==================== design 1
**Design 1: cell classes on the final placement**

The bar under the picture is 20 um long.
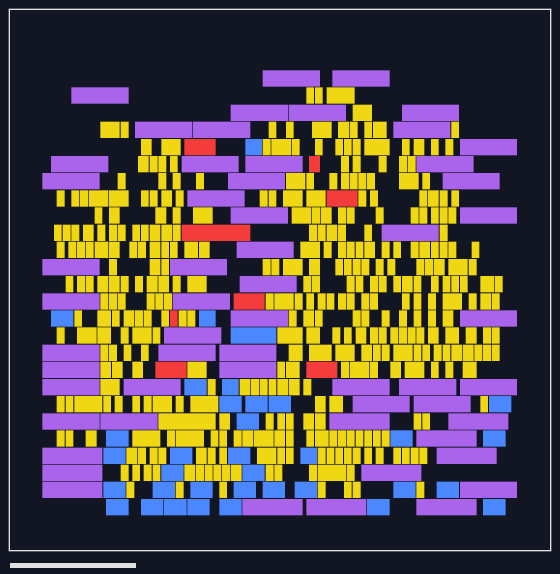

### src/rtl/seg_scan_driver.sv
// seg_scan_driver: scans four BCD digits onto a common-anode 4-digit 7-segment display, blinking the adjusted pair.
// Optional build macro LEADING_ZERO_BLANK_EN blanks a zero minutes-tens digit outside adjust mode.
module seg_scan_driver #(
    parameter int REFRESH_DIV = 100000,
    parameter int BLINK_DIV   = 25000000
) (
    input  logic       clk,
    input  logic       RESET,
    input  logic [3:0] digit3,
    input  logic [3:0] digit2,
    input  logic [3:0] digit1,
    input  logic [3:0] digit0,
    input  logic       ADJ,
    input  logic       SEL,
    output logic [6:0] dispDigit,
    output logic [3:0] selector
);
    localparam int RW = REFRESH_DIV > 1 ? $clog2(REFRESH_DIV) : 1;
    localparam int BW = BLINK_DIV > 1 ? $clog2(BLINK_DIV) : 1;
    localparam logic [RW-1:0] RMAX = RW'(REFRESH_DIV - 1);
    localparam logic [BW-1:0] BMAX = BW'(BLINK_DIV - 1);

    logic [RW-1:0] ref_cnt;
    logic [BW-1:0] blk_cnt;
    logic [1:0]    idx;
    logic          blk_phase;
    logic          tick;
    logic          in_pair;
    logic          lz;
    logic          blank;
    logic [3:0]    cur;
    logic [6:0]    seg;

    assign tick    = ref_cnt == RMAX;
    assign in_pair = SEL ? ~idx[1] : idx[1];
`ifdef LEADING_ZERO_BLANK_EN
    assign lz = digit3 == 4'd0 && !ADJ && idx == 2'd3;
`else
    assign lz = 1'b0;
`endif
    assign blank = (ADJ && blk_phase && in_pair) || lz;

    // Pick the BCD value for the current slot and decode it to active-low segments.
    always_comb begin
        cur = idx == 2'd3 ? digit3 : idx == 2'd2 ? digit2 : idx == 2'd1 ? digit1 : digit0;
        case (cur)
            4'd0:    seg = 7'b1000000;
            4'd1:    seg = 7'b1111001;
            4'd2:    seg = 7'b0100100;
            4'd3:    seg = 7'b0110000;
            4'd4:    seg = 7'b0011001;
            4'd5:    seg = 7'b0010010;
            4'd6:    seg = 7'b0000010;
            4'd7:    seg = 7'b1111000;
            4'd8:    seg = 7'b0000000;
            4'd9:    seg = 7'b0010000;
            default: seg = 7'b1111111;
        endcase
    end

    // Slot timer and digit index; blink timer runs only in adjust mode and restarts visible.
    always_ff @(posedge clk or posedge RESET) begin
        if (RESET) begin
            ref_cnt   <= '0;
            idx       <= 2'd0;
            blk_cnt   <= '0;
            blk_phase <= 1'b0;
        end else begin
            ref_cnt   <= tick ? '0 : ref_cnt + 1'b1;
            idx       <= tick ? idx + 2'd1 : idx;
            blk_cnt   <= !ADJ || blk_cnt == BMAX ? '0 : blk_cnt + 1'b1;
            blk_phase <= !ADJ ? 1'b0 : blk_cnt == BMAX ? ~blk_phase : blk_phase;
        end
    end

    // Registered pin drivers; anode and segments change on the same edge.
    always_ff @(posedge clk or posedge RESET) begin
        if (RESET) begin
            selector  <= 4'b1111;
            dispDigit <= 7'b1111111;
        end else begin
            selector  <= ~(4'b0001 << idx);
            dispDigit <= blank ? 7'b1111111 : seg;
        end
    end
endmodule

### config.mk
export PLATFORM = sky130hd
export DESIGN_NAME = seg_scan_driver
export DESIGN_NICKNAME = d
export VERILOG_FILES = /design/src/rtl/seg_scan_driver.sv
export SDC_FILE = /design/constraint.sdc
export NUM_CORES = 1
export LEC_CHECK = 0
export ABC_AREA = 1
export CORE_MARGIN = 5
export CORE_UTILIZATION = 55
export DETAILED_ROUTE_END_ITERATION = 12
export PLACE_DENSITY = 0.83
export SETUP_SLACK_MARGIN = 0.02
export SLEW_MARGIN = 10
export SYNTH_ARGS = -nofsm -noshare
export SYNTH_HDL_FRONTEND = slang
export SYNTH_SLANG_ARGS = --single-unit
### constraint.sdc
create_clock -name clk -period 2.1 [get_ports clk]
set_input_delay 0.525 -clock clk [delete_from_list [all_inputs] [get_ports clk]]
set_output_delay 0.525 -clock clk [all_outputs]
set_load 0.01 [all_outputs]
==================== design 2
==> src/rtl/periph_obi_arbiter.sv <==
// Round-robin arbiter sharing one single-outstanding OBI slave port among NHARTS masters.
// Latency: grant 0 cycles after s_gnt_i, response 0 cycles after s_rvalid_i; max 1 transaction per 2 cycles.
// Backpressure: a master stays ungranted until the slave grants; a stalled winner is locked until granted or it drops req.
// Optional feature macro: PERIPH_ARB_TIMEOUT_EN (response watchdog with TIMEOUT_CYCLES limit).
module periph_obi_arbiter #(
    parameter int NHARTS         = 3,
    parameter int ADDR_WIDTH     = 32,
    parameter int DATA_WIDTH     = 32,
    parameter int TIMEOUT_CYCLES = 256
) (
    input  logic                           clk_i,
    input  logic                           rst_i,
    input  logic [NHARTS-1:0]              m_req_i,
    input  logic [NHARTS-1:0]              m_we_i,
    input  logic [NHARTS*ADDR_WIDTH-1:0]   m_addr_i,
    input  logic [NHARTS*DATA_WIDTH-1:0]   m_wdata_i,
    input  logic [NHARTS*DATA_WIDTH/8-1:0] m_be_i,
    output logic [NHARTS-1:0]              m_gnt_o,
    output logic [NHARTS-1:0]              m_rvalid_o,
    output logic [DATA_WIDTH-1:0]          m_rdata_o,
    output logic                           s_req_o,
    output logic                           s_we_o,
    output logic [ADDR_WIDTH-1:0]          s_addr_o,
    output logic [DATA_WIDTH-1:0]          s_wdata_o,
    output logic [DATA_WIDTH/8-1:0]        s_be_o,
    input  logic                           s_gnt_i,
    input  logic                           s_rvalid_i,
    input  logic [DATA_WIDTH-1:0]          s_rdata_i,
    output logic                           timeout_o
);
    localparam int PTR_W = (NHARTS > 1) ? $clog2(NHARTS) : 1;
    localparam int BE_W  = DATA_WIDTH / 8;

    if (NHARTS < 2 || TIMEOUT_CYCLES < 1) begin : g_bad_params
        $error("periph_obi_arbiter: NHARTS must be >= 2 and TIMEOUT_CYCLES >= 1");
    end

    typedef enum logic [1:0] {IDLE, LOCK, BUSY} state_t;

    state_t             state;
    logic [PTR_W-1:0]   rr_ptr;
    logic [PTR_W-1:0]   owner;
    logic [PTR_W-1:0]   lock;
    logic [PTR_W-1:0]   winner;
    logic [PTR_W-1:0]   sel;
    logic [PTR_W-1:0]   scan_idx;
    int                 idx;

    function automatic logic [PTR_W-1:0] next_ptr(input logic [PTR_W-1:0] p);
        return (p == PTR_W'(NHARTS - 1)) ? '0 : p + PTR_W'(1);
    endfunction

`ifdef PERIPH_ARB_TIMEOUT_EN
    localparam int WD_W = $clog2(TIMEOUT_CYCLES + 1);
    localparam logic [31:0] TIMEOUT_DATA = 32'hDEADBEEF;
    logic [WD_W-1:0] wd_cnt;
    logic            wd_expire;
    assign wd_expire = (wd_cnt == WD_W'(TIMEOUT_CYCLES - 1));
`endif

    // Round-robin pick: first requesting master starting at rr_ptr, wrapping.
    always_comb begin
        winner   = rr_ptr;
        idx      = 0;
        scan_idx = '0;
        for (int i = 0; i < NHARTS; i++) begin
            idx = int'(rr_ptr) + i;
            if (idx >= NHARTS) idx = idx - NHARTS;
            scan_idx = PTR_W'(idx);
            if (m_req_i[scan_idx]) begin
                winner = scan_idx;
                break;
            end
        end
    end

    // A stalled request keeps forwarding the locked master so the slave sees stable fields.
    assign sel = (state == LOCK) ? lock : winner;

    // Output decode; everything is forced to zero while reset is asserted.
    always_comb begin
        s_req_o    = 1'b0;
        s_we_o     = 1'b0;
        s_addr_o   = '0;
        s_wdata_o  = '0;
        s_be_o     = '0;
        m_gnt_o    = '0;
        m_rvalid_o = '0;
        m_rdata_o  = '0;
        timeout_o  = 1'b0;
        if (!rst_i) begin
            case (state)
                IDLE: begin
                    s_req_o = |m_req_i;
                    if (s_req_o && s_gnt_i) m_gnt_o[winner] = 1'b1;
                end
                LOCK: begin
                    s_req_o = m_req_i[lock];
                    if (s_req_o && s_gnt_i) m_gnt_o[lock] = 1'b1;
                end
                BUSY: begin
                    if (s_rvalid_i) begin
                        m_rvalid_o[owner] = 1'b1;
                        m_rdata_o         = s_rdata_i;
                    end
`ifdef PERIPH_ARB_TIMEOUT_EN
                    else if (wd_expire) begin
                        m_rvalid_o[owner] = 1'b1;
                        m_rdata_o         = DATA_WIDTH'(TIMEOUT_DATA);
                        timeout_o         = 1'b1;
                    end
`endif
                end
                default: ;
            endcase
            if (s_req_o) begin
                s_we_o    = m_we_i[sel];
                s_addr_o  = m_addr_i[int'(sel)*ADDR_WIDTH +: ADDR_WIDTH];
                s_wdata_o = m_wdata_i[int'(sel)*DATA_WIDTH +: DATA_WIDTH];
                s_be_o    = m_be_i[int'(sel)*BE_W +: BE_W];
            end
        end
    end

    // Arbitration FSM: pick, optionally hold for grant, then wait for the single response.
    always_ff @(posedge clk_i) begin
        if (rst_i) begin
            state  <= IDLE;
            rr_ptr <= '0;
            owner  <= '0;
            lock   <= '0;
`ifdef PERIPH_ARB_TIMEOUT_EN
            wd_cnt <= '0;
`endif
        end else begin
            case (state)
                IDLE: begin
                    if (|m_req_i) begin
                        if (s_gnt_i) begin
                            owner  <= winner;
                            rr_ptr <= next_ptr(winner);
                            state  <= BUSY;
`ifdef PERIPH_ARB_TIMEOUT_EN
                            wd_cnt <= '0;
`endif
                        end else begin
                            lock  <= winner;
                            state <= LOCK;
                        end
                    end
                end
                LOCK: begin
                    if (!m_req_i[lock]) begin
                        state <= IDLE;
                    end else if (s_gnt_i) begin
                        owner  <= lock;
                        rr_ptr <= next_ptr(lock);
                        state  <= BUSY;
`ifdef PERIPH_ARB_TIMEOUT_EN
                        wd_cnt <= '0;
`endif
                    end
                end
                BUSY: begin
                    if (s_rvalid_i) begin
                        state <= IDLE;
                    end
`ifdef PERIPH_ARB_TIMEOUT_EN
                    else if (wd_expire) begin
                        state <= IDLE;
                    end else begin
                        wd_cnt <= wd_cnt + WD_W'(1);
                    end
`endif
                end
                default: state <= IDLE;
            endcase
        end
    end

endmodule

==> config.mk <==
export PLATFORM = sky130hd
export DESIGN_NAME = periph_obi_arbiter
export DESIGN_NICKNAME = d
export VERILOG_FILES = /design/src/rtl/periph_obi_arbiter.sv
export SDC_FILE = /design/constraint.sdc
export NUM_CORES = 1
export LEC_CHECK = 0
export CAP_MARGIN = 5
export CORE_AREA = 2 2 136 138
export CTS_CLUSTER_SIZE = 30
export DETAILED_ROUTE_END_ITERATION = 8
export DIE_AREA = 0 0 138 140
export GPL_TIMING_DRIVEN = 0
export REMOVE_ABC_BUFFERS = 1
export SYNTH_ARGS = -nofsm -noshare
export SYNTH_HDL_FRONTEND = slang
export SYNTH_SLANG_ARGS = --single-unit
==> constraint.sdc <==
create_clock -name clk_i -period 4.7 [get_ports clk_i]
set_clock_uncertainty 0.05 [all_clocks]
set_input_delay 0.47 -clock clk_i [delete_from_list [all_inputs] [get_ports clk_i]]
set_output_delay 0.47 -clock clk_i [all_outputs]
set_load 0.005 [all_outputs]
==================== design 3
$ cat src/rtl/plic_gateway.sv
// plic_gateway: per-source level/edge interrupt gateway feeding the plic, one outstanding request per source.
// Optional GATEWAY_SYNC_EN inserts a 2-flop synchronizer on each irq_in bit.
module plic_gateway #(
  parameter int PORTS = 4,
  parameter int CNT_W = 3
) (
  input  logic             clk,
  input  logic             rst,
  input  logic [PORTS-1:0] irq_in,
  input  logic [PORTS-1:0] edge_mode,
  input  logic [PORTS-1:0] int_claim,
  input  logic [PORTS-1:0] int_complete,
  output logic [PORTS-1:0] int_signal,
  output logic [PORTS-1:0] int_active,
  output logic [PORTS-1:0] edge_ovf,
  input  logic [PORTS-1:0] ovf_clear
);
  localparam logic [1:0] IDLE = 2'd0, PEND = 2'd1, ACT = 2'd2;
  logic [PORTS-1:0] w_irq, r_irq_q, w_rise, w_ovf_set, r_ovf;
`ifdef GATEWAY_SYNC_EN
  logic [PORTS-1:0] r_sync1, r_sync2;
  always_ff @(posedge clk) begin
    r_sync1 <= rst ? '0 : irq_in;
    r_sync2 <= rst ? '0 : r_sync1;
  end
  assign w_irq = r_sync2;
`else
  assign w_irq = irq_in;
`endif
  // irq_q clears on reset so a line already high at release reads as a rise
  always_ff @(posedge clk) begin
    r_irq_q <= rst ? '0 : w_irq;
    r_ovf   <= rst ? '0 : (w_ovf_set | (r_ovf & ~ovf_clear));
  end
  assign w_rise   = w_irq & ~r_irq_q;
  assign edge_ovf = r_ovf;
  genvar i;
  generate
    for (i = 0; i < PORTS; i++) begin : g_src
      logic [1:0]       r_state, w_next;
      logic [CNT_W-1:0] r_cnt, w_cnt;
      logic             w_done, w_inc, w_sat, w_sig, w_act;
      assign w_done = (r_state == ACT) && int_complete[i];
      assign w_inc  = edge_mode[i] && w_rise[i] && (r_state == PEND || r_state == ACT);
      assign w_sat  = &r_cnt;
      always_ff @(posedge clk) begin
        r_state <= rst ? IDLE : w_next;
        r_cnt   <= rst ? '0 : w_cnt;
      end
      always_comb begin
        w_next = (r_state == IDLE) ? ((edge_mode[i] ? w_rise[i] : w_irq[i]) ? PEND : IDLE)
               : (r_state == PEND) ? (int_claim[i] ? ACT : PEND)
               : (r_state == ACT)  ? (!int_complete[i] ? ACT
                                      : (edge_mode[i] && (w_rise[i] || r_cnt != '0)) ? PEND : IDLE)
               : IDLE;
        // a rise coinciding with complete is consumed by the re-pend, so the count is untouched
        w_cnt  = w_done ? ((edge_mode[i] && !w_rise[i] && r_cnt != '0) ? r_cnt - 1'b1 : r_cnt)
               : ((w_inc && !w_sat) ? r_cnt + 1'b1 : r_cnt);
      end
      always_comb begin
        w_sig = (r_state == PEND);
        w_act = (r_state == ACT);
      end
      assign int_signal[i] = w_sig;
      assign int_active[i] = w_act;
      assign w_ovf_set[i]  = w_inc && !w_done && w_sat;
    end
  endgenerate
endmodule

$ cat config.mk
export PLATFORM = sky130hd
export DESIGN_NAME = plic_gateway
export DESIGN_NICKNAME = d
export VERILOG_FILES = /design/src/rtl/plic_gateway.sv
export SDC_FILE = /design/constraint.sdc
export NUM_CORES = 1
export LEC_CHECK = 0
export ABC_CLOCK_PERIOD_IN_PS = 2250
export CORE_ASPECT_RATIO = 0.6
export CORE_MARGIN = 2
export CORE_UTILIZATION = 52
export DETAILED_ROUTE_END_ITERATION = 8
export GPL_ROUTABILITY_DRIVEN = 0
export HOLD_SLACK_MARGIN = 0.03
export PLACE_DENSITY_LB_ADDON = 0.25
export SETUP_SLACK_MARGIN = 0.2
export SLEW_MARGIN = 25
export SYNTH_ARGS = -nofsm -noshare
export SYNTH_HDL_FRONTEND = slang
export SYNTH_SLANG_ARGS = --single-unit
$ cat constraint.sdc
create_clock -name clk -period 2.25 [get_ports clk]
set_clock_uncertainty 0.05 [all_clocks]
set_input_delay 0.3375 -clock clk [delete_from_list [all_inputs] [get_ports clk]]
set_output_delay 0.3375 -clock clk [all_outputs]
set_load 0.03 [all_outputs]

==> layout pictures side by side <==
Cell outlines without signal wires.
panel A
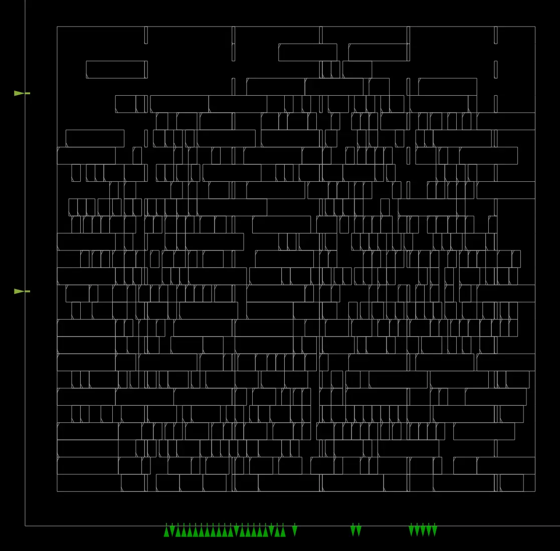
panel B
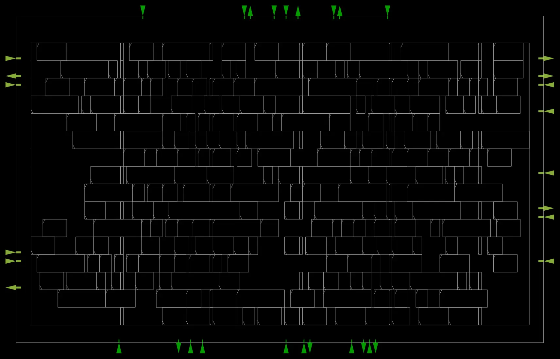
panel C
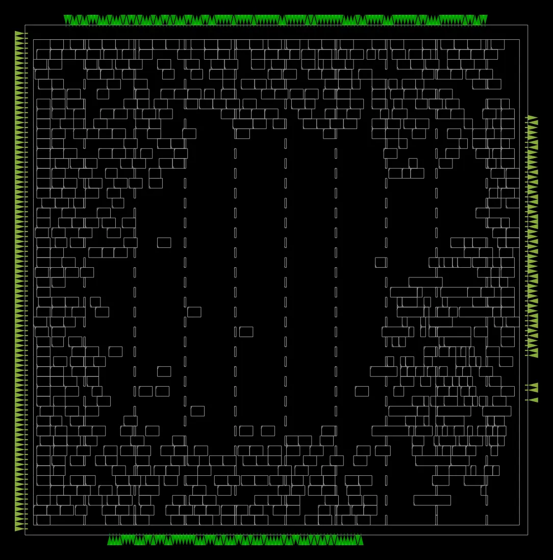
Panel B is design 3.
Panel C is design 2.
Panel A is design 1.
- fewest sequential cells: panel C
- lowest utilization: panel C

**Design 1: signal wires by layer**

Only two layers are drawn.
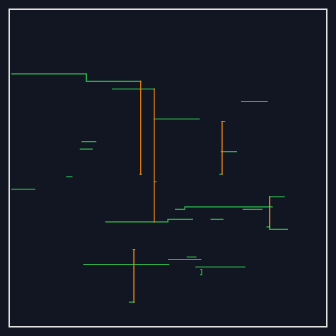
| layer | colour | wire length |
|---|---|---|
| metal 3 | green | 208 um |
| metal 4 | orange | 97.9 um |
DR WL/cell: 12.1 um
Overall Global Routing Usage: 19.4%
Via Count: 2661
WL final: 6530 um

About 'cell classes on the final placement' of design 1:
| class | colour | cells | share of their area |
|---|---|---|---|
| combinational and other logic | yellow | 368 | 48% |
| remaining buffers and delay cells | blue | 35 | 9.7% |
| clock drivers and dummy loads | red | 8 | 3.0% |
| sequential cells | purple | 56 | 39% |
Finished Cell Area: 3690 um2
Seq/total area: 38.4%
core area: 5540 um2
row cnt: 27

==> results.sh, design 1 <==
# flow metrics
export IMPL_syn_to_final_growth_pct=17.2
export IMPL_ys_warn_count=0
export IMPL_fin_nets=493
export IMPL_xor_share_pct=7.51
export IMPL_dieHeight_um=85.7
export IMPL_ys_flop_type="dfrtp_1"
export IMPL_largest_area_cell="dfrtp_1"
export IMPL_cts_sink_count=56
export IMPL_synthTopCellsByArea="dfrtp_1 (36%), nand2_1 (14%), nor2_1 (9.3%)"
export IMPL_combPwrFrac_pct=8.0
export IMPL_p_per_area_nw_per_um2=531
export IMPL_design_die_area_um2=7340
export IMPL_ff_latch_area_um2=1420
export IMPL_clkCellAreaFrac_pct=2.92
export IMPL_worstSkewPairLatency_ns=0.31
export IMPL_met3_length_um=207
export IMPL_grt_overflow=0
export IMPL_ff2ff_setup_slack_ns=0.21
export IMPL_clockBufferDepth=2
export IMPL_use_met2_pct=33.5
export IMPL_buffers_excl_clock=35
export IMPL_drive_gt1_share_pct=8.14
export IMPL_p_leak_nw=1.69
export IMPL_yosysUniqueCellTypes=23
export IMPL_syn_inst=426
export IMPL_crit_arrival_ns=1.39
export IMPL_tightest_slew_ns=0.490
export IMPL_setup_violations_final=0
export IMPL_layout_min_cycle_time_ns=1.91
export IMPL_worstSetupEndpoint="dispDigit[6]"
export IMPL_ant_nets=0
export IMPL_status="complete, no violations"
export IMPL_netlist_area_um2=3150
export IMPL_cts_resized=0
export IMPL_startpoint="dispDigit[6]"
export IMPL_ir_drop_v=0.000466
export IMPL_cts_buffers=5
## design 1: power groups by stage
stage          Clock, mW  Sequential, mW  Combinational (mW)
2_1_floorplan          0            1.14              0.0693
5_1_grt            0.772            1.11               0.175
3_5_place_dp           0            1.13               0.158
6_report           0.694            1.11               0.156
3_3_place_gp           0            1.13               0.156
4_1_cts            0.713            1.11               0.159
## design 1: registers in the layout, summed over array words and instances (netlist names)
name,cells
ref_cnt,17
selector,4
blk_phase,1
dispDigit,7
blk_cnt,25
idx,2
**Design 2: cell classes on the final placement**

The bar under the picture is 50 um long.
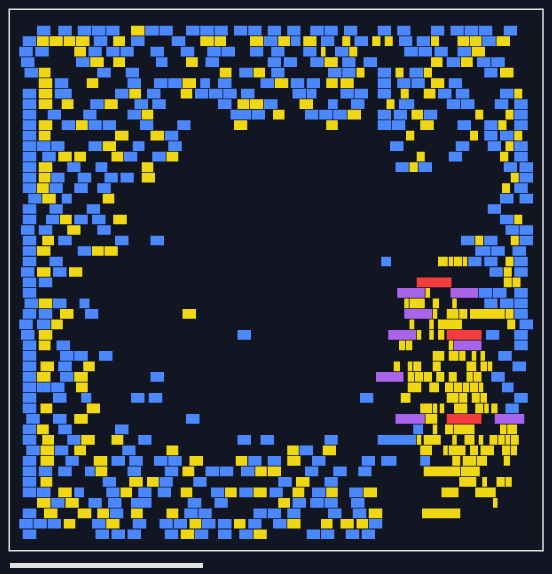
| class | colour | cells | share of their area |
|---|---|---|---|
| combinational and other logic | yellow | 268 | 36% |
| sequential cells | purple | 8 | 2.7% |
| remaining buffers and delay cells | blue | 371 | 60% |
| clock drivers | red | 3 | 1.2% |
row cnt: 49
utilization after layout: 36.1%
Seq/total area: 2.53%
Finished Cell Area: 6420 um2

**Design 2: supply network**

The bar under the picture is 50 um long. Pins as bars on the die edge.
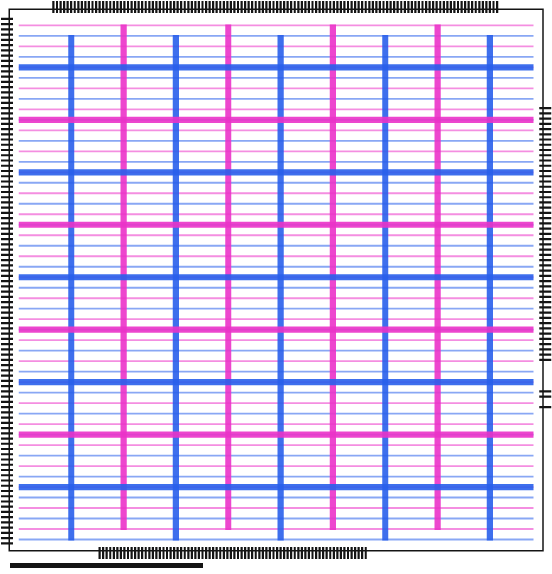
| net | colour |
|---|---|
| VDD | magenta |
| VSS | blue |
signal pins: 355
met1 rails: 50
rows: 49
met5 straps: 9
DIE HEIGHT: 140 um
Max VDD drop: 0.000197 V
core area: 17800 um2
Die Wd: 138 um

==> results.sh, design 2 <==
# flow metrics
export IMPL_status="complete, no violations"
export IMPL_p_per_area_nw_per_um2=201
export IMPL_cts_sink_count=8
export IMPL_postSynth_asyncResetShare_pct=0
export IMPL_whs_path_depth=2
export IMPL_r2r_end="rr_ptr[0]"
export IMPL_clkCellAreaFrac_pct=1.17
export IMPL_top_usage_layer="met2"
export IMPL_tightest_slew_ns=0.910
export IMPL_yosysSeqAreaShare_pct=6.70
export IMPL_flop_count=8
export IMPL_cts_hold_buf=0
export IMPL_path_clk_slew_ns=0.04
export IMPL_fin_ws_ns=0.242
export IMPL_buffer_area_share_pct=57.8
export IMPL_rr_worst_depth=8
export IMPL_ys_sh_simple_pct=20.5
export IMPL_worstSetupPathType="reg -> out"
export IMPL_fin_crit_sh_pct=94.9
export IMPL_fillers=1867
export IMPL_yosysTopAreaCellShare_pct=30.1
export IMPL_clkbuf_count=3
export IMPL_via_count=3671
export IMPL_worstSetupEndpoint="s_be_o[2]"
export IMPL_setup_violations_final=0
export IMPL_design_die_area_um2=19300
export IMPL_end_kind="output port"
export IMPL_xor_share_pct=0
export IMPL_cp_top_family="AND-OR/OR-AND gates"
export IMPL_slowest_delay_ns=0.85
export IMPL_grt_overflow=0
export IMPL_first_iter_violations=67
export IMPL_dpl_cell_count=874
design 2: cells in the mapped netlist (3+ instances only):
library cell and instances:
mux2i_1 72, o2bb2ai_1 69, and2_1 32, buf_2 14, nor2_1 13, clkbuf_1 11
a21oi_1 8, dfxtp_1 8, nand2_1 8, nand2b_1 8, inv_1 5, nor2b_1 5
o21ai_0 4, or3_1 4, a31oi_1 3, ha_1 3, nor3_1 3
design 2: report_power, final:
part	total, mW	leakage [nW]	internal [mW]	switching, mW
clock network	0.148	0.0370	0.110	0.0379
logic	1.05	2.36	0.624	0.431
registers	0.0896	0.0665	0.0770	0.0126
**Design 3: signal wires by layer**

Only two layers are drawn.
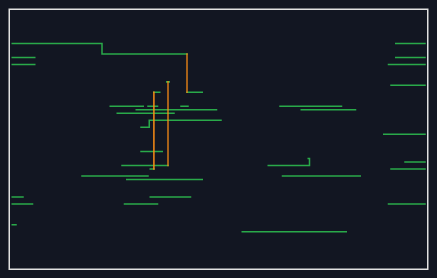
| layer | colour | wire length |
|---|---|---|
| metal 4 | orange | 38.8 um |
| metal 3 | green | 283 um |
WL final: 4060 um
Via Count: 1664
Overall Global Routing Usage: 20.5%

==> results.sh, design 3 <==
# flow metrics
export IMPL_most_common_cell="dfxtp_1"
export IMPL_cts_sink_count=28
export IMPL_grt_overflow=0
export IMPL_end_kind="output port"
export IMPL_met3_length_um=283
export IMPL_slowest_delay_ns=0.69
export IMPL_status="complete, no violations"
export IMPL_postSynthAreaPerCell_um2=8.56
export IMPL_postSynth_asyncResetShare_pct=0
export IMPL_tritoncts="built"
export IMPL_hold_path_endpoint="edge_ovf[1]"
export IMPL_first_iter_violations=123
export IMPL_ys_cells=218
export IMPL_timing_rr_start="g_src[3].r_state[0]"
export IMPL_fillers=261
export IMPL_yosysTopAreaCellShare_pct=30.0
export IMPL_die_width_um=81.3
export IMPL_comb_area_um2=1130
export IMPL_drt_met1_wl_um=2020
export IMPL_dpl_worst_slack_ns=0.196
export IMPL_buffers_excl_clock=36
[design 3: power by group]
part | total [mW] | switching, mW | internal [mW]
combinational | 0.184 | 0.0968 | 0.0867
sequential | 0.521 | 0.0114 | 0.510
clock | 0.408 | 0.170 | 0.238
[design 3: cells by family (layout without fill, tap and decap cells)]
family,after synthesis,after routing
XOR/XNOR,4,4
AND-OR/OR-AND,49,49
adder cells (fa/ha/maj),16,16
AND/OR/NAND/NOR,82,82
multiplexers,1,1
flip-flops,28,28
buffers and inverters,38,67
[design 3: timing repair]
item	CTS	global route
endpoints found under the hold margin	0	0
endpoints found under the setup margin	0	6
resized	0	6

==================== design 4
**Design 4: supply network**

The bar under the picture is 20 um long. Pins as bars on the die edge.
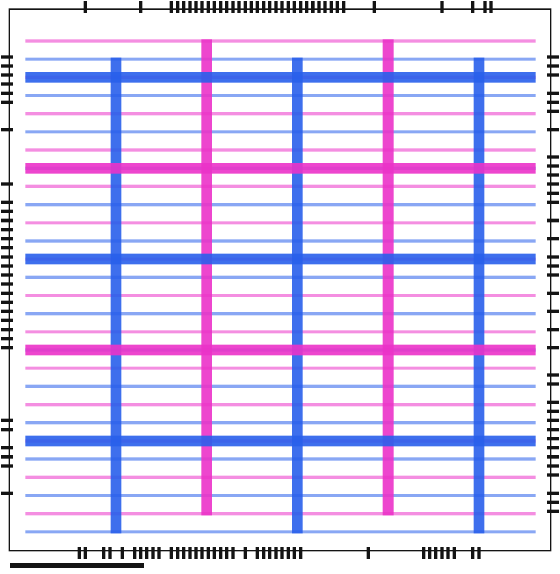

### config.mk
export PLATFORM = sky130hd
export DESIGN_NAME = array_access_arbiter
export DESIGN_NICKNAME = d
export VERILOG_FILES = /design/src/rtl/array_access_arbiter_pkg.sv /design/src/rtl/array_access_rr_arbiter.sv /design/src/rtl/array_access_arbiter.sv
export SDC_FILE = /design/constraint.sdc
export NUM_CORES = 1
export LEC_CHECK = 0
export CAP_MARGIN = 20
export CORE_MARGIN = 2
export CORE_UTILIZATION = 60
export CTS_BUF_LIST = sky130_fd_sc_hd__clkbuf_4
export CTS_CLUSTER_DIAMETER = 200
export DETAILED_ROUTE_END_ITERATION = 10
export DONT_BUFFER_PORTS = 1
export PLACE_DENSITY = 0.76
export SKIP_CTS_REPAIR_TIMING = 1
export SYNTH_ARGS = -nofsm -noshare
export SYNTH_HDL_FRONTEND = slang
export SYNTH_SLANG_ARGS = --single-unit
### constraint.sdc
create_clock -name i_clk -period 7.57 [get_ports i_clk]
set_input_delay 1.514 -clock i_clk [delete_from_list [all_inputs] [get_ports i_clk]]
set_output_delay 1.514 -clock i_clk [all_outputs]
set_load 0.005 [all_outputs]
### src/rtl/array_access_arbiter_pkg.sv
// Shared types and constants for the array access arbiter.
package array_access_arbiter_pkg;

    // Top-level controller states: sweep after reset, normal service, sweep on request
    typedef enum logic [1:0] {
        INIT  = 2'd0,
        SERVE = 2'd1,
        CLEAR = 2'd2
    } state_t;

    // Per-requester accepted-transfer counter width and its saturation value
    localparam int GRANT_CNT_W = 16;
    localparam logic [GRANT_CNT_W-1:0] GRANT_CNT_MAX = 16'hFFFF;

endpackage

### src/rtl/array_access_rr_arbiter.sv
// Combinational round-robin picker: grants the first requester at or after
// the pointer, wrapping modulo NUM_REQ.
module array_access_rr_arbiter #(
    parameter int NUM_REQ = 4,
    localparam int ID_W = $clog2(NUM_REQ)
) (
    input  logic [NUM_REQ-1:0] req_i,
    input  logic [ID_W-1:0]    ptr_i,
    output logic [NUM_REQ-1:0] gnt_oh_o,
    output logic [ID_W-1:0]    gnt_idx_o,
    output logic               gnt_any_o
);

    // Distance from the pointer of the best candidate found so far
    int best;

    // Pick the requesting index with the smallest wrap-around distance from the pointer
    always_comb begin
        gnt_oh_o  = '0;
        gnt_idx_o = '0;
        gnt_any_o = 1'b0;
        best      = NUM_REQ;
        for (int i = 0; i < NUM_REQ; i++) begin
            if (req_i[i] && (((i + NUM_REQ - int'(ptr_i)) % NUM_REQ) < best)) begin
                best        = (i + NUM_REQ - int'(ptr_i)) % NUM_REQ;
                gnt_oh_o    = '0;
                gnt_oh_o[i] = 1'b1;
                gnt_idx_o   = ID_W'(i);
                gnt_any_o   = 1'b1;
            end
        end
    end

endmodule

### src/rtl/array_access_arbiter.sv
// Shared ROWS x COLS register array with round-robin access for NUM_REQ
// requesters, one read or write per cycle, and a zero-fill sweeper that runs
// after reset and on i_clear.
// Optional per-requester grant statistics: define ARRAY_ACCESS_ARBITER_STATS_EN.
module array_access_arbiter
    import array_access_arbiter_pkg::*;
#(
    parameter int NUM_REQ = 4,
    parameter int ROWS    = 2,
    parameter int COLS    = 2,
    parameter int WIDTH   = 10,
    localparam int ROW_W  = $clog2(ROWS),
    localparam int COL_W  = $clog2(COLS),
    localparam int ID_W   = $clog2(NUM_REQ)
) (
    input  logic                                   i_clk,
    input  logic                                   i_rst_n,
    input  logic [NUM_REQ-1:0]                     i_req_valid,
    output logic [NUM_REQ-1:0]                     o_req_ready,
    input  logic [NUM_REQ-1:0]                     i_req_write,
    input  logic [NUM_REQ-1:0][ROW_W-1:0]          i_req_row,
    input  logic [NUM_REQ-1:0][COL_W-1:0]          i_req_col,
    input  logic [NUM_REQ-1:0][WIDTH-1:0]          i_req_wdata,
    output logic [NUM_REQ-1:0]                     o_rsp_valid,
    output logic [WIDTH-1:0]                       o_rsp_rdata,
    input  logic                                   i_clear,
    output logic                                   o_busy,
    output logic [NUM_REQ-1:0][GRANT_CNT_W-1:0]    o_grant_count
);

    localparam int DEPTH = ROWS * COLS;
    localparam int IDX_W = ROW_W + COL_W;
    localparam logic [IDX_W-1:0] SWEEP_LAST = IDX_W'(DEPTH - 1);

    state_t             state_q;
    logic [IDX_W-1:0]   sweep_q;
    logic               busy_q;
    logic [ID_W-1:0]    ptr_q;
    logic [ID_W-1:0]    ptr_d;

    logic [NUM_REQ-1:0] arb_req;
    logic [NUM_REQ-1:0] gnt_oh;
    logic [ID_W-1:0]    gnt_idx;
    logic               gnt_any;
    logic               serve_clear;

    logic               gnt_write;
    logic [IDX_W-1:0]   gnt_addr;
    logic [WIDTH-1:0]   gnt_wdata;

    logic [WIDTH-1:0]   mem_q [DEPTH];
    logic [NUM_REQ-1:0] rsp_valid_q;
    logic [WIDTH-1:0]   rsp_rdata_q;

    // A clear seen in SERVE wins over any same-cycle request
    assign serve_clear = (state_q == SERVE) && i_clear;
    assign arb_req     = ((state_q == SERVE) && !i_clear) ? i_req_valid : '0;

    array_access_rr_arbiter #(
        .NUM_REQ (NUM_REQ)
    ) u_rr (
        .req_i     (arb_req),
        .ptr_i     (ptr_q),
        .gnt_oh_o  (gnt_oh),
        .gnt_idx_o (gnt_idx),
        .gnt_any_o (gnt_any)
    );

    assign o_req_ready = gnt_oh;

    // Row-major flat index: row*COLS + col is the concatenation for power-of-two sizes
    assign gnt_write = i_req_write[gnt_idx];
    assign gnt_addr  = {i_req_row[gnt_idx], i_req_col[gnt_idx]};
    assign gnt_wdata = i_req_wdata[gnt_idx];

    // Pointer advances past the winner on a transfer, holds otherwise
    always_comb begin
        ptr_d = ptr_q;
        if (gnt_any) begin
            ptr_d = (gnt_idx == ID_W'(NUM_REQ - 1)) ? '0 : gnt_idx + ID_W'(1);
        end
    end

    // Controller FSM: sweep counter, busy flag and round-robin pointer
    always_ff @(posedge i_clk or negedge i_rst_n) begin
        if (!i_rst_n) begin
            state_q <= INIT;
            sweep_q <= '0;
            busy_q  <= 1'b1;
            ptr_q   <= '0;
        end else begin
            ptr_q <= ptr_d;
            unique case (state_q)
                INIT, CLEAR: begin
                    if (sweep_q == SWEEP_LAST) begin
                        state_q <= SERVE;
                        sweep_q <= '0;
                        busy_q  <= 1'b0;
                    end else begin
                        sweep_q <= sweep_q + IDX_W'(1);
                    end
                end
                SERVE: begin
                    if (serve_clear) begin
                        state_q <= CLEAR;
                        sweep_q <= '0;
                        busy_q  <= 1'b1;
                    end
                end
                default: begin
                    state_q <= INIT;
                    sweep_q <= '0;
                    busy_q  <= 1'b1;
                end
            endcase
        end
    end

    assign o_busy = busy_q;

    // Array storage: the sweep zero-fills one entry per cycle, otherwise a granted write lands
    always_ff @(posedge i_clk) begin
        if (state_q != SERVE) begin
            mem_q[sweep_q] <= '0;
        end else if (gnt_any && gnt_write) begin
            mem_q[gnt_addr] <= gnt_wdata;
        end
    end

    // Read response one cycle after the grant; read data holds between responses
    always_ff @(posedge i_clk or negedge i_rst_n) begin
        if (!i_rst_n) begin
            rsp_valid_q <= '0;
            rsp_rdata_q <= '0;
        end else begin
            rsp_valid_q <= (gnt_any && !gnt_write) ? gnt_oh : '0;
            if (gnt_any && !gnt_write) begin
                rsp_rdata_q <= mem_q[gnt_addr];
            end
        end
    end

    assign o_rsp_valid = rsp_valid_q;
    assign o_rsp_rdata = rsp_rdata_q;

`ifdef ARRAY_ACCESS_ARBITER_STATS_EN
    logic [NUM_REQ-1:0][GRANT_CNT_W-1:0] cnt_q;

    function automatic logic [GRANT_CNT_W-1:0] sat_inc(input logic [GRANT_CNT_W-1:0] v);
        return (v == GRANT_CNT_MAX) ? v : v + GRANT_CNT_W'(1);
    endfunction

    // Accepted-transfer counters, zeroed on entry into a clear sweep
    always_ff @(posedge i_clk or negedge i_rst_n) begin
        if (!i_rst_n) begin
            cnt_q <= '0;
        end else if (serve_clear) begin
            cnt_q <= '0;
        end else if (gnt_any) begin
            cnt_q[gnt_idx] <= sat_inc(cnt_q[gnt_idx]);
        end
    end

    assign o_grant_count = cnt_q;
`else
    assign o_grant_count = '0;
`endif

endmodule

==================== design 5
--- config.mk ---
export PLATFORM = sky130hd
export DESIGN_NAME = program_loader
export DESIGN_NICKNAME = d
export VERILOG_FILES = /design/src/rtl/program_loader.sv
export SDC_FILE = /design/constraint.sdc
export NUM_CORES = 1
export LEC_CHECK = 0
export CORE_ASPECT_RATIO = 1.5
export CORE_UTILIZATION = 35
export CTS_CLUSTER_DIAMETER = 100
export DETAILED_ROUTE_END_ITERATION = 6
export SLEW_MARGIN = 20
export SYNTH_ARGS = -nofsm -noshare
export SYNTH_HDL_FRONTEND = slang
export SYNTH_SLANG_ARGS = --single-unit
--- constraint.sdc ---
create_clock -name clk -period 1.56 [get_ports clk]
set_input_delay 0.234 -clock clk [delete_from_list [all_inputs] [get_ports clk]]
set_output_delay 0.234 -clock clk [all_outputs]
set_load 0.05 [all_outputs]
--- src/rtl/program_loader.sv ---
// Loads a byte stream into program RAM over the shared bus while the CPU is frozen,
// then restarts the CPU from address 0. All outputs are registered state decodes.
module program_loader #(
  parameter int ADDR_W = 4,
  parameter int DATA_W = 8
) (
  input  logic              clk,
  input  logic              rst,
  input  logic              ld_start,
  input  logic [ADDR_W:0]   ld_len,
  input  logic              ld_valid,
  input  logic [DATA_W-1:0] ld_data,
  output logic              ld_ready,
  input  logic              ld_abort,
  output logic              cpu_hold,
  output logic              cpu_rst,
  output logic              bus_en,
  output logic [DATA_W-1:0] bus_out,
  output logic              mem_MI,
  output logic              mem_WE,
  output logic              busy,
  output logic              done,
  output logic              err
);

  localparam logic [2:0] S_IDLE    = 3'd0;
  localparam logic [2:0] S_HOLD    = 3'd1;
  localparam logic [2:0] S_WAIT    = 3'd2;
  localparam logic [2:0] S_ADDR    = 3'd3;
  localparam logic [2:0] S_DATA    = 3'd4;
  localparam logic [2:0] S_RESTART = 3'd5;
  localparam logic [2:0] S_DONE    = 3'd6;

  localparam logic [ADDR_W:0] MAX_LEN  = {1'b1, {ADDR_W{1'b0}}};
  localparam logic [ADDR_W:0] ADDR_ONE = {{ADDR_W{1'b0}}, 1'b1};

  logic [2:0]        r_state;
  logic [ADDR_W:0]   r_len;
  logic [ADDR_W:0]   r_addr;
  logic [DATA_W-1:0] r_byte;
  logic              r_err;

  logic              r_ld_ready;
  logic              r_cpu_hold;
  logic              r_cpu_rst;
  logic              r_bus_en;
  logic [DATA_W-1:0] r_bus_out;
  logic              r_mem_MI;
  logic              r_mem_WE;
  logic              r_busy;
  logic              r_done;

  logic [2:0]        w_state_next;
  logic [ADDR_W:0]   w_len_next;
  logic [ADDR_W:0]   w_addr_next;
  logic [DATA_W-1:0] w_byte_next;
  logic              w_err_next;
  logic [ADDR_W:0]   w_addr_inc;
  logic              w_abort;
  logic [DATA_W-1:0] w_bus_next;

  assign w_addr_inc = r_addr + ADDR_ONE;
  assign w_abort    = ld_abort && (r_state != S_IDLE) && (r_state != S_DONE);

  always_comb begin
    w_state_next = r_state;
    w_len_next   = r_len;
    w_addr_next  = r_addr;
    w_byte_next  = r_byte;
    w_err_next   = r_err;
    case (r_state)
      S_IDLE: begin
        if (ld_start) begin
          w_len_next   = (ld_len > MAX_LEN) ? MAX_LEN : ld_len;
          w_addr_next  = '0;
          w_err_next   = 1'b0;
          w_state_next = S_HOLD;
        end
      end
      S_HOLD:    w_state_next = (r_len == '0) ? S_RESTART : S_WAIT;
      S_WAIT: begin
        if (ld_valid) begin
          w_byte_next  = ld_data;
          w_state_next = S_ADDR;
        end
      end
      S_ADDR:    w_state_next = S_DATA;
      S_DATA: begin
        w_addr_next  = w_addr_inc;
        w_state_next = (w_addr_inc == r_len) ? S_RESTART : S_WAIT;
      end
      S_RESTART: w_state_next = S_DONE;
      S_DONE:    w_state_next = S_IDLE;
      default:   w_state_next = S_IDLE;
    endcase
    // Abort beats any same-cycle handshake: the offered byte is never latched.
    if (w_abort) begin
      w_state_next = S_IDLE;
      w_err_next   = 1'b1;
      w_addr_next  = r_addr;
      w_byte_next  = r_byte;
    end
  end

  always_comb begin
    w_bus_next = '0;
    if (w_state_next == S_ADDR) begin
      w_bus_next = DATA_W'(w_addr_next[ADDR_W-1:0]);
    end else if (w_state_next == S_DATA) begin
      w_bus_next = w_byte_next;
    end
  end

  always_ff @(posedge clk or posedge rst) begin
    if (rst) begin
      r_state <= S_IDLE;
      r_len   <= '0;
      r_addr  <= '0;
      r_byte  <= '0;
      r_err   <= 1'b0;
    end else begin
      r_state <= w_state_next;
      r_len   <= w_len_next;
      r_addr  <= w_addr_next;
      r_byte  <= w_byte_next;
      r_err   <= w_err_next;
    end
  end

  // Outputs are decoded from the next state so they are valid for the whole state cycle.
  always_ff @(posedge clk or posedge rst) begin
    if (rst) begin
      r_ld_ready <= 1'b0;
      r_cpu_hold <= 1'b0;
      r_cpu_rst  <= 1'b0;
      r_bus_en   <= 1'b0;
      r_bus_out  <= '0;
      r_mem_MI   <= 1'b0;
      r_mem_WE   <= 1'b0;
      r_busy     <= 1'b0;
      r_done     <= 1'b0;
    end else begin
      r_ld_ready <= (w_state_next == S_WAIT);
      r_cpu_hold <= (w_state_next == S_HOLD) || (w_state_next == S_WAIT) ||
                    (w_state_next == S_ADDR) || (w_state_next == S_DATA) ||
                    (w_state_next == S_RESTART);
      r_cpu_rst  <= (w_state_next == S_RESTART);
      r_bus_en   <= (w_state_next == S_ADDR) || (w_state_next == S_DATA);
      r_bus_out  <= w_bus_next;
      r_mem_MI   <= (w_state_next == S_ADDR);
      r_mem_WE   <= (w_state_next == S_DATA);
      r_busy     <= (w_state_next != S_IDLE);
      r_done     <= (w_state_next == S_DONE);
    end
  end

  assign ld_ready = r_ld_ready;
  assign cpu_hold = r_cpu_hold;
  assign cpu_rst  = r_cpu_rst;
  assign bus_en   = r_bus_en;
  assign bus_out  = r_bus_out;
  assign mem_MI   = r_mem_MI;
  assign mem_WE   = r_mem_WE;
  assign busy     = r_busy;
  assign done     = r_done;
  assign err      = r_err;

endmodule

==================== design 6
File: src/rtl/bram_tree_pkg.sv
// Shared types and sizing helpers for the block-RAM backed max-heap priority queue.
package bram_tree_pkg;

    typedef enum logic [2:0] {
        IDLE,
        UP_RD,
        UP_CMP,
        DN_RD,
        DN_CMP,
        DONE
    } state_t;

    // Address width for a RAM of the given depth; never narrower than one bit.
    function automatic int addr_width(input int depth);
        return (depth > 1) ? $clog2(depth) : 1;
    endfunction

endpackage

File: src/rtl/bram_tree_ram.sv
// Heap storage: one write port, two registered read ports, write-first on address collision.
module bram_tree_ram
    import bram_tree_pkg::*;
#(
    parameter int DEPTH = 7,
    parameter int WIDTH = 16,
    parameter int AW    = addr_width(DEPTH)
) (
    input  logic             clk,
    input  logic             we,
    input  logic [AW-1:0]    waddr,
    input  logic [WIDTH-1:0] wdata,
    input  logic [AW-1:0]    raddr_a,
    input  logic [AW-1:0]    raddr_b,
    output logic [WIDTH-1:0] rdata_a,
    output logic [WIDTH-1:0] rdata_b
);

    logic [WIDTH-1:0] mem [DEPTH];
    logic [AW-1:0]    raddr [2];
    logic [WIDTH-1:0] rdata [2];

    assign raddr[0] = raddr_a;
    assign raddr[1] = raddr_b;
    assign rdata_a  = rdata[0];
    assign rdata_b  = rdata[1];

    always_ff @(posedge clk) begin
        if (we) begin
            mem[waddr] <= wdata;
        end
    end

    // Bypass lets the FSM read the root in the same cycle it writes the final key there.
    for (genvar gi = 0; gi < 2; gi++) begin : g_rd
        always_ff @(posedge clk) begin
            rdata[gi] <= (we && (waddr == raddr[gi])) ? wdata : mem[raddr[gi]];
        end
    end

endmodule

File: src/rtl/bram_tree.sv
// Max-heap priority queue: the moving key is held in a register and written once at its final slot.
module bram_tree
    import bram_tree_pkg::*;
#(
    parameter int QUEUE_SIZE = 7,
    parameter int DATA_WIDTH = 16
) (
    input  logic                  CLK,
    input  logic                  RSTn,
    input  logic                  i_wrt,
    input  logic                  i_read,
    input  logic [DATA_WIDTH-1:0] i_data,
    output logic                  o_full,
    output logic                  o_empty,
    output logic [DATA_WIDTH-1:0] o_data
);

    localparam int AW = addr_width(QUEUE_SIZE);
    localparam int CW = $clog2(QUEUE_SIZE + 1);
    localparam int IW = CW + 1;

    state_t                state_reg, state_next;
    logic [CW-1:0]         count_reg, count_next;
    logic [AW-1:0]         idx_reg, idx_next;
    logic [DATA_WIDTH-1:0] key_reg, key_next;
    logic                  load_reg, load_next;
    logic [DATA_WIDTH-1:0] data_reg, data_next;

    logic                  we;
    logic [AW-1:0]         waddr, raddr_a, raddr_b;
    logic [DATA_WIDTH-1:0] wdata, rdata_a, rdata_b;

    logic [IW-1:0]         child_l, child_r;
    logic [AW-1:0]         parent, big_idx;
    logic                  left_ok, right_ok, big_right;
    logic [DATA_WIDTH-1:0] key_cur, big_val;

    bram_tree_ram #(
        .DEPTH(QUEUE_SIZE),
        .WIDTH(DATA_WIDTH),
        .AW   (AW)
    ) u_ram (
        .clk    (CLK),
        .we     (we),
        .waddr  (waddr),
        .wdata  (wdata),
        .raddr_a(raddr_a),
        .raddr_b(raddr_b),
        .rdata_a(rdata_a),
        .rdata_b(rdata_b)
    );

    assign o_full  = (count_reg == CW'(QUEUE_SIZE));
    assign o_empty = (count_reg == '0);
    assign o_data  = data_reg;

    assign child_l   = (IW'(idx_reg) << 1) + IW'(1);
    assign child_r   = (IW'(idx_reg) << 1) + IW'(2);
    assign parent    = (idx_reg - AW'(1)) >> 1;
    assign left_ok   = (child_l < IW'(count_reg));
    assign right_ok  = (child_r < IW'(count_reg));
    // On dequeue the last entry arrives from RAM in DN_RD instead of from the key register.
    assign key_cur   = load_reg ? rdata_a : key_reg;
    assign big_right = right_ok && (rdata_b > rdata_a);
    assign big_val   = big_right ? rdata_b : rdata_a;
    assign big_idx   = big_right ? child_r[AW-1:0] : child_l[AW-1:0];

    always_ff @(posedge CLK or posedge RSTn) begin
        if (RSTn) begin
            state_reg <= IDLE;
            count_reg <= '0;
            idx_reg   <= '0;
            key_reg   <= '0;
            load_reg  <= 1'b0;
            data_reg  <= '0;
        end else begin
            state_reg <= state_next;
            count_reg <= count_next;
            idx_reg   <= idx_next;
            key_reg   <= key_next;
            load_reg  <= load_next;
            data_reg  <= data_next;
        end
    end

    always_comb begin
        state_next = state_reg;
        count_next = count_reg;
        idx_next   = idx_reg;
        key_next   = key_reg;
        load_next  = load_reg;
        data_next  = data_reg;
        we         = 1'b0;
        waddr      = idx_reg;
        wdata      = key_reg;
        raddr_a    = '0;
        raddr_b    = '0;
        case (state_reg)
            IDLE: begin
                if (i_wrt && (!i_read || count_reg == '0)) begin
                    if (count_reg != CW'(QUEUE_SIZE)) begin
                        count_next = count_reg + CW'(1);
                        idx_next   = count_reg[AW-1:0];
                        key_next   = i_data;
                        state_next = UP_RD;
                    end
                end else if (i_wrt && i_read) begin
                    idx_next   = '0;
                    key_next   = i_data;
                    load_next  = 1'b0;
                    state_next = DN_RD;
                end else if (i_read && count_reg != '0) begin
                    count_next = count_reg - CW'(1);
                    idx_next   = '0;
                    raddr_a    = AW'(count_reg - CW'(1));
                    load_next  = 1'b1;
                    state_next = DN_RD;
                end
            end
            UP_RD: begin
                if (idx_reg == '0) begin
                    we         = 1'b1;
                    state_next = DONE;
                end else begin
                    raddr_a    = parent;
                    state_next = UP_CMP;
                end
            end
            UP_CMP: begin
                we = 1'b1;
                if (key_reg > rdata_a) begin
                    wdata      = rdata_a;
                    idx_next   = parent;
                    state_next = UP_RD;
                end else begin
                    state_next = DONE;
                end
            end
            DN_RD: begin
                load_next = 1'b0;
                key_next  = key_cur;
                if (!left_ok) begin
                    we         = 1'b1;
                    wdata      = key_cur;
                    state_next = DONE;
                end else begin
                    raddr_a    = child_l[AW-1:0];
                    raddr_b    = right_ok ? child_r[AW-1:0] : '0;
                    state_next = DN_CMP;
                end
            end
            DN_CMP: begin
                we = 1'b1;
                if (big_val > key_reg) begin
                    wdata      = big_val;
                    idx_next   = big_idx;
                    state_next = DN_RD;
                end else begin
                    state_next = DONE;
                end
            end
            DONE: begin
                data_next  = (count_reg == '0) ? '0 : rdata_a;
                state_next = IDLE;
            end
            default: state_next = IDLE;
        endcase
    end

endmodule

File: config.mk
export PLATFORM = sky130hd
export DESIGN_NAME = bram_tree
export DESIGN_NICKNAME = d
export VERILOG_FILES = /design/src/rtl/bram_tree_pkg.sv /design/src/rtl/bram_tree_ram.sv /design/src/rtl/bram_tree.sv
export SDC_FILE = /design/constraint.sdc
export NUM_CORES = 1
export LEC_CHECK = 0
export CAP_MARGIN = 40
export CORE_ASPECT_RATIO = 2
export CORE_MARGIN = 4
export CORE_UTILIZATION = 25
export DETAILED_ROUTE_END_ITERATION = 8
export GPL_TIMING_DRIVEN = 0
export HOLD_SLACK_MARGIN = 0.12
export PLACE_DENSITY_LB_ADDON = 0.15
export SYNTH_ARGS = -nofsm -noshare
export SYNTH_HDL_FRONTEND = slang
export SYNTH_HIERARCHICAL = 1
export SYNTH_SLANG_ARGS = --single-unit
File: constraint.sdc
create_clock -name CLK -period 4 [get_ports CLK]
set_input_delay 0.4 -clock CLK [delete_from_list [all_inputs] [get_ports CLK]]
set_output_delay 0.4 -clock CLK [all_outputs]
set_load 0.005 [all_outputs]
==================== design 7
File: config.mk
export PLATFORM = sky130hd
export DESIGN_NAME = instr_encoder
export DESIGN_NICKNAME = d
export VERILOG_FILES = /design/src/rtl/instr_encoder.sv
export SDC_FILE = /design/constraint.sdc
export NUM_CORES = 1
export LEC_CHECK = 0
export CAP_MARGIN = 40
export CELL_PAD_IN_SITES_DETAIL_PLACEMENT = 0
export CELL_PAD_IN_SITES_GLOBAL_PLACEMENT = 2
export CORE_UTILIZATION = 20
export CTS_CLUSTER_DIAMETER = 100
export CTS_CLUSTER_SIZE = 40
export DETAILED_ROUTE_END_ITERATION = 6
export PLACE_DENSITY_LB_ADDON = 0.08
export SYNTH_ARGS = -nofsm -noshare
export SYNTH_HDL_FRONTEND = slang
export SYNTH_SLANG_ARGS = --single-unit
File: constraint.sdc
create_clock -name clk -period 1.6 [get_ports clk]
set_input_delay 0.16 -clock clk [delete_from_list [all_inputs] [get_ports clk]]
set_output_delay 0.16 -clock clk [all_outputs]
set_load 0.005 [all_outputs]
File: src/rtl/instr_encoder.sv
// instr_encoder: program loader that packs R/I/J instruction field bundles
// into 32-bit words and writes them sequentially into instruction memory.
// One bundle is accepted in LOAD. The packed word is then written in the
// following WRITE cycle, so throughput is one word every two cycles.
// Optional build macro INSTR_ENC_PARITY_EN: bit 31 of each word carries even
// parity over bits [30:0]. Without it, bit 31 is always 0.
module instr_encoder #(
   parameter int AW        = 8,
   parameter int DEPTH     = 256,
   parameter int BASE_ADDR = 0
) (
   input  logic          clk,
   input  logic          rst,
   input  logic          start,
   input  logic          in_valid,
   output logic          in_ready,
   input  logic [1:0]    in_type,
   input  logic [5:0]    in_opcode,
   input  logic [4:0]    in_rd,
   input  logic [4:0]    in_rs,
   input  logic [4:0]    in_rt,
   input  logic [4:0]    in_shamt,
   input  logic [15:0]   in_imm,
   input  logic [15:0]   in_addr,
   input  logic          in_last,
   output logic          mem_we,
   output logic [AW-1:0] mem_addr,
   output logic [31:0]   mem_wdata,
   output logic          busy,
   output logic          done,
   output logic          err,
   output logic [AW:0]   count
);

   typedef enum logic [1:0] {IDLE, LOAD, WRITE, DONE} state_t;

   localparam logic [AW-1:0] BASE_C  = AW'(BASE_ADDR);
   localparam logic [AW:0]   DEPTH_C = (AW+1)'(DEPTH);

   state_t        state_q, state_d;
   logic [AW-1:0] mem_addr_q, mem_addr_d;
   logic [31:0]   mem_wdata_q, mem_wdata_d;
   logic          last_q, last_d;
   logic [AW:0]   count_q, count_d;
   logic          err_q, err_d;
   logic [AW:0]   count_inc;
   logic [31:0]   packed_word;

   // Field layout mirrors the decoder; bit 31 sits in the decoder's unused field.
   function automatic logic [31:0] pack_word(
      input logic [1:0]  t,
      input logic [5:0]  op,
      input logic [4:0]  rd,
      input logic [4:0]  rs,
      input logic [4:0]  rt,
      input logic [4:0]  sh,
      input logic [15:0] imm,
      input logic [15:0] adr
   );
      logic [31:0] w;
      case (t)
         2'b00:   w = {6'd0, sh, rt, rs, rd, op};
         2'b01:   w = {6'd0, imm, 4'd0, op};
         2'b10:   w = {10'd0, adr, op};
         default: w = 32'd0;
      endcase
`ifdef INSTR_ENC_PARITY_EN
      w[31] = ^w[30:0];
`else
      w[31] = 1'b0;
`endif
      return w;
   endfunction

   assign packed_word = pack_word(in_type, in_opcode, in_rd, in_rs, in_rt,
                                  in_shamt, in_imm, in_addr);
   assign count_inc   = count_q + (AW+1)'(1);

   assign in_ready  = (state_q == LOAD);
   assign busy      = (state_q == LOAD) || (state_q == WRITE);
   assign done      = (state_q == DONE);
   assign mem_we    = (state_q == WRITE);
   assign mem_addr  = mem_addr_q;
   assign mem_wdata = mem_wdata_q;
   assign count     = count_q;
   assign err       = err_q;

   // Next-state logic: session control, bundle acceptance and address/count advance.
   always_comb begin
      state_d     = state_q;
      mem_addr_d  = mem_addr_q;
      mem_wdata_d = mem_wdata_q;
      last_d      = last_q;
      count_d     = count_q;
      err_d       = err_q;
      case (state_q)
         IDLE, DONE: begin
            if (start) begin
               mem_addr_d = BASE_C;
               count_d    = '0;
               err_d      = 1'b0;
               state_d    = LOAD;
            end
         end
         LOAD: begin
            if (in_valid) begin
               if (in_type == 2'b11) begin
                  // Illegal bundle is dropped but may still close the session.
                  err_d = 1'b1;
                  if (in_last) state_d = DONE;
               end else begin
                  mem_wdata_d = packed_word;
                  last_d      = in_last;
                  state_d     = WRITE;
               end
            end
         end
         WRITE: begin
            mem_addr_d = mem_addr_q + AW'(1);
            count_d    = count_inc;
            if (last_q || (count_inc == DEPTH_C)) state_d = DONE;
            else                                  state_d = LOAD;
         end
         default: state_d = IDLE;
      endcase
   end

   // State and datapath registers; reset wins in every state, including WRITE.
   always_ff @(posedge clk) begin
      if (rst) begin
         state_q     <= IDLE;
         mem_addr_q  <= BASE_C;
         mem_wdata_q <= 32'd0;
         last_q      <= 1'b0;
         count_q     <= '0;
         err_q       <= 1'b0;
      end else begin
         state_q     <= state_d;
         mem_addr_q  <= mem_addr_d;
         mem_wdata_q <= mem_wdata_d;
         last_q      <= last_d;
         count_q     <= count_d;
         err_q       <= err_d;
      end
   end

endmodule
**Design 7: routed clock nets over the placement**

The bar under the picture is 20 um long.
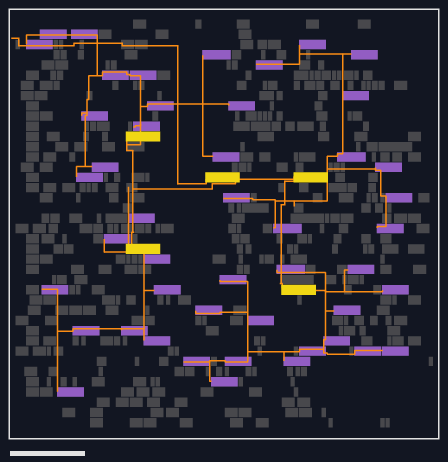
[flip-flops] purple | count: 47
[clock wires] orange | length: 798 um
[clock drivers] yellow | count: 5
routed clock nets: 6
Power Clock: 1.11 mW
clock share of power: 25.7%
clk ins delay skew pair: 0.29 ns

**Design 7: cell classes on the final placement**

The bar under the picture is 20 um long.
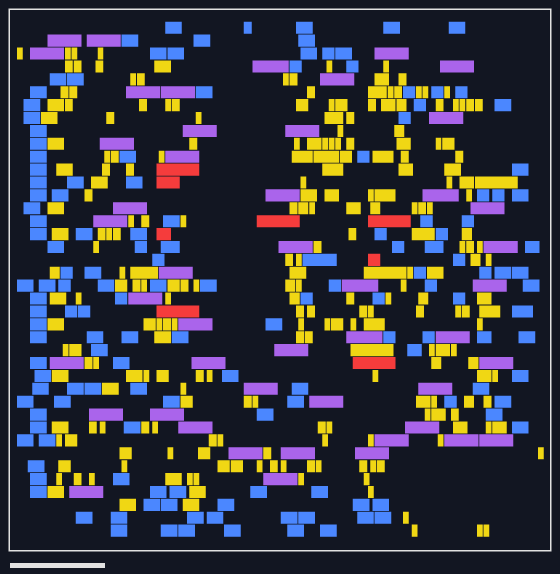
| class | colour | cells | share of their area |
|---|---|---|---|
| combinational and other logic | yellow | 241 | 37% |
| sequential cells | purple | 47 | 24% |
| remaining buffers and delay cells | blue | 149 | 35% |
| clock drivers and dummy loads | red | 8 | 3.9% |
utilization after layout: 34.6%
Finished Cell Area: 4190 um2
Seq/total area: 22.6%
core area: 12100 um2

==> results.sh, design 7 <==
# flow metrics
export IMPL_status="complete, no violations"
export IMPL_whs_path_depth=2
export IMPL_syn_inst=310
export IMPL_netlist_area_um2=2500
export IMPL_n_all_inverters=4
export IMPL_ys_flop_type="dfxtp_1"
export IMPL_cts_hold_buf=0
export IMPL_cp_top_family="simple AND/OR/NAND/NOR gates"
export IMPL_hold_path_endpoint="count[0]"
export IMPL_worstHoldPathType="in -> reg"
export IMPL_largest_reg_flops=26
export IMPL_max_cap_violations=0
export IMPL_yosys_area_um2=2500
export IMPL_grt_pass1_wl_um=13100
export IMPL_crit_fanout=5
export IMPL_cts_buffers=5
export IMPL_warning_count=31
export IMPL_combPwrFrac_pct=42.3
export IMPL_syn_to_final_growth_pct=67.4
export IMPL_swShare_pct=32.6
export IMPL_yosysTopAreaCellShare_pct=37.6
export IMPL_dp_hpwl_um=6180
export IMPL_ioPinCount=119
export IMPL_via_count=2587
export IMPL_start_kind="flip-flop"
export IMPL_fin_crit_sh_pct=96.4
export IMPL_drt_wirelength_per_cell_um=13.3
## design 7: metal layers
metal	up-vias	track usage (%)	share of wire (%)
met4	0	3.64	1.1
met1	1168	15.7	45
li1	1323	-	-
met2	89	21.4	46
met5	-	0	0
met3	7	4.68	8.4
## design 7: stage by stage
step	utilization (%)	power [mW]	setup TNS [ns]	std cells
after floorplan	-	2.20	-0.0323	315
after global placement	32.7	3.17	-3.24	602
after detailed placement	32.7	3.17	-1.53	603
after CTS	34.3	4.39	0	612
after global routing	34.6	4.65	-0.0255	613
final	34.6	4.34	0	613
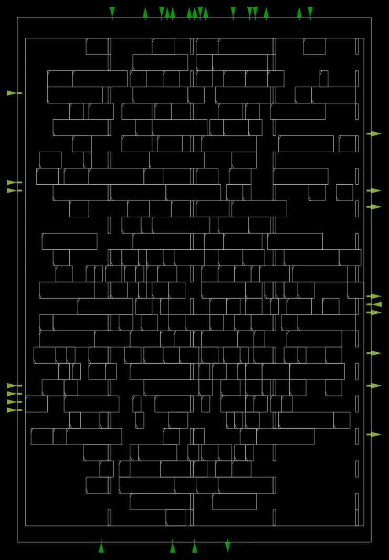
**Above:** design 5 (cell outlines without signal wires).
row cnt: 30
Seq/total area: 37.1%
utilization after layout: 55.9%
core area: 4620 um2

**Design 5: signal wires by layer**

Only two layers are drawn.
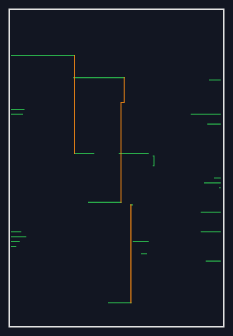
| layer | colour | wire length |
|---|---|---|
| metal 3 | green | 120 um |
| metal 4 | orange | 90.0 um |
Overall Global Routing Usage: 16.0%
WL final: 3970 um
DR WL/cell: 13.7 um
Via Count: 1382

==> results.sh, design 5 <==
# flow metrics
export IMPL_slew_headroom_pct=83.2
export IMPL_first_global_vias=1315
export IMPL_ir_drop_v=0.000798
export IMPL_rsz0062_at_grt="yes"
export IMPL_final_common_cell="buf_4"
export IMPL_firstDrtPassIters=4
export IMPL_finalHoldViolations=0
export IMPL_netlist_area_um2=1720
export IMPL_pg_clk_mw=0.702
export IMPL_violations="negative setup slack"
export IMPL_startpoint="r_addr[1]"
export IMPL_setup_violations_final=6
export IMPL_edf_count=0
export IMPL_mux_share_pct=7.87
export IMPL_worstHoldPathType="in -> async"
export IMPL_fin_ws_ns=-0.0714
export IMPL_ys_warn_count=0
export IMPL_p_sw_mw=1.74
export IMPL_synthTopCellsByArea="dfrtp_1 (55%), mux2_2 (4.6%), nand2_1 (3.7%)"
export IMPL_viasPerCell=4.78
export IMPL_dp_hpwl_um=2690
export IMPL_dpl_cell_area_um2=2280
export IMPL_max_cap_violations=0
export IMPL_path_buffers=0
export IMPL_comb_area_share_pct=33.3
export IMPL_fp_util_pct=37.2
export IMPL_p_seq_share_pct=33.2
export IMPL_logic_gates=110
export IMPL_cp_depth=7
export IMPL_combPwrFrac_pct=51.4
export IMPL_flop_count=38
export IMPL_status="finished with violations"
export IMPL_r2r_end="cpu_hold"
-- design 5: repair_timing --
item / 4_1_cts / 5_1_grt
endpoints found under the setup margin: 9 / 18
buffers inserted: 0 / 9
pin swaps: 7 / 5
resized: 11 / 15
cloned: 0 / 1
-- design 5: registers in the layout, indices dropped and copies added (netlist names), 3 cells and up --
signal	cells
bus_out	8
r_byte	8
r_addr	5
r_len	5
r_state	3
-- design 5: per-layer routing --
layer  vias to the layer above  part of all wire (%)  global-route usage, %
met1                       682                    37                   18.1
met2                        28                    58                   28.4
met5                         -                     0                      0
li1                        665                     -                      -
met3                         7                   3.0                   3.55
met4                         0                   2.3                   6.49
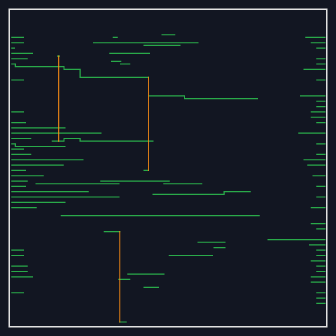
**Above:** design 4 (signal wires by layer).
Only two layers are drawn.
| layer | colour | wire length |
|---|---|---|
| metal 4 | orange | 68.7 um |
| metal 3 | green | 665 um |
DR WL/cell: 18.8 um
Overall Global Routing Usage: 22.2%
Via Count: 2130
WL final: 6870 um

**Design 4: routed clock nets over the placement**

The bar under the picture is 20 um long.
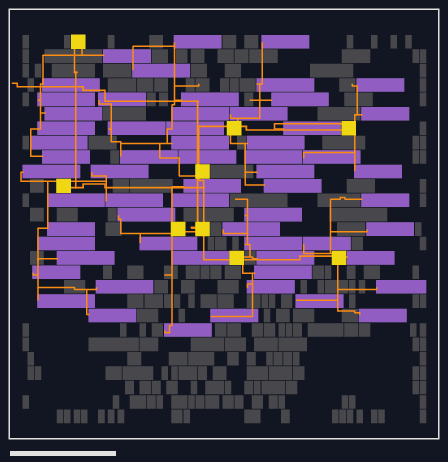
[flip-flops] purple | count: 61
[clock drivers] yellow | count: 9
[clock wires] orange | length: 651 um
routed clock nets: 10
clock share of power: 22.8%
Power Clock: 0.287 mW

About 'supply network' of design 4:
| net | colour |
|---|---|
| VDD | magenta |
| VSS | blue |
met1 rails: 28
met4 straps: 5
met5 straps: 5
signal pins: 142
Die Wd: 80.8 um
DIE HEIGHT: 80.8 um
Max VDD drop: 0.000207 V
core area: 5610 um2

==> results.sh, design 4 <==
# flow metrics
export IMPL_status="complete, no violations"
export IMPL_drive_gt1_share_pct=19.1
export IMPL_cts_buffers=9
export IMPL_comb_area_um2=1460
export IMPL_postSynth_asyncResetShare_pct=34.4
export IMPL_grt_pass1_wl_um=10400
export IMPL_crit_required_ns=7.58
export IMPL_fin_skew_ns=0.0209
export IMPL_htreeDepth=3
export IMPL_p_leak_nw=1.45
export IMPL_first_iter_violations=160
export IMPL_fillers=428
export IMPL_gp_congestion=0.916
export IMPL_rsz0062_at_grt="no"
export IMPL_worstSetupPathType="in -> reg"
export IMPL_max_cap_violations=0
export IMPL_design_area_um2=3530
export IMPL_fin_nets=350
export IMPL_worstSetupEndpoint="mem_q[3][6]"
export IMPL_netlist_area_um2=3540
export IMPL_timing_rr_start="ptr_q[1]"
export IMPL_clkbuf_count=10
export IMPL_end_kind="flip-flop"
export IMPL_fin_ws_ns=1.21
export IMPL_nWellTaps=72
export IMPL_dpl_cell_area_um2=3350
export IMPL_final_common_cell="conb_1"
export IMPL_crit_arrival_ns=6.36
export IMPL_tritoncts="built"
export IMPL_slowest_delay_ns=0.79
export IMPL_ff2ff_setup_slack_ns=1.80
export IMPL_yosysUniqueCellTypes=56
export IMPL_ioPinCount=142
export IMPL_tns_ns=0
export IMPL_syn_to_final_growth_pct=-0.177
export IMPL_comb_area_share_pct=41.2
export IMPL_rr_worst_depth=19
export IMPL_slowest_stage="o21ai_1"
export IMPL_timing_fmax_ghz=0.157
export IMPL_syn_inst=285
export IMPL_layout_min_cycle_time_ns=6.36
export IMPL_clkCellAreaFrac_pct=5.28
export IMPL_n_all_inverters=13
export IMPL_ys_cells=285
export IMPL_first_global_vias=2013
export IMPL_finalHoldViolations=0
export IMPL_path_clk_slew_ns=0.09
export IMPL_ys_warn_count=0
export IMPL_setup_violations_final=0
export IMPL_firstDrtPassIters=4
export IMPL_postSynthAreaPerCell_um2=12.4
export IMPL_diodes=0
export IMPL_slew_headroom_pct=33.3
export IMPL_power_total_mw=1.26
export IMPL_ys_sh_simple_pct=7.99
export IMPL_worstSkewPairLatency_ns=0.39
export IMPL_num_rows=27
[design 4: flip-flops by register name (all words and copies together) (netlist names)]
name	count
mem_q	40
sweep_q	2
o_rsp_rdata	10
o_busy	1
o_rsp_valid	4
state_q	2
ptr_q	2
[design 4: report_power, final]
part / switching [mW] / internal, mW
logic: 0.220 / 0.182
clock network: 0.116 / 0.171
registers: 0.0621 / 0.507
[design 4: per-layer routing]
layer	share of wire [%]	global-route usage, %
met1	39	27.8
met2	50	35.9
met3	9.7	8.33
met4	0.99	6.95
met5	0	0
**Design 6: signal wires by layer**

Only two layers are drawn.
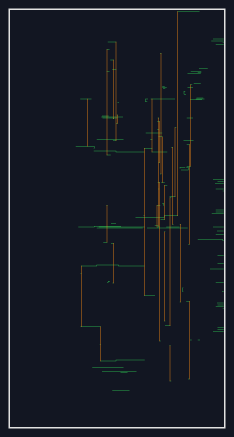
| layer | colour | wire length |
|---|---|---|
| metal 3 | green | 823 um |
| metal 4 | orange | 1550 um |
WL final: 37400 um
Overall Global Routing Usage: 16.3%
DR WL/cell: 23.6 um
Via Count: 7927

**Design 6: routed clock nets over the placement**

The bar under the picture is 50 um long.
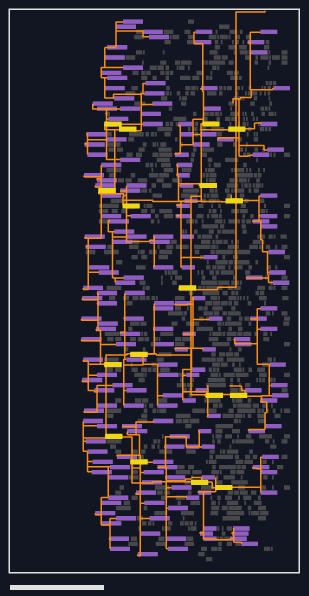
[flip-flops] purple | count: 186
[clock drivers] yellow | count: 17
[clock wires] orange | length: 2720 um
routed clock nets: 18
clk ins delay skew pair: 0.45 ns
Power Clock: 1.68 mW
Final Skew: 0.0102 ns
clock share of power: 11.8%

==> results.sh, design 6 <==
# flow metrics
export IMPL_ys_seq_elements=186
export IMPL_startpoint="u_ram/rdata[0][14]"
export IMPL_ff_latch_area_um2=5080
export IMPL_ys_warn_count=6
export IMPL_largest_reg_flops=112
export IMPL_edf_count=112
export IMPL_die_width_um=153
export IMPL_num_rows=106
export IMPL_flop_count=186
export IMPL_worstHoldPathType="in -> async"
export IMPL_ys_cells=905
export IMPL_ir_drop_v=0.000389
export IMPL_setup_violations_final=148
export IMPL_dpl_cell_count=1494
export IMPL_cts_hold_buf=0
export IMPL_io_buffers=37
export IMPL_fin_ws_ns=-0.746
export IMPL_crit_fanout=7
export IMPL_clkbuf_count=18
export IMPL_drive_gt1_share_pct=29.3
export IMPL_top_logic_kind="AND-OR/OR-AND gates"
export IMPL_drcViolationCount=0
export IMPL_grt_use_met1_pct=15.0
export IMPL_grt_pass1_wl_um=55200
export IMPL_reg_largest_list="u_ram/mem x112, u_ram/rdata x32"
export IMPL_tightest_slew_ns=0.826
export IMPL_timing_fmax_ghz=0.211
export IMPL_top_usage_layer="met2"
export IMPL_violations="negative setup slack"
export IMPL_p_per_area_nw_per_um2=1030
export IMPL_met3_length_um=822
export IMPL_fp_nets=985
export IMPL_slowest_delay_ns=0.50
export IMPL_cts_buffers=17
export IMPL_crit_required_ns=4.20
export IMPL_comb_area_um2=5690
export IMPL_mostFrequentLayoutCells="edfxtp_1 (112), mux2i_1 (66), nand2_1 (60), ha_1 (49), nor2_1 (42)"
export IMPL_netlist_area_um2=10600
export IMPL_cp_top_family="simple AND/OR/NAND/NOR gates"
export IMPL_synthTopCellsByArea="edfxtp_1 (32%), dfrtp_1 (10%), ha_1 (7.1%)"
export IMPL_fillers=4269
export IMPL_viasPerCell=5.00
export IMPL_layout_min_cycle_time_ns=4.75
export IMPL_fin_nets=1114
export IMPL_comb_area_share_pct=41.1
export IMPL_yosysSeqAreaShare_pct=47.9
export IMPL_path_buffers=6
export IMPL_slew_headroom_pct=44.8
export IMPL_status="finished with violations"
export IMPL_common_cells="edfxtp_1 (112), nand2_1 (68), mux2i_1 (66)"
export IMPL_yosysTopAreaCellShare_pct=31.9
export IMPL_mux_share_pct=14.2
export IMPL_slowest_stage="a2111oi_4"
export IMPL_clockBufferDepth=2
export IMPL_dieHeight_um=299
export IMPL_largest_area_cell="edfxtp_1"
export IMPL_grt_overflow=0
design 6: power by group:
group	total (mW)	leakage (nW)	internal (mW)	switching [mW]
Combinational	8.99	3.22	4.11	4.88
Sequential	3.61	1.78	3.09	0.516
Clock	1.68	0.266	0.911	0.771
Total	14.3	5.27	8.11	6.17
design 6: timing repair:
action | in CTS | in global routing
setup buffers | 45 | 19
pin swaps | 37 | 40
endpoints found under the setup margin | 149 | 149
resized | 100 | 49
gates cloned | 2 | 0


## Gallery

Cell outlines without signal wires.
image #1
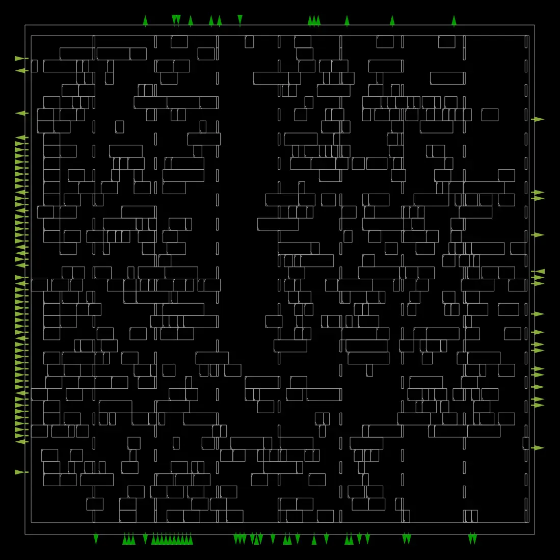
image #2
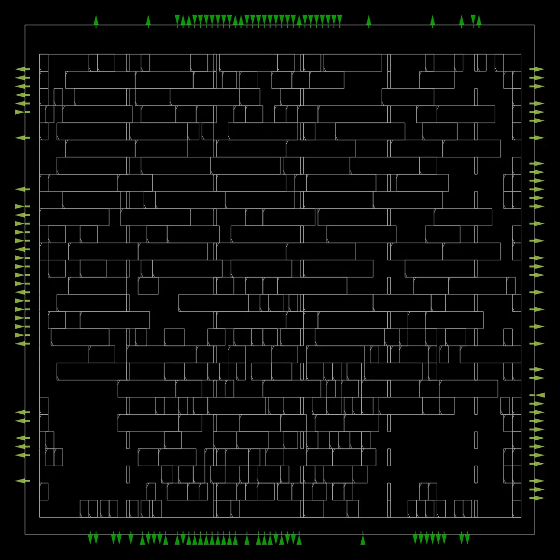
image #3
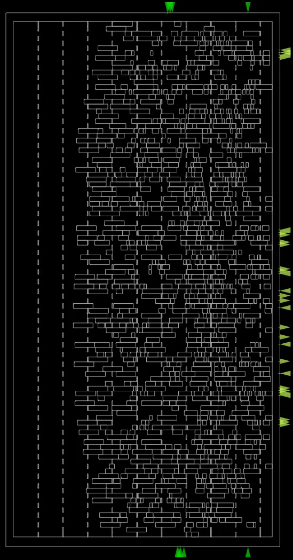
- design 6 = image #3
- design 7 = image #1
- design 4 = image #2


==> screenshots <==
Supply network.
picture 1
The bar under the picture is 50 um long. Pins as bars on the die edge.
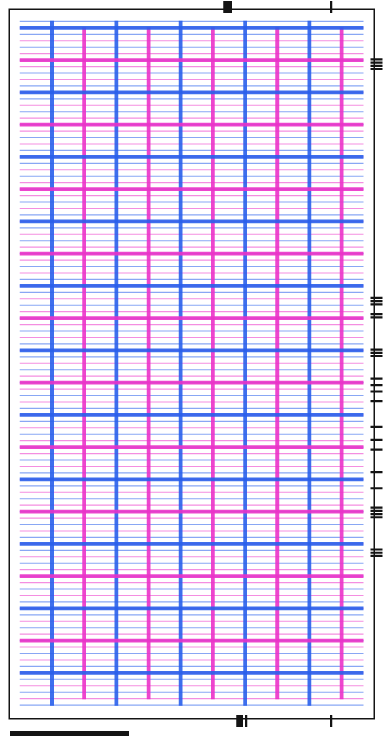
picture 2
The bar under the picture is 20 um long. Pins as bars on the die edge.
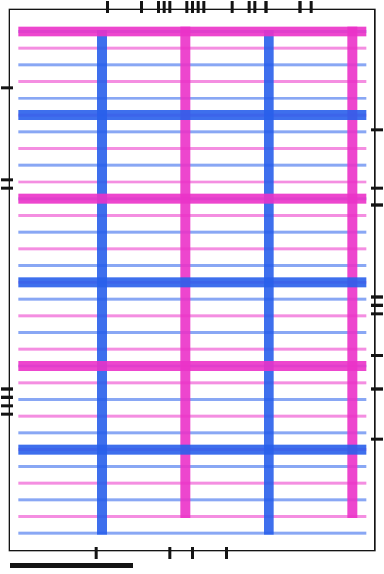
picture 3
The bar under the picture is 20 um long. Pins as bars on the die edge.
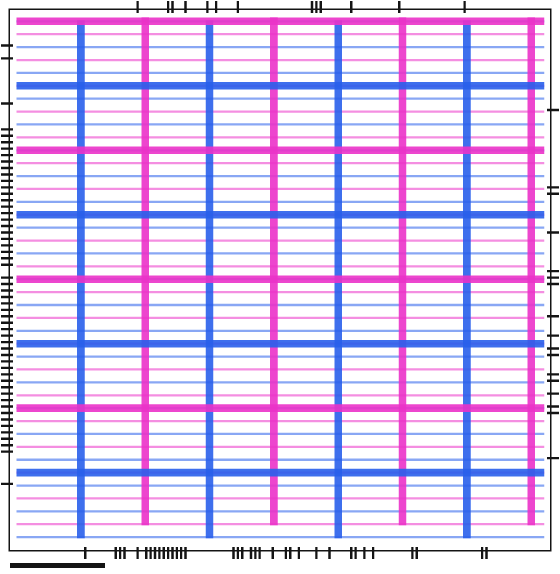
picture 4
The bar under the picture is 20 um long. Pins as bars on the die edge.
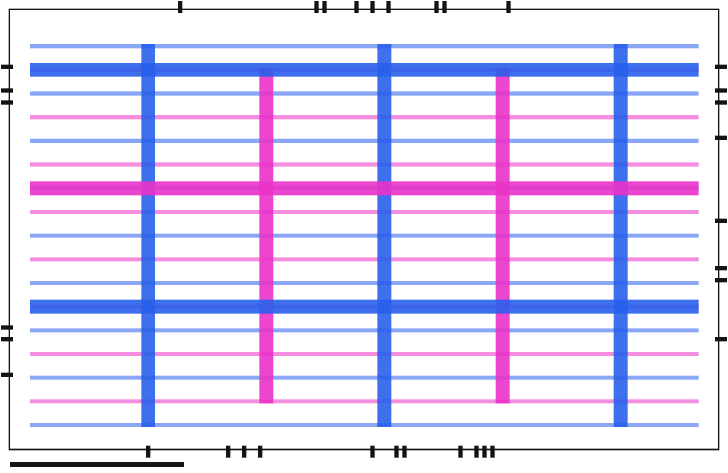
picture 5
The bar under the picture is 20 um long. Pins as bars on the die edge.
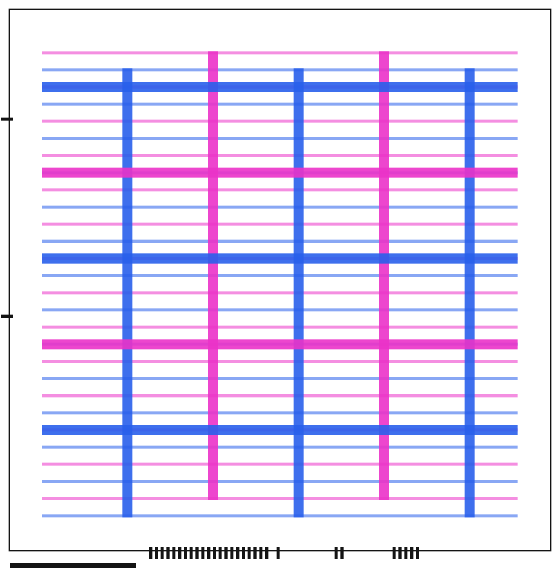
picture 2 -> design 5
picture 1 -> design 6
picture 3 -> design 7
picture 5 -> design 1
picture 4 -> design 3

Power and IR drop assume default switching activity.
